# design 1

Design 1, close-up of the layout:
Region (46, 46) to (71, 71) um. Cells in gray, sequential cells in the stronger gray; small squares are vias.
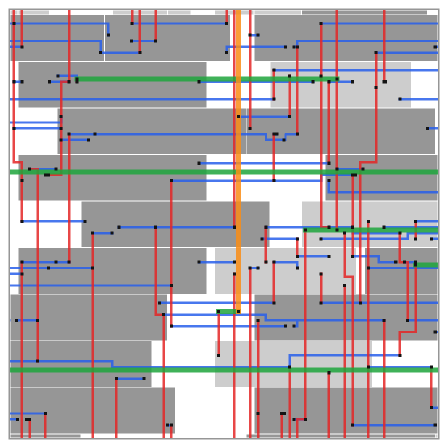

<file path="src/rtl/edge_row_packer.sv">
`default_nettype none
// +--------------------------------------------------------------------------+
// | edge_row_packer: packs the serial edge stream into row words, buffers     |
// | them in a small FIFO and keeps per-frame edge statistics.  Rev 1.0        |
// +--------------------------------------------------------------------------+
module edge_row_packer #(
  parameter int IMG_DIM    = 20,
  parameter int FIFO_DEPTH = 4
) (
  input  logic               clk,
  input  logic               reset,
  input  logic               edge_in,
  input  logic               edge_valid,
  output logic [IMG_DIM-1:0] row_data,
  output logic [4:0]         row_index,
  output logic               row_valid,
  input  logic               row_ready,
  output logic               frame_done,
  output logic [8:0]         edge_count,
  output logic               overflow
);

  localparam int             PTR_W    = $clog2(FIFO_DEPTH);
  localparam logic [4:0]     LAST_POS = 5'(IMG_DIM - 1);
  localparam logic [PTR_W:0] FULL_CNT = (PTR_W + 1)'(FIFO_DEPTH);
  localparam logic [PTR_W:0] PTR_ONE  = (PTR_W + 1)'(1);

  logic [4:0]         col_q, col_d;
  logic [4:0]         row_q, row_d;
  logic [IMG_DIM-1:0] asm_q, asm_d;
  logic [8:0]         acc_q, acc_d;
  logic [8:0]         edge_count_q, edge_count_d;
  logic               frame_done_q, frame_done_d;
  logic               overflow_q, overflow_d;
  logic [PTR_W:0]     wr_ptr_q, wr_ptr_d;
  logic [PTR_W:0]     rd_ptr_q, rd_ptr_d;
  logic [IMG_DIM-1:0] data_mem_q [FIFO_DEPTH];
  logic [IMG_DIM-1:0] data_mem_d [FIFO_DEPTH];
  logic [4:0]         idx_mem_q  [FIFO_DEPTH];
  logic [4:0]         idx_mem_d  [FIFO_DEPTH];

  logic [IMG_DIM-1:0] row_word;
  logic [PTR_W:0]     fill;
  logic               fifo_empty;
  logic               fifo_full;
  logic               row_end;
  logic               frame_end;
  logic               do_pop;
  logic               do_push;

  always_comb begin
    row_word          = asm_q;
    row_word[col_q]   = edge_in;
    fill              = wr_ptr_q - rd_ptr_q;
    fifo_empty        = (fill == '0);
    fifo_full         = (fill == FULL_CNT);
    row_end           = edge_valid && (col_q == LAST_POS);
    frame_end         = row_end && (row_q == LAST_POS);
    do_pop            = !fifo_empty && row_ready;
    // A full FIFO still takes the word when the head leaves on the same edge.
    do_push           = row_end && (!fifo_full || do_pop);
  end

  always_comb begin
    col_d        = col_q;
    row_d        = row_q;
    asm_d        = asm_q;
    acc_d        = acc_q;
    edge_count_d = edge_count_q;
    frame_done_d = 1'b0;
    overflow_d   = overflow_q;
    wr_ptr_d     = wr_ptr_q;
    rd_ptr_d     = rd_ptr_q;
    data_mem_d   = data_mem_q;
    idx_mem_d    = idx_mem_q;

    if (edge_valid) begin
      acc_d = acc_q + {8'd0, edge_in};
      if (row_end) begin
        col_d = '0;
        asm_d = '0;
        row_d = (row_q == LAST_POS) ? 5'd0 : row_q + 5'd1;
        if (frame_end) begin
          edge_count_d = acc_d;
          acc_d        = '0;
          frame_done_d = 1'b1;
        end
      end else begin
        col_d = col_q + 5'd1;
        asm_d = row_word;
      end
    end

    if (do_push) begin
      data_mem_d[wr_ptr_q[PTR_W-1:0]] = row_word;
      idx_mem_d[wr_ptr_q[PTR_W-1:0]]  = row_q;
      wr_ptr_d                        = wr_ptr_q + PTR_ONE;
    end else if (row_end) begin
      overflow_d = 1'b1;
    end

    if (do_pop) begin
      rd_ptr_d = rd_ptr_q + PTR_ONE;
    end
  end

  always_ff @(posedge clk) begin
    if (reset) begin
      col_q        <= '0;
      row_q        <= '0;
      asm_q        <= '0;
      acc_q        <= '0;
      edge_count_q <= '0;
      frame_done_q <= 1'b0;
      overflow_q   <= 1'b0;
      wr_ptr_q     <= '0;
      rd_ptr_q     <= '0;
    end else begin
      col_q        <= col_d;
      row_q        <= row_d;
      asm_q        <= asm_d;
      acc_q        <= acc_d;
      edge_count_q <= edge_count_d;
      frame_done_q <= frame_done_d;
      overflow_q   <= overflow_d;
      wr_ptr_q     <= wr_ptr_d;
      rd_ptr_q     <= rd_ptr_d;
    end
  end

  // Storage needs no reset: the outputs are masked while the FIFO is empty.
  always_ff @(posedge clk) begin
    data_mem_q <= data_mem_d;
    idx_mem_q  <= idx_mem_d;
  end

  assign row_valid  = !fifo_empty;
  assign row_data   = fifo_empty ? '0 : data_mem_q[rd_ptr_q[PTR_W-1:0]];
  assign row_index  = fifo_empty ? '0 : idx_mem_q[rd_ptr_q[PTR_W-1:0]];
  assign frame_done = frame_done_q;
  assign edge_count = edge_count_q;
  assign overflow   = overflow_q;

endmodule
`default_nettype wire

</file>
<file path="config.mk">
export PLATFORM = sky130hd
export DESIGN_NAME = edge_row_packer
export DESIGN_NICKNAME = d
export VERILOG_FILES = /design/src/rtl/edge_row_packer.sv
export SDC_FILE = /design/constraint.sdc
export NUM_CORES = 1
export LEC_CHECK = 0
export CAP_MARGIN = 20
export CORE_MARGIN = 2
export CORE_UTILIZATION = 53
export DETAILED_ROUTE_END_ITERATION = 7
export PLACE_DENSITY_LB_ADDON = 0.12
export SYNTH_ARGS = -nofsm -noshare
export SYNTH_HDL_FRONTEND = slang
export SYNTH_SLANG_ARGS = --single-unit
export TNS_END_PERCENT = 50
</file>
<file path="constraint.sdc">
create_clock -name clk -period 3.43 [get_ports clk]
set_clock_uncertainty 0.15 [all_clocks]
set_input_delay 0.8575 -clock clk [delete_from_list [all_inputs] [get_ports clk]]
set_output_delay 0.8575 -clock clk [all_outputs]
set_load 0.1 [all_outputs]
</file>
# design 2

$ cat src/rtl/hazard_ctrl_unit_if.sv
// Pipeline hazard-control bus: ID/EX/MEM hazard inputs and stall/flush outputs.
interface hazard_ctrl_unit_if #(
   parameter int unsigned CNT_W = 16
);
   logic             id_valid;
   logic [3:0]       src1;
   logic [3:0]       src2;
   logic             two_src;
   logic             exe_wb_en;
   logic             exe_mem_r_en;
   logic [3:0]       exe_dest;
   logic             mem_wb_en;
   logic [3:0]       mem_dest;
   logic             branch_taken;
   logic             mem_req;
   logic             mem_ready;
   logic             hazard_freeze;
   logic             bubble;
   logic             flush;
   logic             freeze_all;
   logic             mem_error;
   logic [CNT_W-1:0] stall_count;

   modport master (
      output id_valid, src1, src2, two_src, exe_wb_en, exe_mem_r_en, exe_dest,
             mem_wb_en, mem_dest, branch_taken, mem_req, mem_ready,
      input  hazard_freeze, bubble, flush, freeze_all, mem_error, stall_count
   );

   modport slave (
      input  id_valid, src1, src2, two_src, exe_wb_en, exe_mem_r_en, exe_dest,
             mem_wb_en, mem_dest, branch_taken, mem_req, mem_ready,
      output hazard_freeze, bubble, flush, freeze_all, mem_error, stall_count
   );
endinterface

$ cat src/rtl/hazard_ctrl_unit.sv
// Hazard control: RAW stalls, branch flush, memory-wait freeze with timeout.
// Optional macro FORWARDING_EN limits data hazards to load-use only.
module hazard_ctrl_unit #(
   parameter int unsigned TIMEOUT_CYCLES = 255,
   parameter int unsigned CNT_W          = 16
) (
   input logic              clk,
   input logic              rst,
   hazard_ctrl_unit_if.slave bus
);
   localparam int unsigned WW = $clog2(TIMEOUT_CYCLES + 1);

   typedef enum logic {RUN = 1'b0, MEM_WAIT = 1'b1} state_t;

   state_t           state;
   logic [WW-1:0]    wait_cnt;
   logic             branch_pend;
   logic             mem_error;
   logic [CNT_W-1:0] stall_count;

   logic raw_exe, raw_mem, hazard, timeout;
   logic freeze_all, flush, hazard_freeze, bubble;

   assign raw_exe = bus.exe_wb_en &
                    ((bus.src1 == bus.exe_dest) | (bus.two_src & (bus.src2 == bus.exe_dest)));
   assign raw_mem = bus.mem_wb_en &
                    ((bus.src1 == bus.mem_dest) | (bus.two_src & (bus.src2 == bus.mem_dest)));

`ifdef FORWARDING_EN
   assign hazard = bus.id_valid & bus.exe_mem_r_en & raw_exe;
`else
   assign hazard = bus.id_valid & (raw_exe | raw_mem);
`endif

   assign timeout       = (state == MEM_WAIT) && (wait_cnt == WW'(TIMEOUT_CYCLES - 1));
   assign freeze_all    = bus.mem_req & ~bus.mem_ready & ~timeout;
   // A branch seen while frozen is held in branch_pend and flushed once the freeze lifts
   assign flush         = (bus.branch_taken | branch_pend) & ~freeze_all;
   assign hazard_freeze = hazard & ~freeze_all & ~flush;
   assign bubble        = bus.id_valid & (hazard_freeze | flush);

   always_ff @(posedge clk or posedge rst) begin
      if (rst) begin
         state       <= RUN;
         wait_cnt    <= '0;
         branch_pend <= 1'b0;
         mem_error   <= 1'b0;
         stall_count <= '0;
      end else begin
         branch_pend <= freeze_all & (bus.branch_taken | branch_pend);
         if ((freeze_all | hazard_freeze) && (stall_count != '1))
            stall_count <= stall_count + 1'b1;
         case (state)
            RUN: begin
               wait_cnt <= '0;
               if (bus.mem_req & ~bus.mem_ready)
                  state <= MEM_WAIT;
            end
            MEM_WAIT: begin
               if (bus.mem_ready) begin
                  state    <= RUN;
                  wait_cnt <= '0;
               end else if (timeout) begin
                  state     <= RUN;
                  wait_cnt  <= '0;
                  mem_error <= 1'b1;
               end else begin
                  wait_cnt <= wait_cnt + 1'b1;
               end
            end
            default: begin
               state    <= RUN;
               wait_cnt <= '0;
            end
         endcase
      end
   end

   assign bus.freeze_all    = freeze_all;
   assign bus.flush         = flush;
   assign bus.hazard_freeze = hazard_freeze;
   assign bus.bubble        = bubble;
   assign bus.mem_error     = mem_error;
   assign bus.stall_count   = stall_count;
endmodule

$ cat src/flat_wrapper.sv
// flat-port wrapper written by rule: the top's interface ports become plain ports
module hazard_ctrl_unit_flat 
#(
   parameter int unsigned TIMEOUT_CYCLES = 255,
   parameter int unsigned CNT_W          = 16
)
  (clk, rst, bus_id_valid, bus_src1, bus_src2, bus_two_src, bus_exe_wb_en, bus_exe_mem_r_en, bus_exe_dest, bus_mem_wb_en, bus_mem_dest, bus_branch_taken, bus_mem_req, bus_mem_ready, bus_hazard_freeze, bus_bubble, bus_flush, bus_freeze_all, bus_mem_error, bus_stall_count);
  hazard_ctrl_unit_if #(.CNT_W(CNT_W)) bus_i ();
  input logic clk;
  input logic rst;
  input wire logic [$bits(bus_i.id_valid)-1:0] bus_id_valid;
  input wire logic [$bits(bus_i.src1)-1:0] bus_src1;
  input wire logic [$bits(bus_i.src2)-1:0] bus_src2;
  input wire logic [$bits(bus_i.two_src)-1:0] bus_two_src;
  input wire logic [$bits(bus_i.exe_wb_en)-1:0] bus_exe_wb_en;
  input wire logic [$bits(bus_i.exe_mem_r_en)-1:0] bus_exe_mem_r_en;
  input wire logic [$bits(bus_i.exe_dest)-1:0] bus_exe_dest;
  input wire logic [$bits(bus_i.mem_wb_en)-1:0] bus_mem_wb_en;
  input wire logic [$bits(bus_i.mem_dest)-1:0] bus_mem_dest;
  input wire logic [$bits(bus_i.branch_taken)-1:0] bus_branch_taken;
  input wire logic [$bits(bus_i.mem_req)-1:0] bus_mem_req;
  input wire logic [$bits(bus_i.mem_ready)-1:0] bus_mem_ready;
  output wire logic [$bits(bus_i.hazard_freeze)-1:0] bus_hazard_freeze;
  output wire logic [$bits(bus_i.bubble)-1:0] bus_bubble;
  output wire logic [$bits(bus_i.flush)-1:0] bus_flush;
  output wire logic [$bits(bus_i.freeze_all)-1:0] bus_freeze_all;
  output wire logic [$bits(bus_i.mem_error)-1:0] bus_mem_error;
  output wire logic [$bits(bus_i.stall_count)-1:0] bus_stall_count;
  assign bus_i.id_valid = bus_id_valid;
  assign bus_i.src1 = bus_src1;
  assign bus_i.src2 = bus_src2;
  assign bus_i.two_src = bus_two_src;
  assign bus_i.exe_wb_en = bus_exe_wb_en;
  assign bus_i.exe_mem_r_en = bus_exe_mem_r_en;
  assign bus_i.exe_dest = bus_exe_dest;
  assign bus_i.mem_wb_en = bus_mem_wb_en;
  assign bus_i.mem_dest = bus_mem_dest;
  assign bus_i.branch_taken = bus_branch_taken;
  assign bus_i.mem_req = bus_mem_req;
  assign bus_i.mem_ready = bus_mem_ready;
  assign bus_hazard_freeze = bus_i.hazard_freeze;
  assign bus_bubble = bus_i.bubble;
  assign bus_flush = bus_i.flush;
  assign bus_freeze_all = bus_i.freeze_all;
  assign bus_mem_error = bus_i.mem_error;
  assign bus_stall_count = bus_i.stall_count;
  hazard_ctrl_unit #(.TIMEOUT_CYCLES(TIMEOUT_CYCLES), .CNT_W(CNT_W)) u_core (.clk(clk), .rst(rst), .bus(bus_i));
endmodule
$ cat config.mk
export PLATFORM = sky130hd
export DESIGN_NAME = hazard_ctrl_unit_flat
export DESIGN_NICKNAME = d
export VERILOG_FILES = /design/src/rtl/hazard_ctrl_unit_if.sv /design/src/rtl/hazard_ctrl_unit.sv /design/src/flat_wrapper.sv
export SDC_FILE = /design/constraint.sdc
export NUM_CORES = 1
export LEC_CHECK = 0
export CAP_MARGIN = 20
export CORE_ASPECT_RATIO = 2
export CORE_MARGIN = 1.5
export CORE_UTILIZATION = 51
export DETAILED_ROUTE_END_ITERATION = 6
export PLACE_DENSITY = 0.95
export RECOVER_POWER = 25
export SLEW_MARGIN = 40
export SYNTH_ARGS = -nofsm -noshare
export SYNTH_HDL_FRONTEND = slang
export SYNTH_SLANG_ARGS = --single-unit
$ cat constraint.sdc
create_clock -name clk -period 4.5 [get_ports clk]
set_input_delay 0.9 -clock clk [delete_from_list [all_inputs] [get_ports clk]]
set_output_delay 0.9 -clock clk [all_outputs]
set_load 0.05 [all_outputs]
# design 3

==> config.mk <==
export PLATFORM = sky130hd
export DESIGN_NAME = a51_stream_decrypt_flat
export DESIGN_NICKNAME = d
export VERILOG_FILES = /design/src/rtl/a51_pkg.sv /design/src/rtl/a51_stream_decrypt_if.sv /design/src/rtl/a51_core.sv /design/src/rtl/a51_stream_decrypt.sv /design/src/flat_wrapper.sv
export SDC_FILE = /design/constraint.sdc
export NUM_CORES = 1
export LEC_CHECK = 0
export ABC_AREA = 1
export CAP_MARGIN = 20
export CORE_MARGIN = 2
export CORE_UTILIZATION = 41
export CTS_BUF_LIST = sky130_fd_sc_hd__clkbuf_8
export DETAILED_ROUTE_END_ITERATION = 10
export PLACE_DENSITY = 0.72
export RECOVER_POWER = 100
export SLEW_MARGIN = 20
export SYNTH_ARGS = -nofsm -noshare
export SYNTH_HDL_FRONTEND = slang
export SYNTH_SLANG_ARGS = --single-unit
==> constraint.sdc <==
create_clock -name clk -period 6.5 [get_ports clk]
set_input_delay 0.975 -clock clk [delete_from_list [all_inputs] [get_ports clk]]
set_output_delay 0.975 -clock clk [all_outputs]
set_load 0.01 [all_outputs]
==> src/rtl/a51_pkg.sv <==
// Shared constants, tap masks and state encoding for the A5/1 stream decryptor.
package a51_pkg;

  localparam int R1_LEN    = 19;
  localparam int R2_LEN    = 22;
  localparam int R3_LEN    = 23;
  localparam int KEY_LEN   = 64;
  localparam int FRAME_LEN = 22;

  // Clocking-bit indices used by the majority vote
  localparam int R1_CLK = 8;
  localparam int R2_CLK = 10;
  localparam int R3_CLK = 10;

  // Feedback tap masks: R1 {18,17,16,13}, R2 {21,20}, R3 {22,21,20,7}
  localparam logic [R1_LEN-1:0] R1_TAPS = 19'h72000;
  localparam logic [R2_LEN-1:0] R2_TAPS = 22'h300000;
  localparam logic [R3_LEN-1:0] R3_TAPS = 23'h700080;

  typedef enum logic [2:0] {
    IDLE       = 3'd0,
    LOAD_KEY   = 3'd1,
    LOAD_FRAME = 3'd2,
    MIX        = 3'd3,
    GEN        = 3'd4,
    WAIT_IN    = 3'd5,
    WAIT_OUT   = 3'd6,
    DONE       = 3'd7
  } state_t;

  typedef enum logic {
    MODE_LOAD = 1'b0,
    MODE_MAJ  = 1'b1
  } core_mode_t;

  function automatic logic maj3(input logic a, input logic b, input logic c);
    return (a & b) | (a & c) | (b & c);
  endfunction

endpackage

==> src/rtl/a51_stream_decrypt_if.sv <==
// Ciphertext-in / plaintext-out byte stream handshake of the A5/1 decryptor.
interface a51_stream_decrypt_if;

  logic [7:0] cipher_in;
  logic       cipher_valid;
  logic       cipher_ready;
  logic [7:0] plain_out;
  logic       plain_valid;
  logic       plain_ready;

  modport master (
    output cipher_in, cipher_valid, plain_ready,
    input  cipher_ready, plain_out, plain_valid
  );

  modport slave (
    input  cipher_in, cipher_valid, plain_ready,
    output cipher_ready, plain_out, plain_valid
  );

endinterface

==> src/rtl/a51_core.sv <==
// The three A5/1 LFSRs with load-mode and majority-mode clocking.
// ks_bit is the output bit of the register contents after the current step.
module a51_core
  import a51_pkg::*;
(
  input  logic       clk,
  input  logic       reset,
  input  logic       clear,
  input  core_mode_t mode,
  input  logic       step,
  input  logic       load_bit,
  output logic       ks_bit
);

  logic [R1_LEN-1:0] r1_r, r1_next_s;
  logic [R2_LEN-1:0] r2_r, r2_next_s;
  logic [R3_LEN-1:0] r3_r, r3_next_s;
  logic              maj_s, clk1_s, clk2_s, clk3_s, in_bit_s;

  // Next-state of each register from clocking mode, majority vote and feedback
  always_comb begin
    maj_s = maj3(r1_r[R1_CLK], r2_r[R2_CLK], r3_r[R3_CLK]);
    if (mode == MODE_LOAD) begin
      clk1_s   = step;
      clk2_s   = step;
      clk3_s   = step;
      in_bit_s = load_bit;
    end else begin
      clk1_s   = step && (r1_r[R1_CLK] == maj_s);
      clk2_s   = step && (r2_r[R2_CLK] == maj_s);
      clk3_s   = step && (r3_r[R3_CLK] == maj_s);
      in_bit_s = 1'b0;
    end
    r1_next_s = clk1_s ? {r1_r[R1_LEN-2:0], (^(r1_r & R1_TAPS)) ^ in_bit_s} : r1_r;
    r2_next_s = clk2_s ? {r2_r[R2_LEN-2:0], (^(r2_r & R2_TAPS)) ^ in_bit_s} : r2_r;
    r3_next_s = clk3_s ? {r3_r[R3_LEN-2:0], (^(r3_r & R3_TAPS)) ^ in_bit_s} : r3_r;
    ks_bit    = r1_next_s[R1_LEN-1] ^ r2_next_s[R2_LEN-1] ^ r3_next_s[R3_LEN-1];
  end

  // Register update with async reset and synchronous clear at session start
  always_ff @(posedge clk or posedge reset) begin
    if (reset) begin
      r1_r <= 19'd0;
      r2_r <= 22'd0;
      r3_r <= 23'd0;
    end else if (clear) begin
      r1_r <= 19'd0;
      r2_r <= 22'd0;
      r3_r <= 23'd0;
    end else begin
      r1_r <= r1_next_s;
      r2_r <= r2_next_s;
      r3_r <= r3_next_s;
    end
  end

endmodule

==> src/rtl/a51_stream_decrypt.sv <==
// A5/1 receive path: key/frame setup and mixing, then one keystream byte per
// ciphertext byte, XORed and delivered over a valid/ready handshake.
module a51_stream_decrypt
  import a51_pkg::*;
#(
  parameter int MSG_BYTES  = 28,
  parameter int MIX_CYCLES = 100
) (
  input  logic                  clk,
  input  logic                  reset,
  input  logic                  start,
  input  logic [KEY_LEN-1:0]    key,
  input  logic [FRAME_LEN-1:0]  frame,
  a51_stream_decrypt_if.slave   bus,
  output logic                  busy,
  output logic                  done,
  output logic [4:0]            byte_count
);

  localparam int CNT_W = 8;
  localparam logic [CNT_W-1:0] KEY_LAST   = CNT_W'(KEY_LEN - 1);
  localparam logic [CNT_W-1:0] FRAME_LAST = CNT_W'(FRAME_LEN - 1);
  localparam logic [CNT_W-1:0] MIX_LAST   = CNT_W'(MIX_CYCLES - 1);
  localparam logic [CNT_W-1:0] GEN_LAST   = CNT_W'(7);
  localparam logic [4:0]       BYTE_LAST  = 5'(MSG_BYTES - 1);

  state_t               state_r;
  logic [CNT_W-1:0]     step_cnt_r;
  logic [KEY_LEN-1:0]   key_r;
  logic [FRAME_LEN-1:0] frame_r;
  logic [7:0]           ks_r;
  logic [7:0]           plain_out_r;
  logic                 cipher_ready_r, plain_valid_r;
  logic                 core_clear_s, core_step_s, load_bit_s, ks_bit_s;
  core_mode_t           core_mode_s;

  assign bus.cipher_ready = cipher_ready_r;
  assign bus.plain_valid  = plain_valid_r;
  assign bus.plain_out    = plain_out_r;

  a51_core u_core (
    .clk      (clk),
    .reset    (reset),
    .clear    (core_clear_s),
    .mode     (core_mode_s),
    .step     (core_step_s),
    .load_bit (load_bit_s),
    .ks_bit   (ks_bit_s)
  );

  // Core control: key/frame bits are taken from the MSB of shifting copies
  always_comb begin
    core_clear_s = 1'b0;
    core_step_s  = 1'b0;
    core_mode_s  = MODE_MAJ;
    load_bit_s   = 1'b0;
    case (state_r)
      IDLE, DONE: core_clear_s = start;
      LOAD_KEY: begin
        core_step_s = 1'b1;
        core_mode_s = MODE_LOAD;
        load_bit_s  = key_r[KEY_LEN-1];
      end
      LOAD_FRAME: begin
        core_step_s = 1'b1;
        core_mode_s = MODE_LOAD;
        load_bit_s  = frame_r[FRAME_LEN-1];
      end
      MIX, GEN: core_step_s = 1'b1;
      default: core_step_s = 1'b0;
    endcase
  end

  // Sequencer, keystream byte assembly and handshake outputs
  always_ff @(posedge clk or posedge reset) begin
    if (reset) begin
      state_r        <= IDLE;
      step_cnt_r     <= 8'd0;
      key_r          <= 64'd0;
      frame_r        <= 22'd0;
      ks_r           <= 8'd0;
      plain_out_r    <= 8'd0;
      cipher_ready_r <= 1'b0;
      plain_valid_r  <= 1'b0;
      busy           <= 1'b0;
      done           <= 1'b0;
      byte_count     <= 5'd0;
    end else begin
      case (state_r)
        IDLE, DONE: begin
          if (start) begin
            key_r      <= key;
            frame_r    <= frame;
            step_cnt_r <= 8'd0;
            byte_count <= 5'd0;
            busy       <= 1'b1;
            done       <= 1'b0;
            state_r    <= LOAD_KEY;
          end
        end
        LOAD_KEY: begin
          key_r <= {key_r[KEY_LEN-2:0], 1'b0};
          if (step_cnt_r == KEY_LAST) begin
            step_cnt_r <= 8'd0;
            state_r    <= LOAD_FRAME;
          end else begin
            step_cnt_r <= step_cnt_r + 8'd1;
          end
        end
        LOAD_FRAME: begin
          frame_r <= {frame_r[FRAME_LEN-2:0], 1'b0};
          if (step_cnt_r == FRAME_LAST) begin
            step_cnt_r <= 8'd0;
            state_r    <= MIX;
          end else begin
            step_cnt_r <= step_cnt_r + 8'd1;
          end
        end
        MIX: begin
          if (step_cnt_r == MIX_LAST) begin
            step_cnt_r <= 8'd0;
            state_r    <= GEN;
          end else begin
            step_cnt_r <= step_cnt_r + 8'd1;
          end
        end
        GEN: begin
          ks_r <= {ks_r[6:0], ks_bit_s};
          if (step_cnt_r == GEN_LAST) begin
            step_cnt_r     <= 8'd0;
            cipher_ready_r <= 1'b1;
            state_r        <= WAIT_IN;
          end else begin
            step_cnt_r <= step_cnt_r + 8'd1;
          end
        end
        WAIT_IN: begin
          if (bus.cipher_valid) begin
            plain_out_r    <= bus.cipher_in ^ ks_r;
            plain_valid_r  <= 1'b1;
            cipher_ready_r <= 1'b0;
            state_r        <= WAIT_OUT;
          end
        end
        WAIT_OUT: begin
          if (bus.plain_ready) begin
            plain_valid_r <= 1'b0;
            byte_count    <= byte_count + 5'd1;
            if (byte_count == BYTE_LAST) begin
              busy    <= 1'b0;
              done    <= 1'b1;
              state_r <= DONE;
            end else begin
              state_r <= GEN;
            end
          end
        end
        default: begin
          cipher_ready_r <= 1'b0;
          plain_valid_r  <= 1'b0;
          busy           <= 1'b0;
          done           <= 1'b0;
          state_r        <= IDLE;
        end
      endcase
    end
  end

endmodule

==> src/flat_wrapper.sv <==
// flat-port wrapper written by rule: the top's interface ports become plain ports
module a51_stream_decrypt_flat import a51_pkg::*;
#(
  parameter int MSG_BYTES  = 28,
  parameter int MIX_CYCLES = 100
)
  (clk, reset, start, key, frame, busy, done, byte_count, bus_cipher_in, bus_cipher_valid, bus_plain_ready, bus_cipher_ready, bus_plain_out, bus_plain_valid);
  a51_stream_decrypt_if bus_i ();
  input  logic clk;
  input  logic reset;
  input  logic start;
  input  logic [KEY_LEN-1:0] key;
  input  logic [FRAME_LEN-1:0] frame;
  output logic busy;
  output logic done;
  output logic [4:0] byte_count;
  input wire logic [$bits(bus_i.cipher_in)-1:0] bus_cipher_in;
  input wire logic [$bits(bus_i.cipher_valid)-1:0] bus_cipher_valid;
  input wire logic [$bits(bus_i.plain_ready)-1:0] bus_plain_ready;
  output wire logic [$bits(bus_i.cipher_ready)-1:0] bus_cipher_ready;
  output wire logic [$bits(bus_i.plain_out)-1:0] bus_plain_out;
  output wire logic [$bits(bus_i.plain_valid)-1:0] bus_plain_valid;
  assign bus_i.cipher_in = bus_cipher_in;
  assign bus_i.cipher_valid = bus_cipher_valid;
  assign bus_i.plain_ready = bus_plain_ready;
  assign bus_cipher_ready = bus_i.cipher_ready;
  assign bus_plain_out = bus_i.plain_out;
  assign bus_plain_valid = bus_i.plain_valid;
  a51_stream_decrypt #(.MSG_BYTES(MSG_BYTES), .MIX_CYCLES(MIX_CYCLES)) u_core (.clk(clk), .reset(reset), .start(start), .key(key), .frame(frame), .bus(bus_i), .busy(busy), .done(done), .byte_count(byte_count));
endmodule
# design 4

<file path="src/rtl/regfile_pkg.sv">
// Shared constants and helpers for the register file.
// Address width helper and datapath default sizes.
package regfile_pkg;

    localparam int DEFAULT_DEPTH = 8;
    localparam int DEFAULT_WIDTH = 16;

    // Smallest width able to index depth entries, never below 1.
    function automatic int addr_width(input int depth);
        for (int w = 1; w < 31; w++) begin
            if ((1 << w) >= depth) return w;
        end
        return 31;
    endfunction

endpackage

</file>
<file path="src/rtl/decode_onehot.sv">
// Parametrised one-hot decoder with enable.
// Inputs beyond OUT_N-1 produce an all-zero output.
module decode_onehot #(
    parameter int IN_W  = 3,
    parameter int OUT_N = 8
) (
    input  logic            i_en,
    input  logic [IN_W-1:0] i_addr,
    output logic [OUT_N-1:0] o_onehot
);

    // One output line per code; codes with no line decode to nothing.
    always_comb begin
        o_onehot = '0;
        for (int i = 0; i < OUT_N; i++) begin
            if (i_en && (i_addr == IN_W'(i))) begin
                o_onehot[i] = 1'b1;
            end
        end
    end

endmodule

</file>
<file path="src/rtl/regfile_2r1w.sv">
// Register file: one decoded write port, two registered read ports.
// Optional write-to-read bypass and hardwired zero word.
module regfile_2r1w
    import regfile_pkg::*;
#(
    parameter int DEPTH    = DEFAULT_DEPTH,
    parameter int WIDTH    = DEFAULT_WIDTH,
    parameter bit BYPASS   = 1'b1,
    parameter bit ZERO_REG = 1'b0,
    localparam int ADDR_W  = addr_width(DEPTH)
) (
    input  logic              clk,
    input  logic              reset,
    input  logic              we,
    input  logic [ADDR_W-1:0] waddr,
    input  logic [WIDTH-1:0]  wdata,
    input  logic [ADDR_W-1:0] raddr_a,
    input  logic [ADDR_W-1:0] raddr_b,
    output logic [WIDTH-1:0]  rdata_a,
    output logic [WIDTH-1:0]  rdata_b,
    output logic [DEPTH-1:0]  load
);

    localparam logic [ADDR_W:0] DEPTH_X = (ADDR_W + 1)'(DEPTH);
    localparam logic [DEPTH-1:0] ZMASK =
        ZERO_REG ? DEPTH'(1) : '0;

    logic [WIDTH-1:0] r_mem [DEPTH];
    logic [DEPTH-1:0] w_dec;
    logic             w_wr_valid;
    logic [WIDTH-1:0] w_val_a;
    logic [WIDTH-1:0] w_val_b;

    decode_onehot #(
        .IN_W  (ADDR_W),
        .OUT_N (DEPTH)
    ) u_wdec (
        .i_en     (we),
        .i_addr   (waddr),
        .o_onehot (w_dec)
    );

    assign load       = w_dec & ~ZMASK;
    assign w_wr_valid = |load;

    // Resolve one read address: range, zero word, bypass, then storage.
    function automatic logic [WIDTH-1:0] rd_val(
        input logic [ADDR_W-1:0] a
    );
        if ({1'b0, a} >= DEPTH_X) return '0;
        if (ZERO_REG && (a == '0)) return '0;
        if (BYPASS && w_wr_valid && (a == waddr)) return wdata;
        return r_mem[a];
    endfunction

    // Combinational read values presented to the output registers.
    always_comb begin
        w_val_a = rd_val(raddr_a);
        w_val_b = rd_val(raddr_b);
    end

    // Storage update: reset clears all words and wins over a write.
    always_ff @(posedge clk) begin
        if (reset) begin
            for (int i = 0; i < DEPTH; i++) begin
                r_mem[i] <= '0;
            end
        end else begin
            for (int i = 0; i < DEPTH; i++) begin
                if (load[i]) r_mem[i] <= wdata;
            end
        end
    end

    // Registered read ports with one cycle of latency.
    always_ff @(posedge clk) begin
        if (reset) begin
            rdata_a <= '0;
            rdata_b <= '0;
        end else begin
            rdata_a <= w_val_a;
            rdata_b <= w_val_b;
        end
    end

endmodule

</file>
<file path="config.mk">
export PLATFORM = sky130hd
export DESIGN_NAME = regfile_2r1w
export DESIGN_NICKNAME = d
export VERILOG_FILES = /design/src/rtl/regfile_pkg.sv /design/src/rtl/decode_onehot.sv /design/src/rtl/regfile_2r1w.sv
export SDC_FILE = /design/constraint.sdc
export NUM_CORES = 1
export LEC_CHECK = 0
export ABC_AREA = 1
export CORE_MARGIN = 3
export CORE_UTILIZATION = 35
export CTS_CLUSTER_SIZE = 14
export DETAILED_ROUTE_END_ITERATION = 6
export DONT_BUFFER_PORTS = 1
export SLEW_MARGIN = 20
export SYNTH_ARGS = -nofsm -noshare
export SYNTH_HDL_FRONTEND = slang
export SYNTH_HIERARCHICAL = 1
export SYNTH_SLANG_ARGS = --single-unit
</file>
<file path="constraint.sdc">
create_clock -name clk -period 1.6 [get_ports clk]
set_input_delay 0.32 -clock clk [delete_from_list [all_inputs] [get_ports clk]]
set_output_delay 0.32 -clock clk [all_outputs]
set_load 0.02 [all_outputs]
</file>

==> layout pictures side by side <==
Routed clock nets over the placement.
Plate I
(4 px per um)
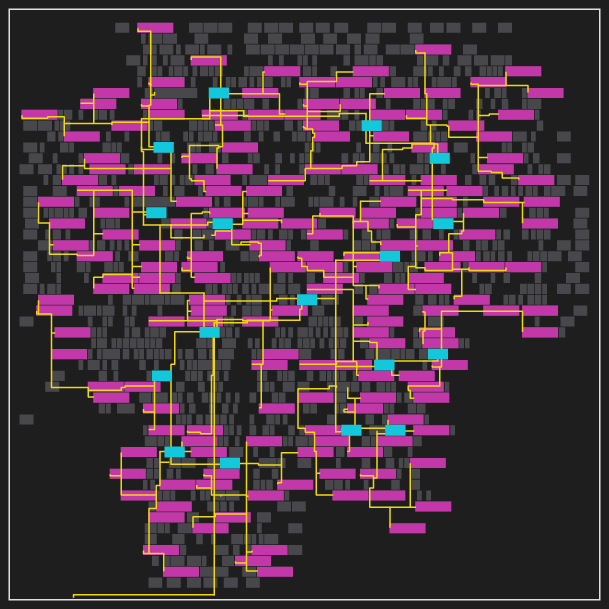
Plate II
(3 px per um)
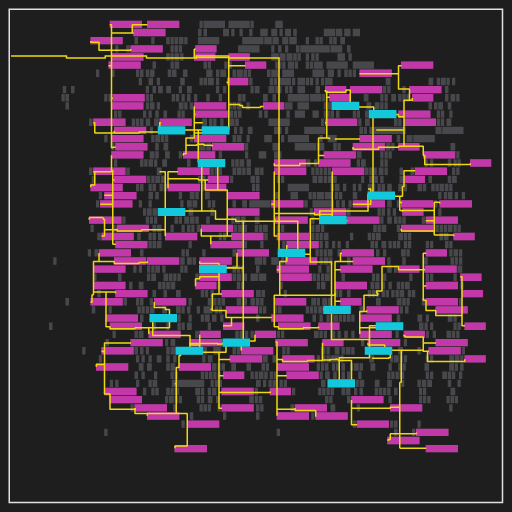
Plate III
(4 px per um)
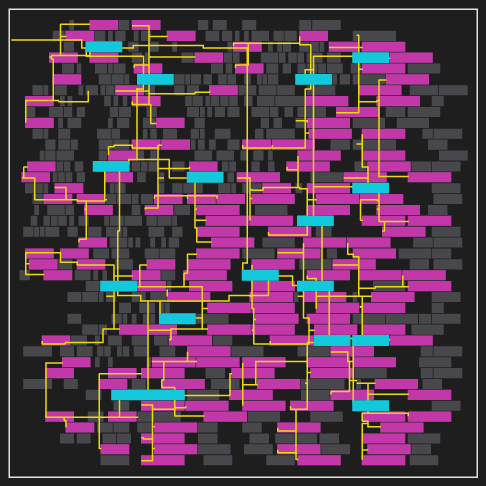
Plate IV
(10 px per um)
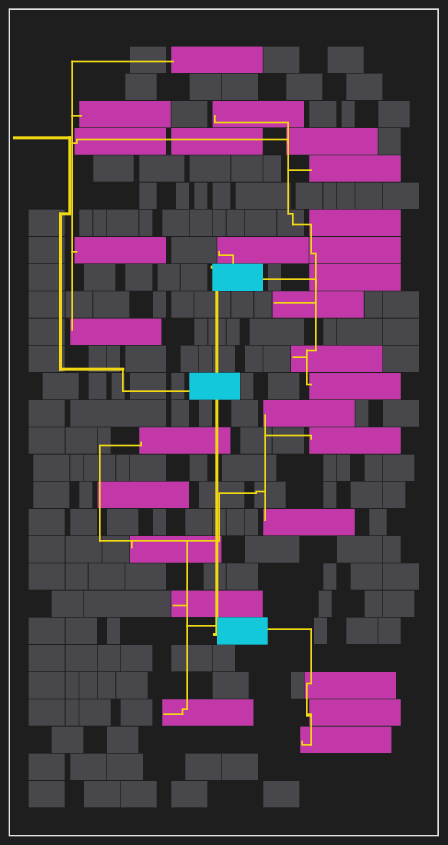
Design 2 is Plate IV.
Design 4 is Plate II.
Design 1 is Plate III.
Design 3 is Plate I.
- smallest die: Plate IV
- fewest sequential cells: Plate IV

Key to Plate II:
[cells driving clock nets] cyan | count: 17
[flip-flops] magenta | count: 160
[clock wires] yellow | length: 2050 um
flops lie	spread over the die

Design 1, placed cells, one color a class:
(3 px per um) Fill, decap, tap and diode cells in gray.
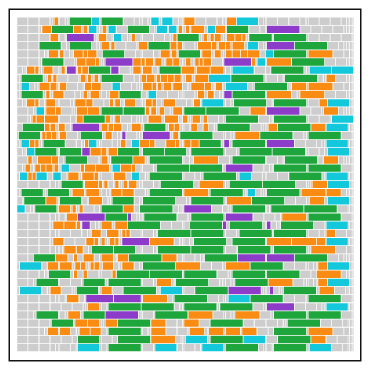
class	color	cells	share of their area
other buffers and delay cells	cyan	59	10%
flip-flops	green	156	50%
clock drivers and dummy loads	purple	32	7.4%
all other logic	orange	297	32%
num rows: 41
Seq/total area: 0.4907
CORE AREA: 0.01252 mm2
cell area after layout: 0.008407 mm2
Layout Utilization: 0.6716

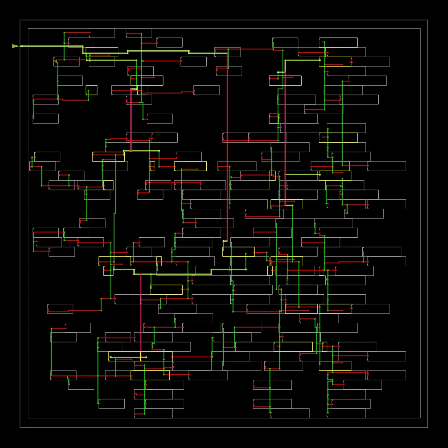
Design 1: clock nets
Clock Sink Count: 156
clock latency (worst-skew pair): 0.42 ns
flip-flops: 156
Num CTS Buffers: 17

## Picture notes: 'close-up of the layout' of design 1
layer	color
met2	red
met4	orange
met1	blue
met3	green
netlist names of flops here include	data_mem_q (12), row_q (2)
cells with their middle in the window	19
sequential cells in the window	15
most frequent	edfxtp_1 (13), mux4_2 (3), dfxtp_1 (2)

==> metrics.yaml, design 1 <==
run_status:
  status: "complete, no violations"
pwr:
  p_clk_frac: 0.381
critical_path:
  critical_path_depth: 7
  r2r_cells: 6
  crit_type: "reg -> out"
final_timing:
  worstMarginPinSlew_ns: 0.5649
  finalMaxSlewViolations: 0
synthesis:
  synth-compound-area-share: 0.06551
  synth-warning-count: 0
  synth-simple-area-share: 0.1254
  synth_xor_xnor_area_share: 0.01824
finish:
  num-nets-final: 550
  n_all_inverters: 11
  comb_share: 0.3070
  logic_gate_count: 286
die:
  die_h_um: 116.6
  ios: 42
min_path:
  hp-start: "asm_q[17]"
routing:
  drt-met1-wl_um: 5852
-- design 1: registers in the layout (all words and copies together), names as in the netlist --
signal,cells
idx_mem_q,20
overflow,1
frame_done,1
data_mem_q,80
asm_q,20
rd_ptr_q,3
wr_ptr_q,3
row_q,5
edge_count,9
acc_q,9
col_q,5
-- design 1: metrics by stage --
stage	instances	util	setup WS, ns	TNS, ns
3_3_place_gp	684	0.6228	0.5516	0
4_1_cts	716	0.6713	0.02937	0
3_5_place_dp	684	0.6228	0.5041	0
6_report	716	0.6716	0.1587	0
5_1_grt	716	0.6716	0.03114	0
2_1_floorplan	483	-	-0.0005964	-0.003578
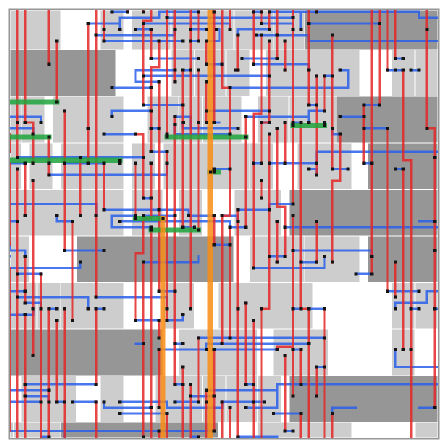
Design 2: close-up of the layout
Region (9, 29) to (34, 54) um. Cells in gray, sequential cells in the stronger gray; small squares are vias.
layer	color
met3	green
met4	orange
met1	blue
met2	red
most frequent	nor2_1 (9), nand2_1 (7), dfrtp_1 (7)
cells with their middle in the window	55
sequential cells in the window	7
netlist names of flops here include	u_core.bus.stall_count (5)

==> metrics.yaml, design 2 <==
die:
  rows: 28
  die_h_um: 82.50
  dieWidth_um: 42.75
cts:
  cts-resized-gates: 0
  clock_path_buffers: 2
pwr:
  p_leak_nw: 0.8930
finish:
  drive_above_1_share: 0.1010
  n_fill_cell: 212
  buffers_excl_clock: 46
  n_antenna_cell: 0
global_routing:
  use_met1: 0.1931
  busiest_layer: "met2"
  grt_max_degree: 28
  grt_first_pass_wirelength_um: 5754
  antenna_found_initial: 0
routing:
  drc: 0
  met2_length_um: 2138
  wire_per_inst_um: 15.05
final_timing:
  finalHoldViolations: 0
critical_path:
  crit_chain: "clkdlybuf4s50_1, inv_1, a222oi_1, nor4b_4, nor3_1, a21oi_1, clkdlybuf4s50_1"
placement:
  dp_hpwl_um: 2910
run_status:
  status: "complete, no violations"
min_path:
  hold_path.class: "reg -> reg"
synthesis:
  synth_flops: 27
[design 2: registers in the layout, summed over array words and instances, names as in the netlist]
name / count
u_core.bus.stall_count: 16
u_core.state: 1
u_core.bus.mem_error: 1
u_core.branch_pend: 1
u_core.wait_cnt: 8
[design 2: per-stage QoR]
stage	utilization	cell area (um2)	hold slack [ns]	power (mW)
floorplan	-	1612	0.4925	0.4859
global placement	0.7004	2086	0.4603	0.5871
detailed placement	0.7004	2086	0.4652	0.5930
CTS	0.7168	2135	0.4904	0.7346
global route	0.7168	2135	0.5254	0.7643
finish	0.7168	2135	0.4915	0.7301
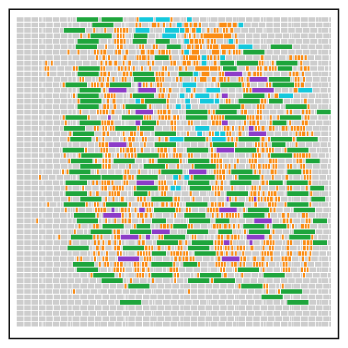
Design 4: placed cells, one color a class
(2 px per um) Fill, decap, tap and diode cells in gray.
class	color	cells	share of their area
other buffers and delay cells	cyan	41	5.2%
clock drivers and dummy loads	purple	32	6.0%
all other logic	orange	942	42%
flip-flops	green	160	47%

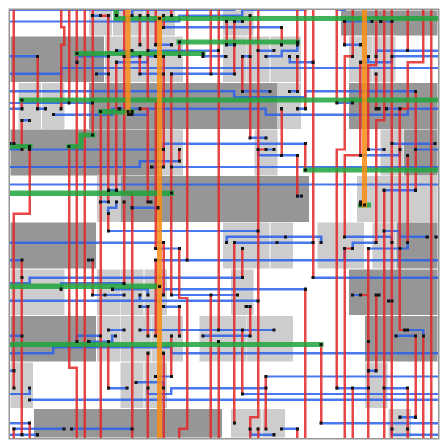
Design 4: close-up of the layout
Region (69, 69) to (94, 94) um. Cells in gray, sequential cells in the stronger gray; small squares are vias.
layer	color
met4	orange
met1	blue
met3	green
met2	red
sequential cells in the window	6
most frequent	nand2_1 (15), nor2_1 (8), nand3_1 (8)
netlist names of flops here include	r_mem (6)
cells with their middle in the window	46

==> metrics.yaml, design 4 <==
synthesis:
  edf_count: 128
  ys_cells: 1165
  logic_family: "simple AND/OR/NAND/NOR gates"
  synth_area_leader_cell: "edfxtp_1"
  synth-simple-area-share: 0.3823
final_timing:
  worstMarginPinSlew_ns: 0.5153
  relSlewSlack: 0.6556
  final.setup.tns_ns: 0
  holdWs_ns: 0.08151
cts:
  htree_levels: 4
  cts_buffers: 17
pwr:
  ir_drop_uv: 782.2
  pwr-share-seq: 0.489
  internal-power_mw: 7.562
global_routing:
  use_met1: 0.2823
  grt_max_degree: 67
critical_path:
  arrival_ns: 1.61
  reg2reg_from: "r_mem[3][5]"
  r2r_cells: 8
run_status:
  status: "complete, no violations"
finish:
  largestRegisters: "r_mem (128), rdata_a (16), rdata_b (16)"
routing:
  vias: 7445
[design 4: worst max-delay path: stages]
cell and delay [ns]:
inv_1 0.03, nand2_1 0.12, nor2_2 0.21, nor2_1 0.09, nand2_1 0.11, nor2_4 0.07
nor2_4 0.43, nor2_1 0.10, nor2_1 0.12
[design 4: cell type report]
class | count | area (um2)
Clock buffer | 17 | 425.4
Clock inverter | 15 | 145.1
Fill cell | 2478 | 14490
Inverter | 145 | 548.0
Multi-Input combinational cell | 797 | 3395
Sequential cell | 160 | 4484
Tap cell | 324 | 405.4
Timing Repair Buffer | 41 | 495.5
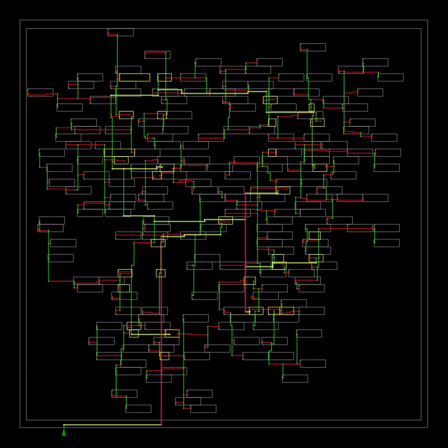
Design 3: clock nets
Clock Sink Count: 186
clk pwr: 0.805 mW
Num CTS Buffers: 17
CLK BUF: 17

==> metrics.yaml, design 3 <==
die:
  ios: 116
global_routing:
  grt_util_met2: 0.2680
critical_path:
  cp-end-kind: "asynchronous set/reset pin"
  critical_path.max_fanout: 86
synthesis:
  most_common_cell: "dfrtp_1"
finish:
  n_fill_cell: 1907
  clk_share: 0.04142
cts:
  clock_path_buffers: 2
run:
  drv_cap: 1
final_timing:
  finalMaxSlewViolations: 87
  worstMarginPinSlew_ns: 3.778
  rsz0062_at_grt: "false"
run_status:
  failed_checks: "max-capacitance violations, max-slew violations"
  status: "finished, violations left"
pwr:
  p_per_area_mw_per_mm2: 473.6
  p_leak_nw: 4.348
  internal-power_mw: 2.728
design 3: worst reg2reg max path, cell delays in order, from the launching register on:
cell	delay (ns)
dfrtp_1	0.52
clkinv_1	0.16
nand3_1	0.74
inv_1	0.65
o21ai_0	0.20
o21ai_0	0.16
nor3_1	0.58
nor2_1	0.10
design 3: power by group through the flow:
stage	clock network (mW)	logic, mW	registers [mW]
final	0.805	2.03	1.90
after global routing	0.867	2.34	1.96
after CTS	0.825	2.11	1.90
after detailed placement	0	2.10	1.92
after global placement	0	2.04	1.91
after floorplan	0	1.72	1.87

# design 5

Design 5, close-up of the layout:
Region (20, 22) to (45, 47) um. Cells in gray, sequential cells in the stronger gray; small squares are vias.
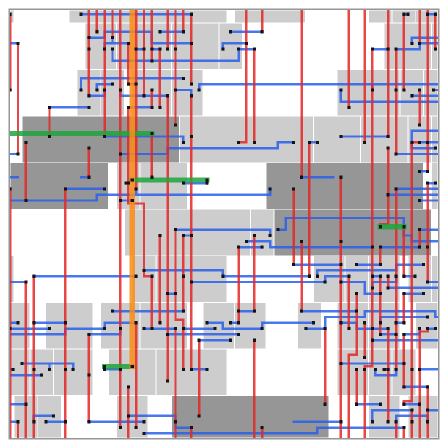

==> src/rtl/ha_result_accumulator.sv <==
// Synchronises the half-adder sum/carry and a strobe pin, accepts one sample per debounced
// strobe press, and accumulates carry*2+sum into a wrapping total with sticky ovf/err flags.
module ha_result_accumulator #(
  parameter int ACC_W       = 8,
  parameter int SYNC_STAGES = 2,
  parameter int LOCKOUT     = 4
) (
  input  logic             clk,
  input  logic             rst_n,
  input  logic             ena,
  input  logic             strobe_in,
  input  logic             sum_in,
  input  logic             carry_in,
  input  logic             clear_in,
  output logic [ACC_W-1:0] acc_out,
  output logic [3:0]       sample_cnt,
  output logic             ovf,
  output logic             err,
  output logic             valid_pulse
);

  typedef enum logic {S_IDLE, S_HOLD} state_t;

  localparam logic [3:0] LOCK_LAST = 4'(LOCKOUT - 1);

  logic [SYNC_STAGES-1:0] r_sync_stb, r_sync_sum, r_sync_cry;
  logic                   r_stb_prev;
  state_t                 r_state, w_state_nxt;
  logic [3:0]             r_lock_cnt, w_lock_cnt_nxt;
  logic                   w_accept;
  logic [ACC_W-1:0]       r_acc;
  logic [3:0]             r_cnt;
  logic                   r_ovf, r_err, r_valid;

  logic                   w_stb_s, w_sum_s, w_cry_s, w_edge;
  logic [ACC_W:0]         w_acc_sum;

  // Operands share the strobe's pipeline depth so they arrive aligned with the edge.
  always_ff @(posedge clk or negedge rst_n) begin
    if (!rst_n) begin
      r_sync_stb <= '0;
      r_sync_sum <= '0;
      r_sync_cry <= '0;
    end else begin
      r_sync_stb <= {r_sync_stb[SYNC_STAGES-2:0], strobe_in};
      r_sync_sum <= {r_sync_sum[SYNC_STAGES-2:0], sum_in};
      r_sync_cry <= {r_sync_cry[SYNC_STAGES-2:0], carry_in};
    end
  end

  assign w_stb_s   = r_sync_stb[SYNC_STAGES-1];
  assign w_sum_s   = r_sync_sum[SYNC_STAGES-1];
  assign w_cry_s   = r_sync_cry[SYNC_STAGES-1];
  assign w_edge    = w_stb_s & ~r_stb_prev;
  assign w_acc_sum = {1'b0, r_acc} + {{(ACC_W-1){1'b0}}, w_cry_s, w_sum_s};

  always_comb begin
    w_state_nxt    = r_state;
    w_lock_cnt_nxt = r_lock_cnt;
    w_accept       = 1'b0;
    case (r_state)
      S_IDLE: begin
        if (w_edge) begin
          w_accept       = 1'b1;
          w_state_nxt    = S_HOLD;
          w_lock_cnt_nxt = 4'd0;
        end
      end
      S_HOLD: begin
        // Re-arm only after LOCKOUT consecutive low cycles; any high restarts the count.
        if (w_stb_s) begin
          w_lock_cnt_nxt = 4'd0;
        end else if (r_lock_cnt == LOCK_LAST) begin
          w_state_nxt    = S_IDLE;
          w_lock_cnt_nxt = 4'd0;
        end else begin
          w_lock_cnt_nxt = r_lock_cnt + 4'd1;
        end
      end
      default: begin
        w_state_nxt    = S_IDLE;
        w_lock_cnt_nxt = 4'd0;
      end
    endcase
  end

  always_ff @(posedge clk or negedge rst_n) begin
    if (!rst_n) begin
      r_stb_prev <= 1'b0;
      r_state    <= S_IDLE;
      r_lock_cnt <= 4'd0;
    end else if (ena) begin
      r_stb_prev <= w_stb_s;
      r_state    <= w_state_nxt;
      r_lock_cnt <= w_lock_cnt_nxt;
    end
  end

  always_ff @(posedge clk or negedge rst_n) begin
    if (!rst_n) begin
      r_acc   <= '0;
      r_cnt   <= 4'd0;
      r_ovf   <= 1'b0;
      r_err   <= 1'b0;
      r_valid <= 1'b0;
    end else if (!ena) begin
      r_valid <= 1'b0;
    end else if (clear_in) begin
      r_acc   <= '0;
      r_cnt   <= 4'd0;
      r_ovf   <= 1'b0;
      r_err   <= 1'b0;
      r_valid <= 1'b0;
    end else if (w_accept) begin
      r_acc   <= w_acc_sum[ACC_W-1:0];
      r_ovf   <= r_ovf | w_acc_sum[ACC_W];
      r_err   <= r_err | (w_sum_s & w_cry_s);
      r_valid <= 1'b1;
      if (r_cnt != 4'hF) begin
        r_cnt <= r_cnt + 4'd1;
      end
    end else begin
      r_valid <= 1'b0;
    end
  end

  assign acc_out     = r_acc;
  assign sample_cnt  = r_cnt;
  assign ovf         = r_ovf;
  assign err         = r_err;
  assign valid_pulse = r_valid;

endmodule
==> config.mk <==
export PLATFORM = sky130hd
export DESIGN_NAME = ha_result_accumulator
export DESIGN_NICKNAME = d
export VERILOG_FILES = /design/src/rtl/ha_result_accumulator.sv
export SDC_FILE = /design/constraint.sdc
export NUM_CORES = 1
export LEC_CHECK = 0
export ABC_AREA = 1
export CORE_ASPECT_RATIO = 1.1
export CORE_MARGIN = 5
export CORE_UTILIZATION = 40
export DETAILED_ROUTE_END_ITERATION = 10
export HOLD_SLACK_MARGIN = 0.15
export PLACE_DENSITY = 0.64
export SETUP_SLACK_MARGIN = 0.3
export SLEW_MARGIN = 20
export SYNTH_ARGS = -nofsm -noshare
export SYNTH_HDL_FRONTEND = slang
export SYNTH_SLANG_ARGS = --single-unit
==> constraint.sdc <==
create_clock -name clk -period 1.6 [get_ports clk]
set_input_delay 0.4 -clock clk [delete_from_list [all_inputs] [get_ports clk]]
set_output_delay 0.4 -clock clk [all_outputs]
set_load 0.02 [all_outputs]
# design 6

==> src/rtl/lfsr_gen.sv <==
// lfsr_gen -- parametrised Galois LFSR with seed load, multi-step advance and
// a valid/ready serial drain port (LSB first).
//
// Optional feature macro: LFSR_GEN_DEBRUIJN_EN
//   defined   : feedback is extended so the all-zero state joins the cycle
//               (de Bruijn sequence, period 2^WIDTH); seed 0 is loaded as 0.
//   undefined : plain Galois LFSR; seed 0 is stored as 1 so the register can
//               never lock up in the all-zero state.
//
// Ports
//   clock       in   rising-edge clock
//   reset       in   asynchronous, active-low reset
//   seed_load   in   load seed into the LFSR (highest priority, aborts a drain)
//   seed        in   seed value, WIDTH bits
//   run         in   advance the LFSR by STEPS steps (IDLE only)
//   drain_start in   snapshot the LFSR and start serial drain (IDLE only)
//   out_ready   in   consumer accepts out_bit
//   lfsr        out  current LFSR state
//   out_bit     out  serial bit, LSB first
//   out_valid   out  out_bit valid
//   busy        out  high while draining
//   done        out  one-cycle pulse after the last drained bit is accepted
module lfsr_gen #(
  parameter int unsigned      WIDTH      = 8,
  parameter logic [WIDTH-1:0] TAPS       = 8'h1D,
  parameter int unsigned      STEPS      = 1,
  parameter logic [WIDTH-1:0] RESET_SEED = 8'h01
) (
  input  logic             clock,
  input  logic             reset,
  input  logic             seed_load,
  input  logic [WIDTH-1:0] seed,
  input  logic             run,
  input  logic             drain_start,
  input  logic             out_ready,
  output logic [WIDTH-1:0] lfsr,
  output logic             out_bit,
  output logic             out_valid,
  output logic             busy,
  output logic             done
);

  localparam int unsigned CW = $clog2(WIDTH);
  localparam logic [CW-1:0] LAST_IDX = CW'(WIDTH - 1);
  localparam logic [WIDTH-1:0] ONE = {{(WIDTH-1){1'b0}}, 1'b1};

  typedef enum logic [0:0] {
    ST_IDLE  = 1'b0,
    ST_DRAIN = 1'b1
  } state_e;

  state_e           state_q, state_d;
  logic [WIDTH-1:0] lfsr_q, lfsr_d;
  logic [WIDTH-1:0] sh_q, sh_d;
  logic [CW-1:0]    cnt_q, cnt_d;
  logic             out_bit_q, out_bit_d;
  logic             out_valid_q, out_valid_d;
  logic             busy_q, busy_d;
  logic             done_q, done_d;
  logic             accept_s;

  // One Galois step; tap bit 0 is ignored because stage 0 takes the feedback.
  function automatic logic [WIDTH-1:0] step1(input logic [WIDTH-1:0] s);
    logic             fb;
    logic [WIDTH-1:0] n;
`ifdef LFSR_GEN_DEBRUIJN_EN
    // Inverting feedback when the low stages are all zero splices the
    // all-zero state into the cycle between 10..0 and the tap pattern.
    fb = s[WIDTH-1] ^ ~(|s[WIDTH-2:0]);
`else
    fb = s[WIDTH-1];
`endif
    n[0] = fb;
    for (int i = 1; i < WIDTH; i++) begin
      n[i] = s[i-1] ^ (TAPS[i] & fb);
    end
    return n;
  endfunction

  // STEPS chained steps, all within one clock cycle.
  function automatic logic [WIDTH-1:0] step_n(input logic [WIDTH-1:0] s);
    logic [WIDTH-1:0] v;
    v = s;
    for (int k = 0; k < STEPS; k++) begin
      v = step1(v);
    end
    return v;
  endfunction

  // Seed conditioning: without the de Bruijn extension zero is a lock-up state.
  function automatic logic [WIDTH-1:0] seed_fix(input logic [WIDTH-1:0] s);
`ifdef LFSR_GEN_DEBRUIJN_EN
    return s;
`else
    return (s == '0) ? ONE : s;
`endif
  endfunction

  assign accept_s = out_valid_q & out_ready;

  // State register and all registered outputs.
  always_ff @(posedge clock or negedge reset) begin
    if (!reset) begin
      state_q     <= ST_IDLE;
      lfsr_q      <= RESET_SEED;
      sh_q        <= '0;
      cnt_q       <= '0;
      out_bit_q   <= 1'b0;
      out_valid_q <= 1'b0;
      busy_q      <= 1'b0;
      done_q      <= 1'b0;
    end else begin
      state_q     <= state_d;
      lfsr_q      <= lfsr_d;
      sh_q        <= sh_d;
      cnt_q       <= cnt_d;
      out_bit_q   <= out_bit_d;
      out_valid_q <= out_valid_d;
      busy_q      <= busy_d;
      done_q      <= done_d;
    end
  end

  // Next-state logic; priority seed_load > drain_start > run.
  always_comb begin
    state_d     = state_q;
    lfsr_d      = lfsr_q;
    sh_d        = sh_q;
    cnt_d       = cnt_q;
    out_bit_d   = out_bit_q;
    out_valid_d = out_valid_q;
    busy_d      = busy_q;
    done_d      = 1'b0;
    case (state_q)
      ST_IDLE: begin
        if (seed_load) begin
          lfsr_d = seed_fix(seed);
        end else if (drain_start) begin
          sh_d        = lfsr_q;
          cnt_d       = '0;
          out_bit_d   = lfsr_q[0];
          out_valid_d = 1'b1;
          busy_d      = 1'b1;
          state_d     = ST_DRAIN;
        end else if (run) begin
          lfsr_d = step_n(lfsr_q);
        end else begin
          lfsr_d = lfsr_q;
        end
      end
      ST_DRAIN: begin
        if (accept_s && (cnt_q == LAST_IDX)) begin
          // Final bit accepted: done pulses even if a load arrives together
          // with it; the load then takes effect on the same edge.
          sh_d        = '0;
          cnt_d       = '0;
          out_bit_d   = 1'b0;
          out_valid_d = 1'b0;
          busy_d      = 1'b0;
          done_d      = 1'b1;
          state_d     = ST_IDLE;
          if (seed_load) begin
            lfsr_d = seed_fix(seed);
          end else begin
            lfsr_d = lfsr_q;
          end
        end else if (seed_load) begin
          // Abort: the remaining bits are dropped and no done is signalled.
          lfsr_d      = seed_fix(seed);
          out_bit_d   = 1'b0;
          out_valid_d = 1'b0;
          busy_d      = 1'b0;
          state_d     = ST_IDLE;
        end else if (accept_s) begin
          sh_d      = sh_q >> 1;
          cnt_d     = cnt_q + CW'(1);
          out_bit_d = sh_q[1];
        end else begin
          // Stalled: hold bit and valid so nothing is lost or repeated.
          out_bit_d = out_bit_q;
        end
      end
      default: begin
        state_d     = ST_IDLE;
        out_valid_d = 1'b0;
        busy_d      = 1'b0;
      end
    endcase
  end

  assign lfsr      = lfsr_q;
  assign out_bit   = out_bit_q;
  assign out_valid = out_valid_q;
  assign busy      = busy_q;
  assign done      = done_q;

endmodule
==> config.mk <==
export PLATFORM = sky130hd
export DESIGN_NAME = lfsr_gen
export DESIGN_NICKNAME = d
export VERILOG_FILES = /design/src/rtl/lfsr_gen.sv
export SDC_FILE = /design/constraint.sdc
export NUM_CORES = 1
export LEC_CHECK = 0
export ABC_AREA = 1
export CORE_MARGIN = 5
export CORE_UTILIZATION = 50
export DETAILED_ROUTE_END_ITERATION = 8
export GPL_TIMING_DRIVEN = 0
export PLACE_DENSITY = 0.78
export SLEW_MARGIN = 40
export SYNTH_ARGS = -nofsm -noshare
export SYNTH_HDL_FRONTEND = slang
export SYNTH_SLANG_ARGS = --single-unit
==> constraint.sdc <==
create_clock -name clock -period 3.35 [get_ports clock]
set_input_delay 0.67 -clock clock [delete_from_list [all_inputs] [get_ports clock]]
set_output_delay 0.67 -clock clock [all_outputs]
set_load 0.05 [all_outputs]
# design 7

**src/rtl/debug_controller.sv**
```systemverilog
// debug_controller: run-control and GPR/CSR access sequencer driving the core's coprocessor IO port
module debug_controller #(
    parameter int N = 64,
    parameter bit HALT_ON_RESET = 1'b0
) (
    input  logic         clk,
    input  logic         reset,
    input  logic         cmd_valid,
    output logic         cmd_ready,
    input  logic [2:0]   cmd_op,
    input  logic [14:0]  cmd_addr,
    input  logic [N-1:0] cmd_data,
    output logic         rsp_valid,
    input  logic         rsp_ready,
    output logic [N-1:0] rsp_data,
    output logic         rsp_err,
    input  logic [1:0]   breakSrc,
    output logic [4:0]   coprocessorIOControl,
    output logic [14:0]  coprocessorIOAddr,
    output logic [N-1:0] coprocessorIODataOut,
    input  logic [N-1:0] coprocessorIODataIn
);
    typedef enum logic [2:0] {S_RUN, S_HALTED, S_RD_SETUP, S_RD_CAP, S_WR, S_STEP, S_RESP} state_t;
    localparam logic [2:0] OP_STATUS = 3'd0;
    localparam logic [2:0] OP_HALT = 3'd1;
    localparam logic [2:0] OP_RESUME = 3'd2;
    localparam logic [2:0] OP_STEP = 3'd3;
    localparam logic [4:0] CTRL_HALT = 5'b00100;
    state_t r_state, w_state;
    logic r_halted, w_halted;
    logic [2:0] r_cause, w_cause;
    logic [15:0] r_step_count, w_step_count, r_step_tgt, w_step_tgt;
    logic [4:0] w_ctrl;
    logic [14:0] w_addr;
    logic [N-1:0] w_dout, w_rsp_data;
    logic w_rsp_valid, w_rsp_err, w_acc, w_bad, w_brk;
    assign w_acc = cmd_valid && cmd_ready;
    assign w_brk = breakSrc != 2'b00;
    // access is illegal while running or with address bits beyond the GPR/CSR space
    assign w_bad = !r_halted || (cmd_op[1] ? cmd_addr[14:12] != 3'b000 : cmd_addr[14:5] != 10'b0);
    // next state, flags and the registered output values
    always_comb begin
        w_state = r_state;
        w_halted = r_halted;
        w_cause = r_cause;
        w_step_count = r_step_count;
        w_step_tgt = r_step_tgt;
        w_addr = coprocessorIOAddr;
        w_dout = coprocessorIODataOut;
        w_rsp_valid = rsp_valid;
        w_rsp_err = rsp_err;
        w_rsp_data = rsp_data;
        case (r_state)
            S_RUN, S_HALTED: begin
                if (w_acc) begin
                    w_state = S_RESP;
                    w_rsp_valid = 1'b1;
                    w_rsp_err = 1'b0;
                    w_rsp_data = '0;
                    case (cmd_op)
                        OP_STATUS: w_rsp_data = N'({r_step_count, r_cause, r_halted});
                        OP_HALT: begin
                            if (!r_halted) begin
                                w_halted = 1'b1;
                                w_cause = 3'b001;
                            end
                        end
                        OP_RESUME: w_halted = 1'b0;
                        OP_STEP: begin
                            if (r_halted && cmd_data[15:0] != 16'd0) begin
                                w_state = S_STEP;
                                w_rsp_valid = 1'b0;
                                w_step_tgt = cmd_data[15:0];
                                w_step_count = 16'd0;
                            end else begin
                                w_rsp_err = 1'b1;
                            end
                        end
                        default: begin
                            if (w_bad) begin
                                w_rsp_err = 1'b1;
                            end else begin
                                w_state = cmd_op[0] ? S_WR : S_RD_SETUP;
                                w_rsp_valid = 1'b0;
                                w_addr = cmd_addr;
                                w_dout = cmd_op[0] ? cmd_data : coprocessorIODataOut;
                            end
                        end
                    endcase
                end else if (r_state == S_RUN && w_brk) begin
                    w_state = S_HALTED;
                    w_halted = 1'b1;
                    w_cause = {breakSrc, 1'b0};
                end
            end
            S_RD_SETUP: w_state = S_RD_CAP;
            S_RD_CAP: begin
                w_state = S_RESP;
                w_rsp_valid = 1'b1;
                w_rsp_err = 1'b0;
                w_rsp_data = coprocessorIODataIn;
            end
            S_WR: begin
                w_state = S_RESP;
                w_rsp_valid = 1'b1;
                w_rsp_err = 1'b0;
                w_rsp_data = '0;
            end
            S_STEP: begin
                w_step_count = r_step_count + 16'd1;
                if (w_step_count == r_step_tgt || w_brk) begin
                    w_state = S_RESP;
                    w_rsp_valid = 1'b1;
                    w_rsp_err = 1'b0;
                    w_rsp_data = N'(w_step_count);
                    w_cause = w_brk ? {breakSrc, 1'b0} : r_cause;
                end
            end
            default: begin
                if (rsp_ready) begin
                    w_state = r_halted ? S_HALTED : S_RUN;
                    w_rsp_valid = 1'b0;
                end
            end
        endcase
        w_ctrl = (w_state == S_RD_CAP) ? coprocessorIOControl :
                 (w_state == S_RD_SETUP || w_state == S_WR) ? {1'b0, cmd_op[1], 1'b1, ~cmd_op[0], cmd_op[0]} :
                 (w_state == S_HALTED || (w_state == S_RESP && w_halted)) ? CTRL_HALT : 5'b00000;
    end
    // state and output registers
    always_ff @(posedge clk) begin
        if (reset) begin
            r_state <= HALT_ON_RESET ? S_HALTED : S_RUN;
            r_halted <= HALT_ON_RESET;
            r_cause <= HALT_ON_RESET ? 3'b001 : 3'b000;
            r_step_count <= 16'd0;
            r_step_tgt <= 16'd0;
            cmd_ready <= 1'b1;
            rsp_valid <= 1'b0;
            rsp_err <= 1'b0;
            rsp_data <= '0;
            coprocessorIOControl <= HALT_ON_RESET ? CTRL_HALT : 5'b00000;
            coprocessorIOAddr <= 15'd0;
            coprocessorIODataOut <= '0;
        end else begin
            r_state <= w_state;
            r_halted <= w_halted;
            r_cause <= w_cause;
            r_step_count <= w_step_count;
            r_step_tgt <= w_step_tgt;
            cmd_ready <= (w_state == S_RUN || w_state == S_HALTED);
            rsp_valid <= w_rsp_valid;
            rsp_err <= w_rsp_err;
            rsp_data <= w_rsp_data;
            coprocessorIOControl <= w_ctrl;
            coprocessorIOAddr <= w_addr;
            coprocessorIODataOut <= w_dout;
        end
    end
endmodule
```
**config.mk**
```make
export PLATFORM = sky130hd
export DESIGN_NAME = debug_controller
export DESIGN_NICKNAME = d
export VERILOG_FILES = /design/src/rtl/debug_controller.sv
export SDC_FILE = /design/constraint.sdc
export NUM_CORES = 1
export LEC_CHECK = 0
export ABC_AREA = 1
export CAP_MARGIN = 10
export CORE_AREA = 5 5 138 140
export CTS_BUF_LIST = sky130_fd_sc_hd__clkbuf_8
export DETAILED_ROUTE_END_ITERATION = 10
export DIE_AREA = 0 0 143 145
export GPL_TIMING_DRIVEN = 0
export HOLD_SLACK_MARGIN = 0.08
export PLACE_DENSITY_LB_ADDON = 0.1
export RECOVER_POWER = 100
export SETUP_SLACK_MARGIN = 0.2
export SLEW_MARGIN = 0
export SYNTH_ARGS = -nofsm -noshare
export SYNTH_HDL_FRONTEND = slang
export SYNTH_SLANG_ARGS = --single-unit
```
**constraint.sdc**
```tcl
create_clock -name clk -period 3.02 [get_ports clk]
set_input_delay 0.906 -clock clk [delete_from_list [all_inputs] [get_ports clk]]
set_output_delay 0.906 -clock clk [all_outputs]
set_load 0.01 [all_outputs]
```
# design 8

<file path="config.mk">
export PLATFORM = sky130hd
export DESIGN_NAME = result_drain24
export DESIGN_NICKNAME = d
export VERILOG_FILES = /design/src/rtl/cpu24_pkg.sv /design/src/rtl/sync_fifo24.sv /design/src/rtl/result_drain24.sv
export SDC_FILE = /design/constraint.sdc
export NUM_CORES = 1
export LEC_CHECK = 0
export ABC_CLOCK_PERIOD_IN_PS = 15300
export CAP_MARGIN = 5
export CORE_MARGIN = 4
export CORE_UTILIZATION = 68
export CTS_BUF_LIST = sky130_fd_sc_hd__clkbuf_2 sky130_fd_sc_hd__clkbuf_4 sky130_fd_sc_hd__clkbuf_8
export CTS_CLUSTER_DIAMETER = 60
export DETAILED_ROUTE_END_ITERATION = 10
export GPL_TIMING_DRIVEN = 1
export PLACE_DENSITY = 0.94
export SLEW_MARGIN = 40
export SYNTH_ARGS = -nofsm -noshare
export SYNTH_HDL_FRONTEND = slang
export SYNTH_HIERARCHICAL = 1
export SYNTH_SLANG_ARGS = --single-unit
</file>
<file path="constraint.sdc">
create_clock -name clk -period 15.3 [get_ports clk]
set_input_delay 2.295 -clock clk [delete_from_list [all_inputs] [get_ports clk]]
set_output_delay 2.295 -clock clk [all_outputs]
set_load 0.05 [all_outputs]
</file>
<file path="src/rtl/cpu24_pkg.sv">
// Shared definitions for the 24-bit CPU result path: window location,
// the signed-minimum seed for arg-max, drain FSM states and FIFO entry layout.
package cpu24_pkg;

  localparam logic [13:0] RESULT_WIN_BASE = 14'h3000;
  localparam logic [23:0] SMIN24          = 24'h800000;

  typedef enum logic [1:0] {
    ST_RUN,
    ST_FLUSH,
    ST_SUMMARY,
    ST_DONE
  } drain_state_t;

  typedef struct packed {
    logic [3:0]  tag;
    logic [23:0] data;
  } result_entry_t;

endpackage

</file>
<file path="src/rtl/sync_fifo24.sv">
// Single-clock FIFO with array storage and a registered read port; the read
// register updates only on pop, so it holds the last popped entry otherwise.
module sync_fifo24 #(
  parameter int WIDTH = 28,
  parameter int LOG2  = 4
) (
  input  logic              clk,
  input  logic              rst,
  input  logic              i_push,
  input  logic [WIDTH-1:0]  i_wdata,
  input  logic              i_pop,
  output logic [WIDTH-1:0]  o_rdata,
  output logic              o_full,
  output logic              o_empty,
  output logic [LOG2:0]     o_count
);

  localparam int DEPTH = 1 << LOG2;

  logic [WIDTH-1:0] r_mem [DEPTH];
  logic [LOG2:0]    r_wr_ptr;
  logic [LOG2:0]    r_rd_ptr;
  logic [WIDTH-1:0] r_rdata;
  logic             w_do_push;
  logic             w_do_pop;

  assign o_count   = r_wr_ptr - r_rd_ptr;
  assign o_full    = (o_count == (LOG2+1)'(DEPTH));
  assign o_empty   = (o_count == '0);
  assign o_rdata   = r_rdata;
  // A pop frees the head slot in the same edge, so push while full succeeds.
  assign w_do_push = i_push && (!o_full || i_pop);
  assign w_do_pop  = i_pop && !o_empty;

  always_ff @(posedge clk) begin
    if (w_do_push) begin
      r_mem[r_wr_ptr[LOG2-1:0]] <= i_wdata;
    end
  end

  always_ff @(posedge clk or posedge rst) begin
    if (rst) begin
      r_wr_ptr <= '0;
      r_rd_ptr <= '0;
      r_rdata  <= '0;
    end else begin
      if (w_do_push) begin
        r_wr_ptr <= r_wr_ptr + (LOG2+1)'(1);
      end
      if (w_do_pop) begin
        r_rdata  <= r_mem[r_rd_ptr[LOG2-1:0]];
        r_rd_ptr <= r_rd_ptr + (LOG2+1)'(1);
      end
    end
  end

endmodule

</file>
<file path="src/rtl/result_drain24.sv">
// Snoops CPU stores into the result window, streams them out, and after halt
// drains the buffer and emits one summary beat with the signed arg-max.
module result_drain24
  import cpu24_pkg::*;
#(
  parameter int              DATA_W    = 24,
  parameter int              ADDR_W    = 14,
  parameter logic [ADDR_W-1:0] WIN_BASE = RESULT_WIN_BASE,
  parameter int              WIN_LOG2  = 4,
  parameter int              FIFO_LOG2 = 4
) (
  input  logic                clk,
  input  logic                rst,
  input  logic                st_we,
  input  logic [ADDR_W-1:0]   st_addr,
  input  logic [DATA_W-1:0]   st_data,
  input  logic                halt,
  output logic                m_valid,
  input  logic                m_ready,
  output logic [DATA_W-1:0]   m_data,
  output logic [WIN_LOG2-1:0] m_tag,
  output logic                m_last,
  output logic                overflow,
  output logic [WIN_LOG2:0]   cap_count,
  output logic                done
);

  localparam int WIN_SIZE = 1 << WIN_LOG2;
  localparam int DEPTH    = 1 << FIFO_LOG2;
  localparam int ENTRY_W  = WIN_LOG2 + DATA_W;

  drain_state_t          r_state;
  logic                  r_valid;
  logic                  r_last;
  logic                  r_done;
  logic                  r_overflow;
  logic [WIN_LOG2:0]     r_cap;
  logic [DATA_W-1:0]     r_max;
  logic [WIN_LOG2-1:0]   r_idx;

  logic [ADDR_W-1:0]     w_offset;
  logic [WIN_LOG2-1:0]   w_tag;
  logic                  w_hit;
  logic                  w_capture;
  logic                  w_streaming;
  logic                  w_xfer;
  logic                  w_pop;
  logic                  w_push;
  logic                  w_drop;
  logic                  w_room;
  logic [FIFO_LOG2:0]    w_held;
  logic [ENTRY_W-1:0]    w_rdata;
  logic                  w_full;
  logic                  w_empty;
  logic [FIFO_LOG2:0]    w_count;

  assign w_offset    = st_addr - WIN_BASE;
  assign w_tag       = w_offset[WIN_LOG2-1:0];
  assign w_hit       = st_we && (st_addr >= WIN_BASE) && (w_offset < ADDR_W'(WIN_SIZE));
  assign w_capture   = (r_state == ST_RUN) && w_hit;
  assign w_streaming = (r_state == ST_RUN) || (r_state == ST_FLUSH);
  assign w_xfer      = r_valid && m_ready;
  assign w_pop       = w_streaming && !w_empty && (!r_valid || m_ready);

  // The pending output beat counts against capacity, so at most DEPTH stores
  // are held in total; a beat leaving this edge makes room for one more.
  assign w_held = w_count + (FIFO_LOG2+1)'(r_valid);
  assign w_room = (w_held < (FIFO_LOG2+1)'(DEPTH)) || w_xfer;
  assign w_push = w_capture && w_room && (!w_full || w_pop);
  assign w_drop = w_capture && !w_push;

  sync_fifo24 #(
    .WIDTH (ENTRY_W),
    .LOG2  (FIFO_LOG2)
  ) u_fifo (
    .clk     (clk),
    .rst     (rst),
    .i_push  (w_push),
    .i_wdata ({w_tag, st_data}),
    .i_pop   (w_pop),
    .o_rdata (w_rdata),
    .o_full  (w_full),
    .o_empty (w_empty),
    .o_count (w_count)
  );

  always_ff @(posedge clk or posedge rst) begin
    if (rst) begin
      r_max      <= SMIN24;
      r_idx      <= '0;
      r_cap      <= '0;
      r_overflow <= 1'b0;
    end else begin
      if (w_push) begin
        if ($signed(st_data) > $signed(r_max)) begin
          r_max <= st_data;
          r_idx <= w_tag;
        end
        if (r_cap != (WIN_LOG2+1)'(WIN_SIZE)) begin
          r_cap <= r_cap + (WIN_LOG2+1)'(1);
        end
      end
      if (w_drop) begin
        r_overflow <= 1'b1;
      end
    end
  end

  always_ff @(posedge clk or posedge rst) begin
    if (rst) begin
      r_state <= ST_RUN;
      r_valid <= 1'b0;
      r_last  <= 1'b0;
      r_done  <= 1'b0;
    end else begin
      case (r_state)
        ST_RUN, ST_FLUSH: begin
          if (w_pop) begin
            r_valid <= 1'b1;
          end else if (m_ready) begin
            r_valid <= 1'b0;
          end
          if (r_state == ST_RUN) begin
            if (halt) begin
              r_state <= ST_FLUSH;
            end
          end else if (w_empty && (!r_valid || m_ready)) begin
            r_state <= ST_SUMMARY;
            r_valid <= 1'b1;
            r_last  <= 1'b1;
          end
        end
        ST_SUMMARY: begin
          if (w_xfer) begin
            r_state <= ST_DONE;
            r_valid <= 1'b0;
            r_last  <= 1'b0;
            r_done  <= 1'b1;
          end
        end
        default: begin
          r_valid <= 1'b0;
          r_done  <= 1'b1;
        end
      endcase
    end
  end

  // The summary beat reuses the output port; r_last selects the arg-max regs.
  assign m_valid   = r_valid;
  assign m_last    = r_last;
  assign m_data    = r_last ? r_max : w_rdata[DATA_W-1:0];
  assign m_tag     = r_last ? r_idx : w_rdata[ENTRY_W-1:DATA_W];
  assign overflow  = r_overflow;
  assign cap_count = r_cap;
  assign done      = r_done;

endmodule

</file>
Design 6, close-up of the layout:
Region (18, 18) to (43, 43) um. Cells in gray, sequential cells in the stronger gray; small squares are vias.
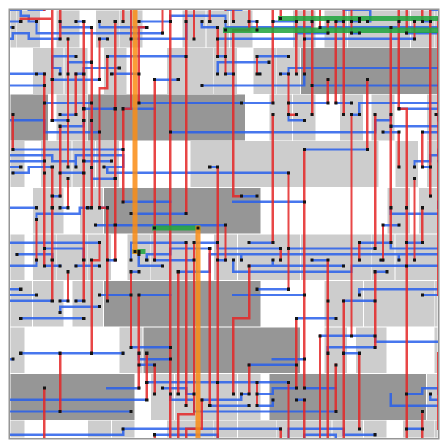
layer	color
met2	red
met1	blue
met3	green
met4	orange
sequential cells in the window	7
netlist names of flops here include	lfsr (3), sh_q (3)
cells with their middle in the window	62
most frequent	nand2_1 (27), dfrtp_1 (7), inv_1 (6)

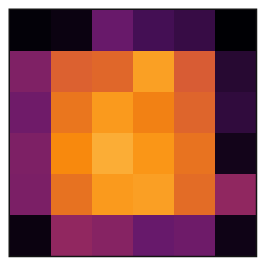
Design 6: local utilization
(4 px per um) 6 x 6 tiles, from black (low) to pale yellow (high), 0 to 100% covered.
nearly empty tiles	5.6%
densest ninth of the die	center
mean over tiles	43%
tiles over 75% full	17%
fullest tile	82%
emptiest ninth of the die	north-east
Layout Utilization: 0.6632
Initial Utilization: 0.5290
CORE AREA: 0.002500 mm2

==> metrics.yaml, design 6 <==
run_status:
  status: "complete, no violations"
final_timing:
  finalSetupViolCount: 0
  worstMarginPinSlew_ns: 0.5064
  rsz0062_at_grt: "false"
critical_path:
  critPathCapture: "lfsr[0]"
  crit_type: "reg -> out"
pwr:
  internal-power_mw: 0.5728
  ir_drop_uv: 342.7
  pwr-share-seq: 0.403
  sw_frac_of_total: 0.3834
  p_leak_nw: 0.8929
finish:
  area_growth_pct: 25.35
  n_fill_cell: 222
  buffer_area_frac: 0.1811
synthesis:
  synth-async-reset-ratio: 1.000
  ys_top_cells_by_count: "nand2_1, dfrtp_1, inv_1"
global_routing:
  grt_first_pass_wirelength_um: 5313
routing:
  drtIter0Drc: 56
cts:
  clock_path_buffers: 2
-- design 6: layer usage --
| layer | vias to the layer above | global-route usage | part of all wire |
|---|---|---|---|
| li1 | 627 | - | - |
| met1 | 574 | 0.2431 | 0.46 |
| met2 | 26 | 0.3248 | 0.49 |
| met3 | 4 | 0.02516 | 0.031 |
| met4 | 0 | 0.04545 | 0.010 |
| met5 | - | 0 | 0 |
-- design 6: cell families after synthesis --
family	after synthesis
simple gates	113
flops	22
buf+inv	30
fa+ha+maj	2
compound gates	17
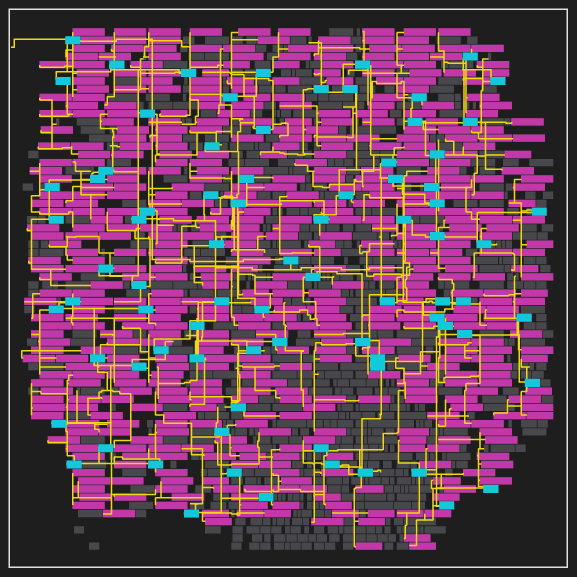
Design 8: routed clock nets over the placement
(3 px per um)
[clock wires] yellow | length: 6010 um
[flip-flops] magenta | count: 525
[cells driving clock nets] cyan | count: 80
flops lie	spread over the die

==> metrics.yaml, design 8 <==
synthesis:
  ys_types: 58
  synth_area_leader_cell: "edfxtp_1"
cts:
  cts_hold_buf: 0
final_timing:
  max_freq_mhz: 172.7
finish:
  n_antenna_cell: 0
  n_all_inverters: 44
  instances_no_fill: 1700
  clock_buffers: 108
run_status:
  status: "complete, no violations"
critical_path:
  reg2reg_slack_ns: 9.55
  crit_slowest_cell: "clkdlybuf4s50_1"
  critical_path_depth: 10
routing:
  route.detailed.vias_per_inst: 7.245
global_routing:
  antenna_found_initial: 1
pwr:
  p_comb_frac: 0.018
-- design 8: worst max path at each step --
stage,endpoint,slack [ns]
after floorplan,u_fifo/r_mem[11][0],9.95
after global placement,r_max[15],9.37
after detailed placement,r_max[8],9.13
after CTS,u_fifo/r_mem[15][24],9.44
after global routing,u_fifo/r_mem[15][11],9.28
final,r_max[10],9.51
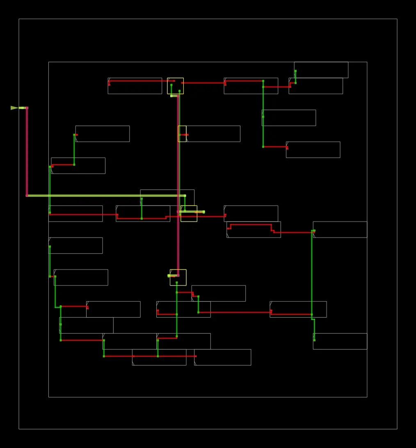
Design 5: clock nets
CLK BUF: 4
Clock Skew: 0.001696 ns
Clock Sink Count: 27

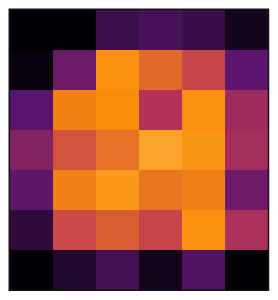
Design 5: local utilization
(4 px per um) 6 x 7 tiles, from black (low) to pale yellow (high), 0 to 100% covered.
tiles over 75% full	14%
fullest tile	80%
densest ninth of the die	center

## Picture notes: 'close-up of the layout' of design 5
layer	color
met1	blue
met3	green
met4	orange
met2	red
cells with their middle in the window	54
sequential cells in the window	5
most frequent	nand2_1 (10), inv_1 (7)
netlist names of flops here include	acc_out (2)

==> metrics.yaml, design 5 <==
run_status:
  status: "complete, no violations"
critical_path:
  crit_slowest_cell: "dfrtp_2"
  cpPeakStageDelay_ns: 0.46
  critical_path.max_fanout: 3
  startpoint: "acc_out[0]"
synthesis:
  synth-compound-area-share: 0.08054
  ys_types: 22
  ys_cells: 147
routing:
  top_layer: "met4"
  drtIter0Drc: 53
  route.detailed.vias_per_inst: 5.013
  drt-met1-wl_um: 1209
pwr:
  p_per_area_mw_per_mm2: 786.6
  internal-power_mw: 1.014
  powerComb_mw: 0.357
  p_clk_mw: 0.300
  p_leak_nw: 0.9478
  p_clk_frac: 0.203
run:
  warnings: 29
finish:
  finish.utilization: 0.6069
  final_cell_mix: "nand2_1, dfrtp_1, buf_4"
  n_fill_cell: 271
  clk_share: 0.01396
die:
  dieArea_mm2: 0.004506
cts:
  cts_root_buf: "clkbuf_4"
final_timing:
  final.setup.tns_ns: 0
global_routing:
  antenna_found_initial: 0
design 5: repair_timing:
| action | CTS | global route |
|---|---|---|
| endpoints found under the setup margin | 25 | 33 |
| resized | 88 | 13 |
| gates cloned | 0 | 0 |
| buffers inserted | 9 | 5 |
| pin swaps | 1 | 3 |
design 5: state kept, by name, summed over array words and instances, names as in the netlist:
name         count
valid_pulse      1
r_lock_cnt       4
r_sync_stb       2
r_state          1
ovf              1
sample_cnt       4
r_sync_sum       2
acc_out          8
r_stb_prev       1
r_sync_cry       2
err              1
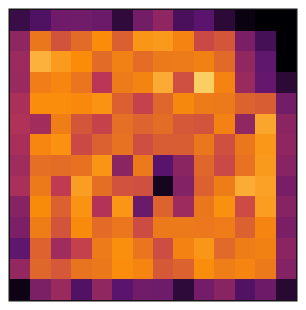
Design 7: local utilization
(2 px per um) 14 x 14 tiles, from black (low) to pale yellow (high), 0 to 100% covered.
fullest tile	89%
mean over tiles	54%
tiles over 75% full	13%
nearly empty tiles	2.0%
emptiest ninth of the die	north-east
Initial Utilization: 0.4407
CORE AREA: 0.01772 mm2
Layout Utilization: 0.6516

==> metrics.yaml, design 7 <==
pwr:
  p_per_area_mw_per_mm2: 606.0
  p_leak_nw: 4.638
finish:
  area_growth_pct: 47.86
  n_fill_cell: 1626
  num-nets-final: 1540
min_path:
  hold_path.class: "reg -> reg"
  hp-start: "coprocessorIODataOut[5]"
synthesis:
  synth_xor_xnor_area_share: 0.004006
  logic_family: "AND-OR/OR-AND gates"
  top_area_frac: 0.4845
  ys_types: 38
run_status:
  status: "complete, no violations"
routing:
  wire_per_inst_um: 16.34
  drtIter0Drc: 537
critical_path:
  cpPeakStageDelay_ns: 0.53
  cp-end-kind: "flop"
final_timing:
  final.setup.tns_ns: 0
  max_freq_mhz: 364.2
cts:
  cts_buffers: 17
placement:
  dpl.cell_count: 1596
die:
  rows: 49
global_routing:
  grt_max_degree: 17
==> design 7: where the power goes <==
group / total (mW) / switching (mW) / internal (mW)
clock network: 1.75 / 0.939 / 0.809
logic: 2.31 / 1.33 / 0.982
registers: 2.94 / 0.169 / 2.77
total: 7.00 / 2.43 / 4.56
==> design 7: what timing repair did <==
item,CTS,global route
setup endpoints to repair,0,172
buffers inserted,0,1
hold buffers,0,0
gates resized,0,24

==> screenshots <==
Placed cells, one color a class.
panel A
(2 px per um) Fill, decap, tap and diode cells in gray.
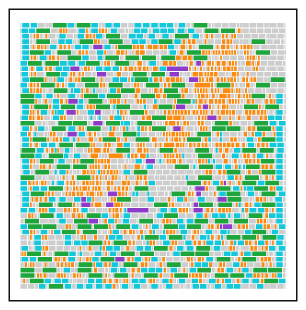
panel B
(2 px per um) Fill, decap, tap and diode cells in gray.
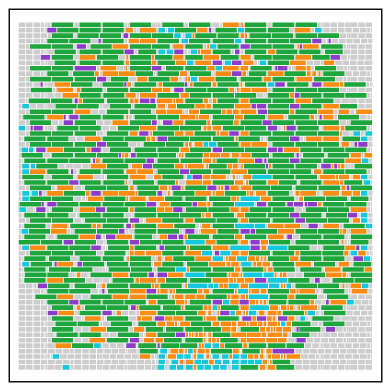
panel C
(6 px per um) Fill, decap, tap and diode cells in gray.
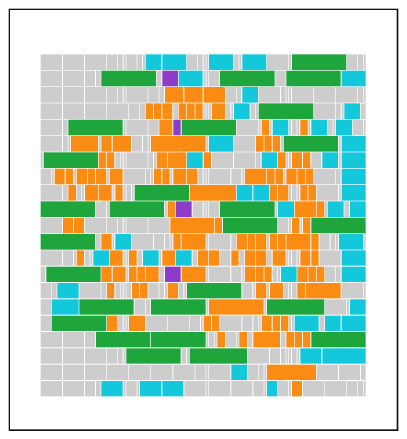
panel D
(6 px per um) Fill, decap, tap and diode cells in gray.
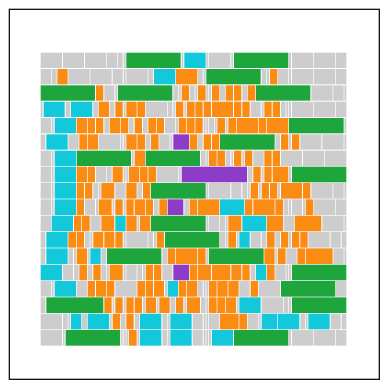
For design 8, see panel B.
For design 6, see panel D.
For design 5, see panel C.
For design 7, see panel A.



==> notes/layouts.md <==
Pictures saved along the way, in no particular order.

Close-up of the layout.
picture 1
Region (59, 60) to (84, 85) um. Cells in gray, sequential cells in the stronger gray; small squares are vias.
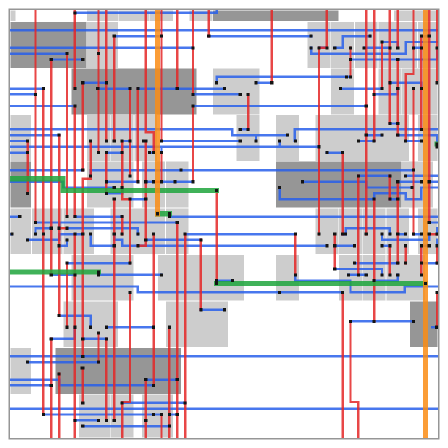
picture 2
Region (61, 61) to (86, 86) um. Cells in gray, sequential cells in the stronger gray; small squares are vias.
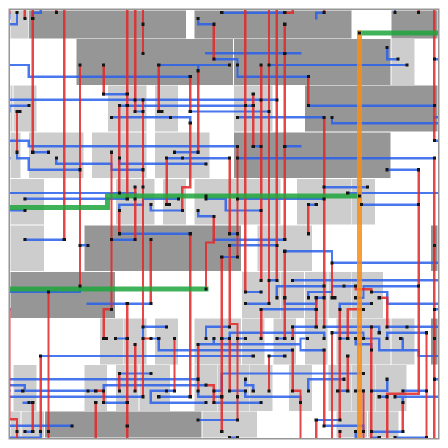
picture 3
Region (80, 80) to (105, 105) um. Cells in gray, sequential cells in the stronger gray; small squares are vias.
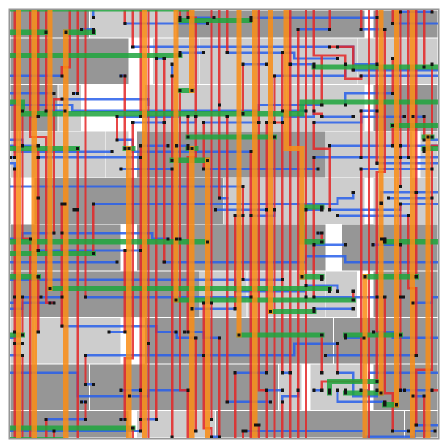
- design 3 = picture 2
- design 8 = picture 3
- design 7 = picture 1


==> notes/layouts.md <==
Pictures saved along the way, in no particular order.

Local utilization.
image #1
(1.5 px per um) 16 x 16 tiles, from black (low) to pale yellow (high), 0 to 100% covered.
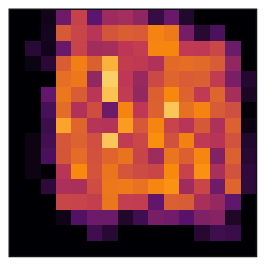
image #2
(2 px per um) 15 x 15 tiles, from black (low) to pale yellow (high), 0 to 100% covered.
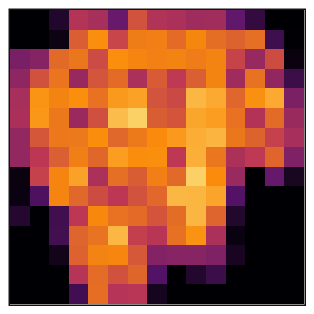
image #3
(2 px per um) 12 x 12 tiles, from black (low) to pale yellow (high), 0 to 100% covered.
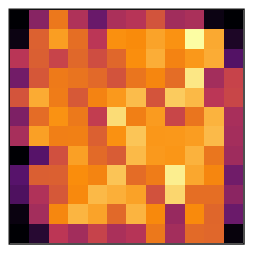
image #4
(1.5 px per um) 19 x 19 tiles, from black (low) to pale yellow (high), 0 to 100% covered.
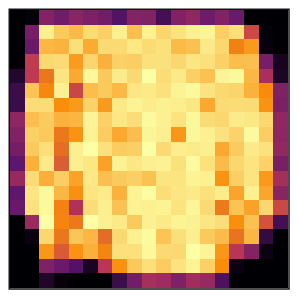
| from | picture |
|---|---|
| design 3 | image #2 |
| design 4 | image #1 |
| design 1 | image #3 |
| design 8 | image #4 |
The one with the lowest utilization is image #1.
The one with the largest die is image #4.

Key to image #3:
mean over tiles	60%
nearly empty tiles	3.5%
fullest tile	100%
tiles over 75% full	30%

Power is estimated from default activity; no workload was simulated.
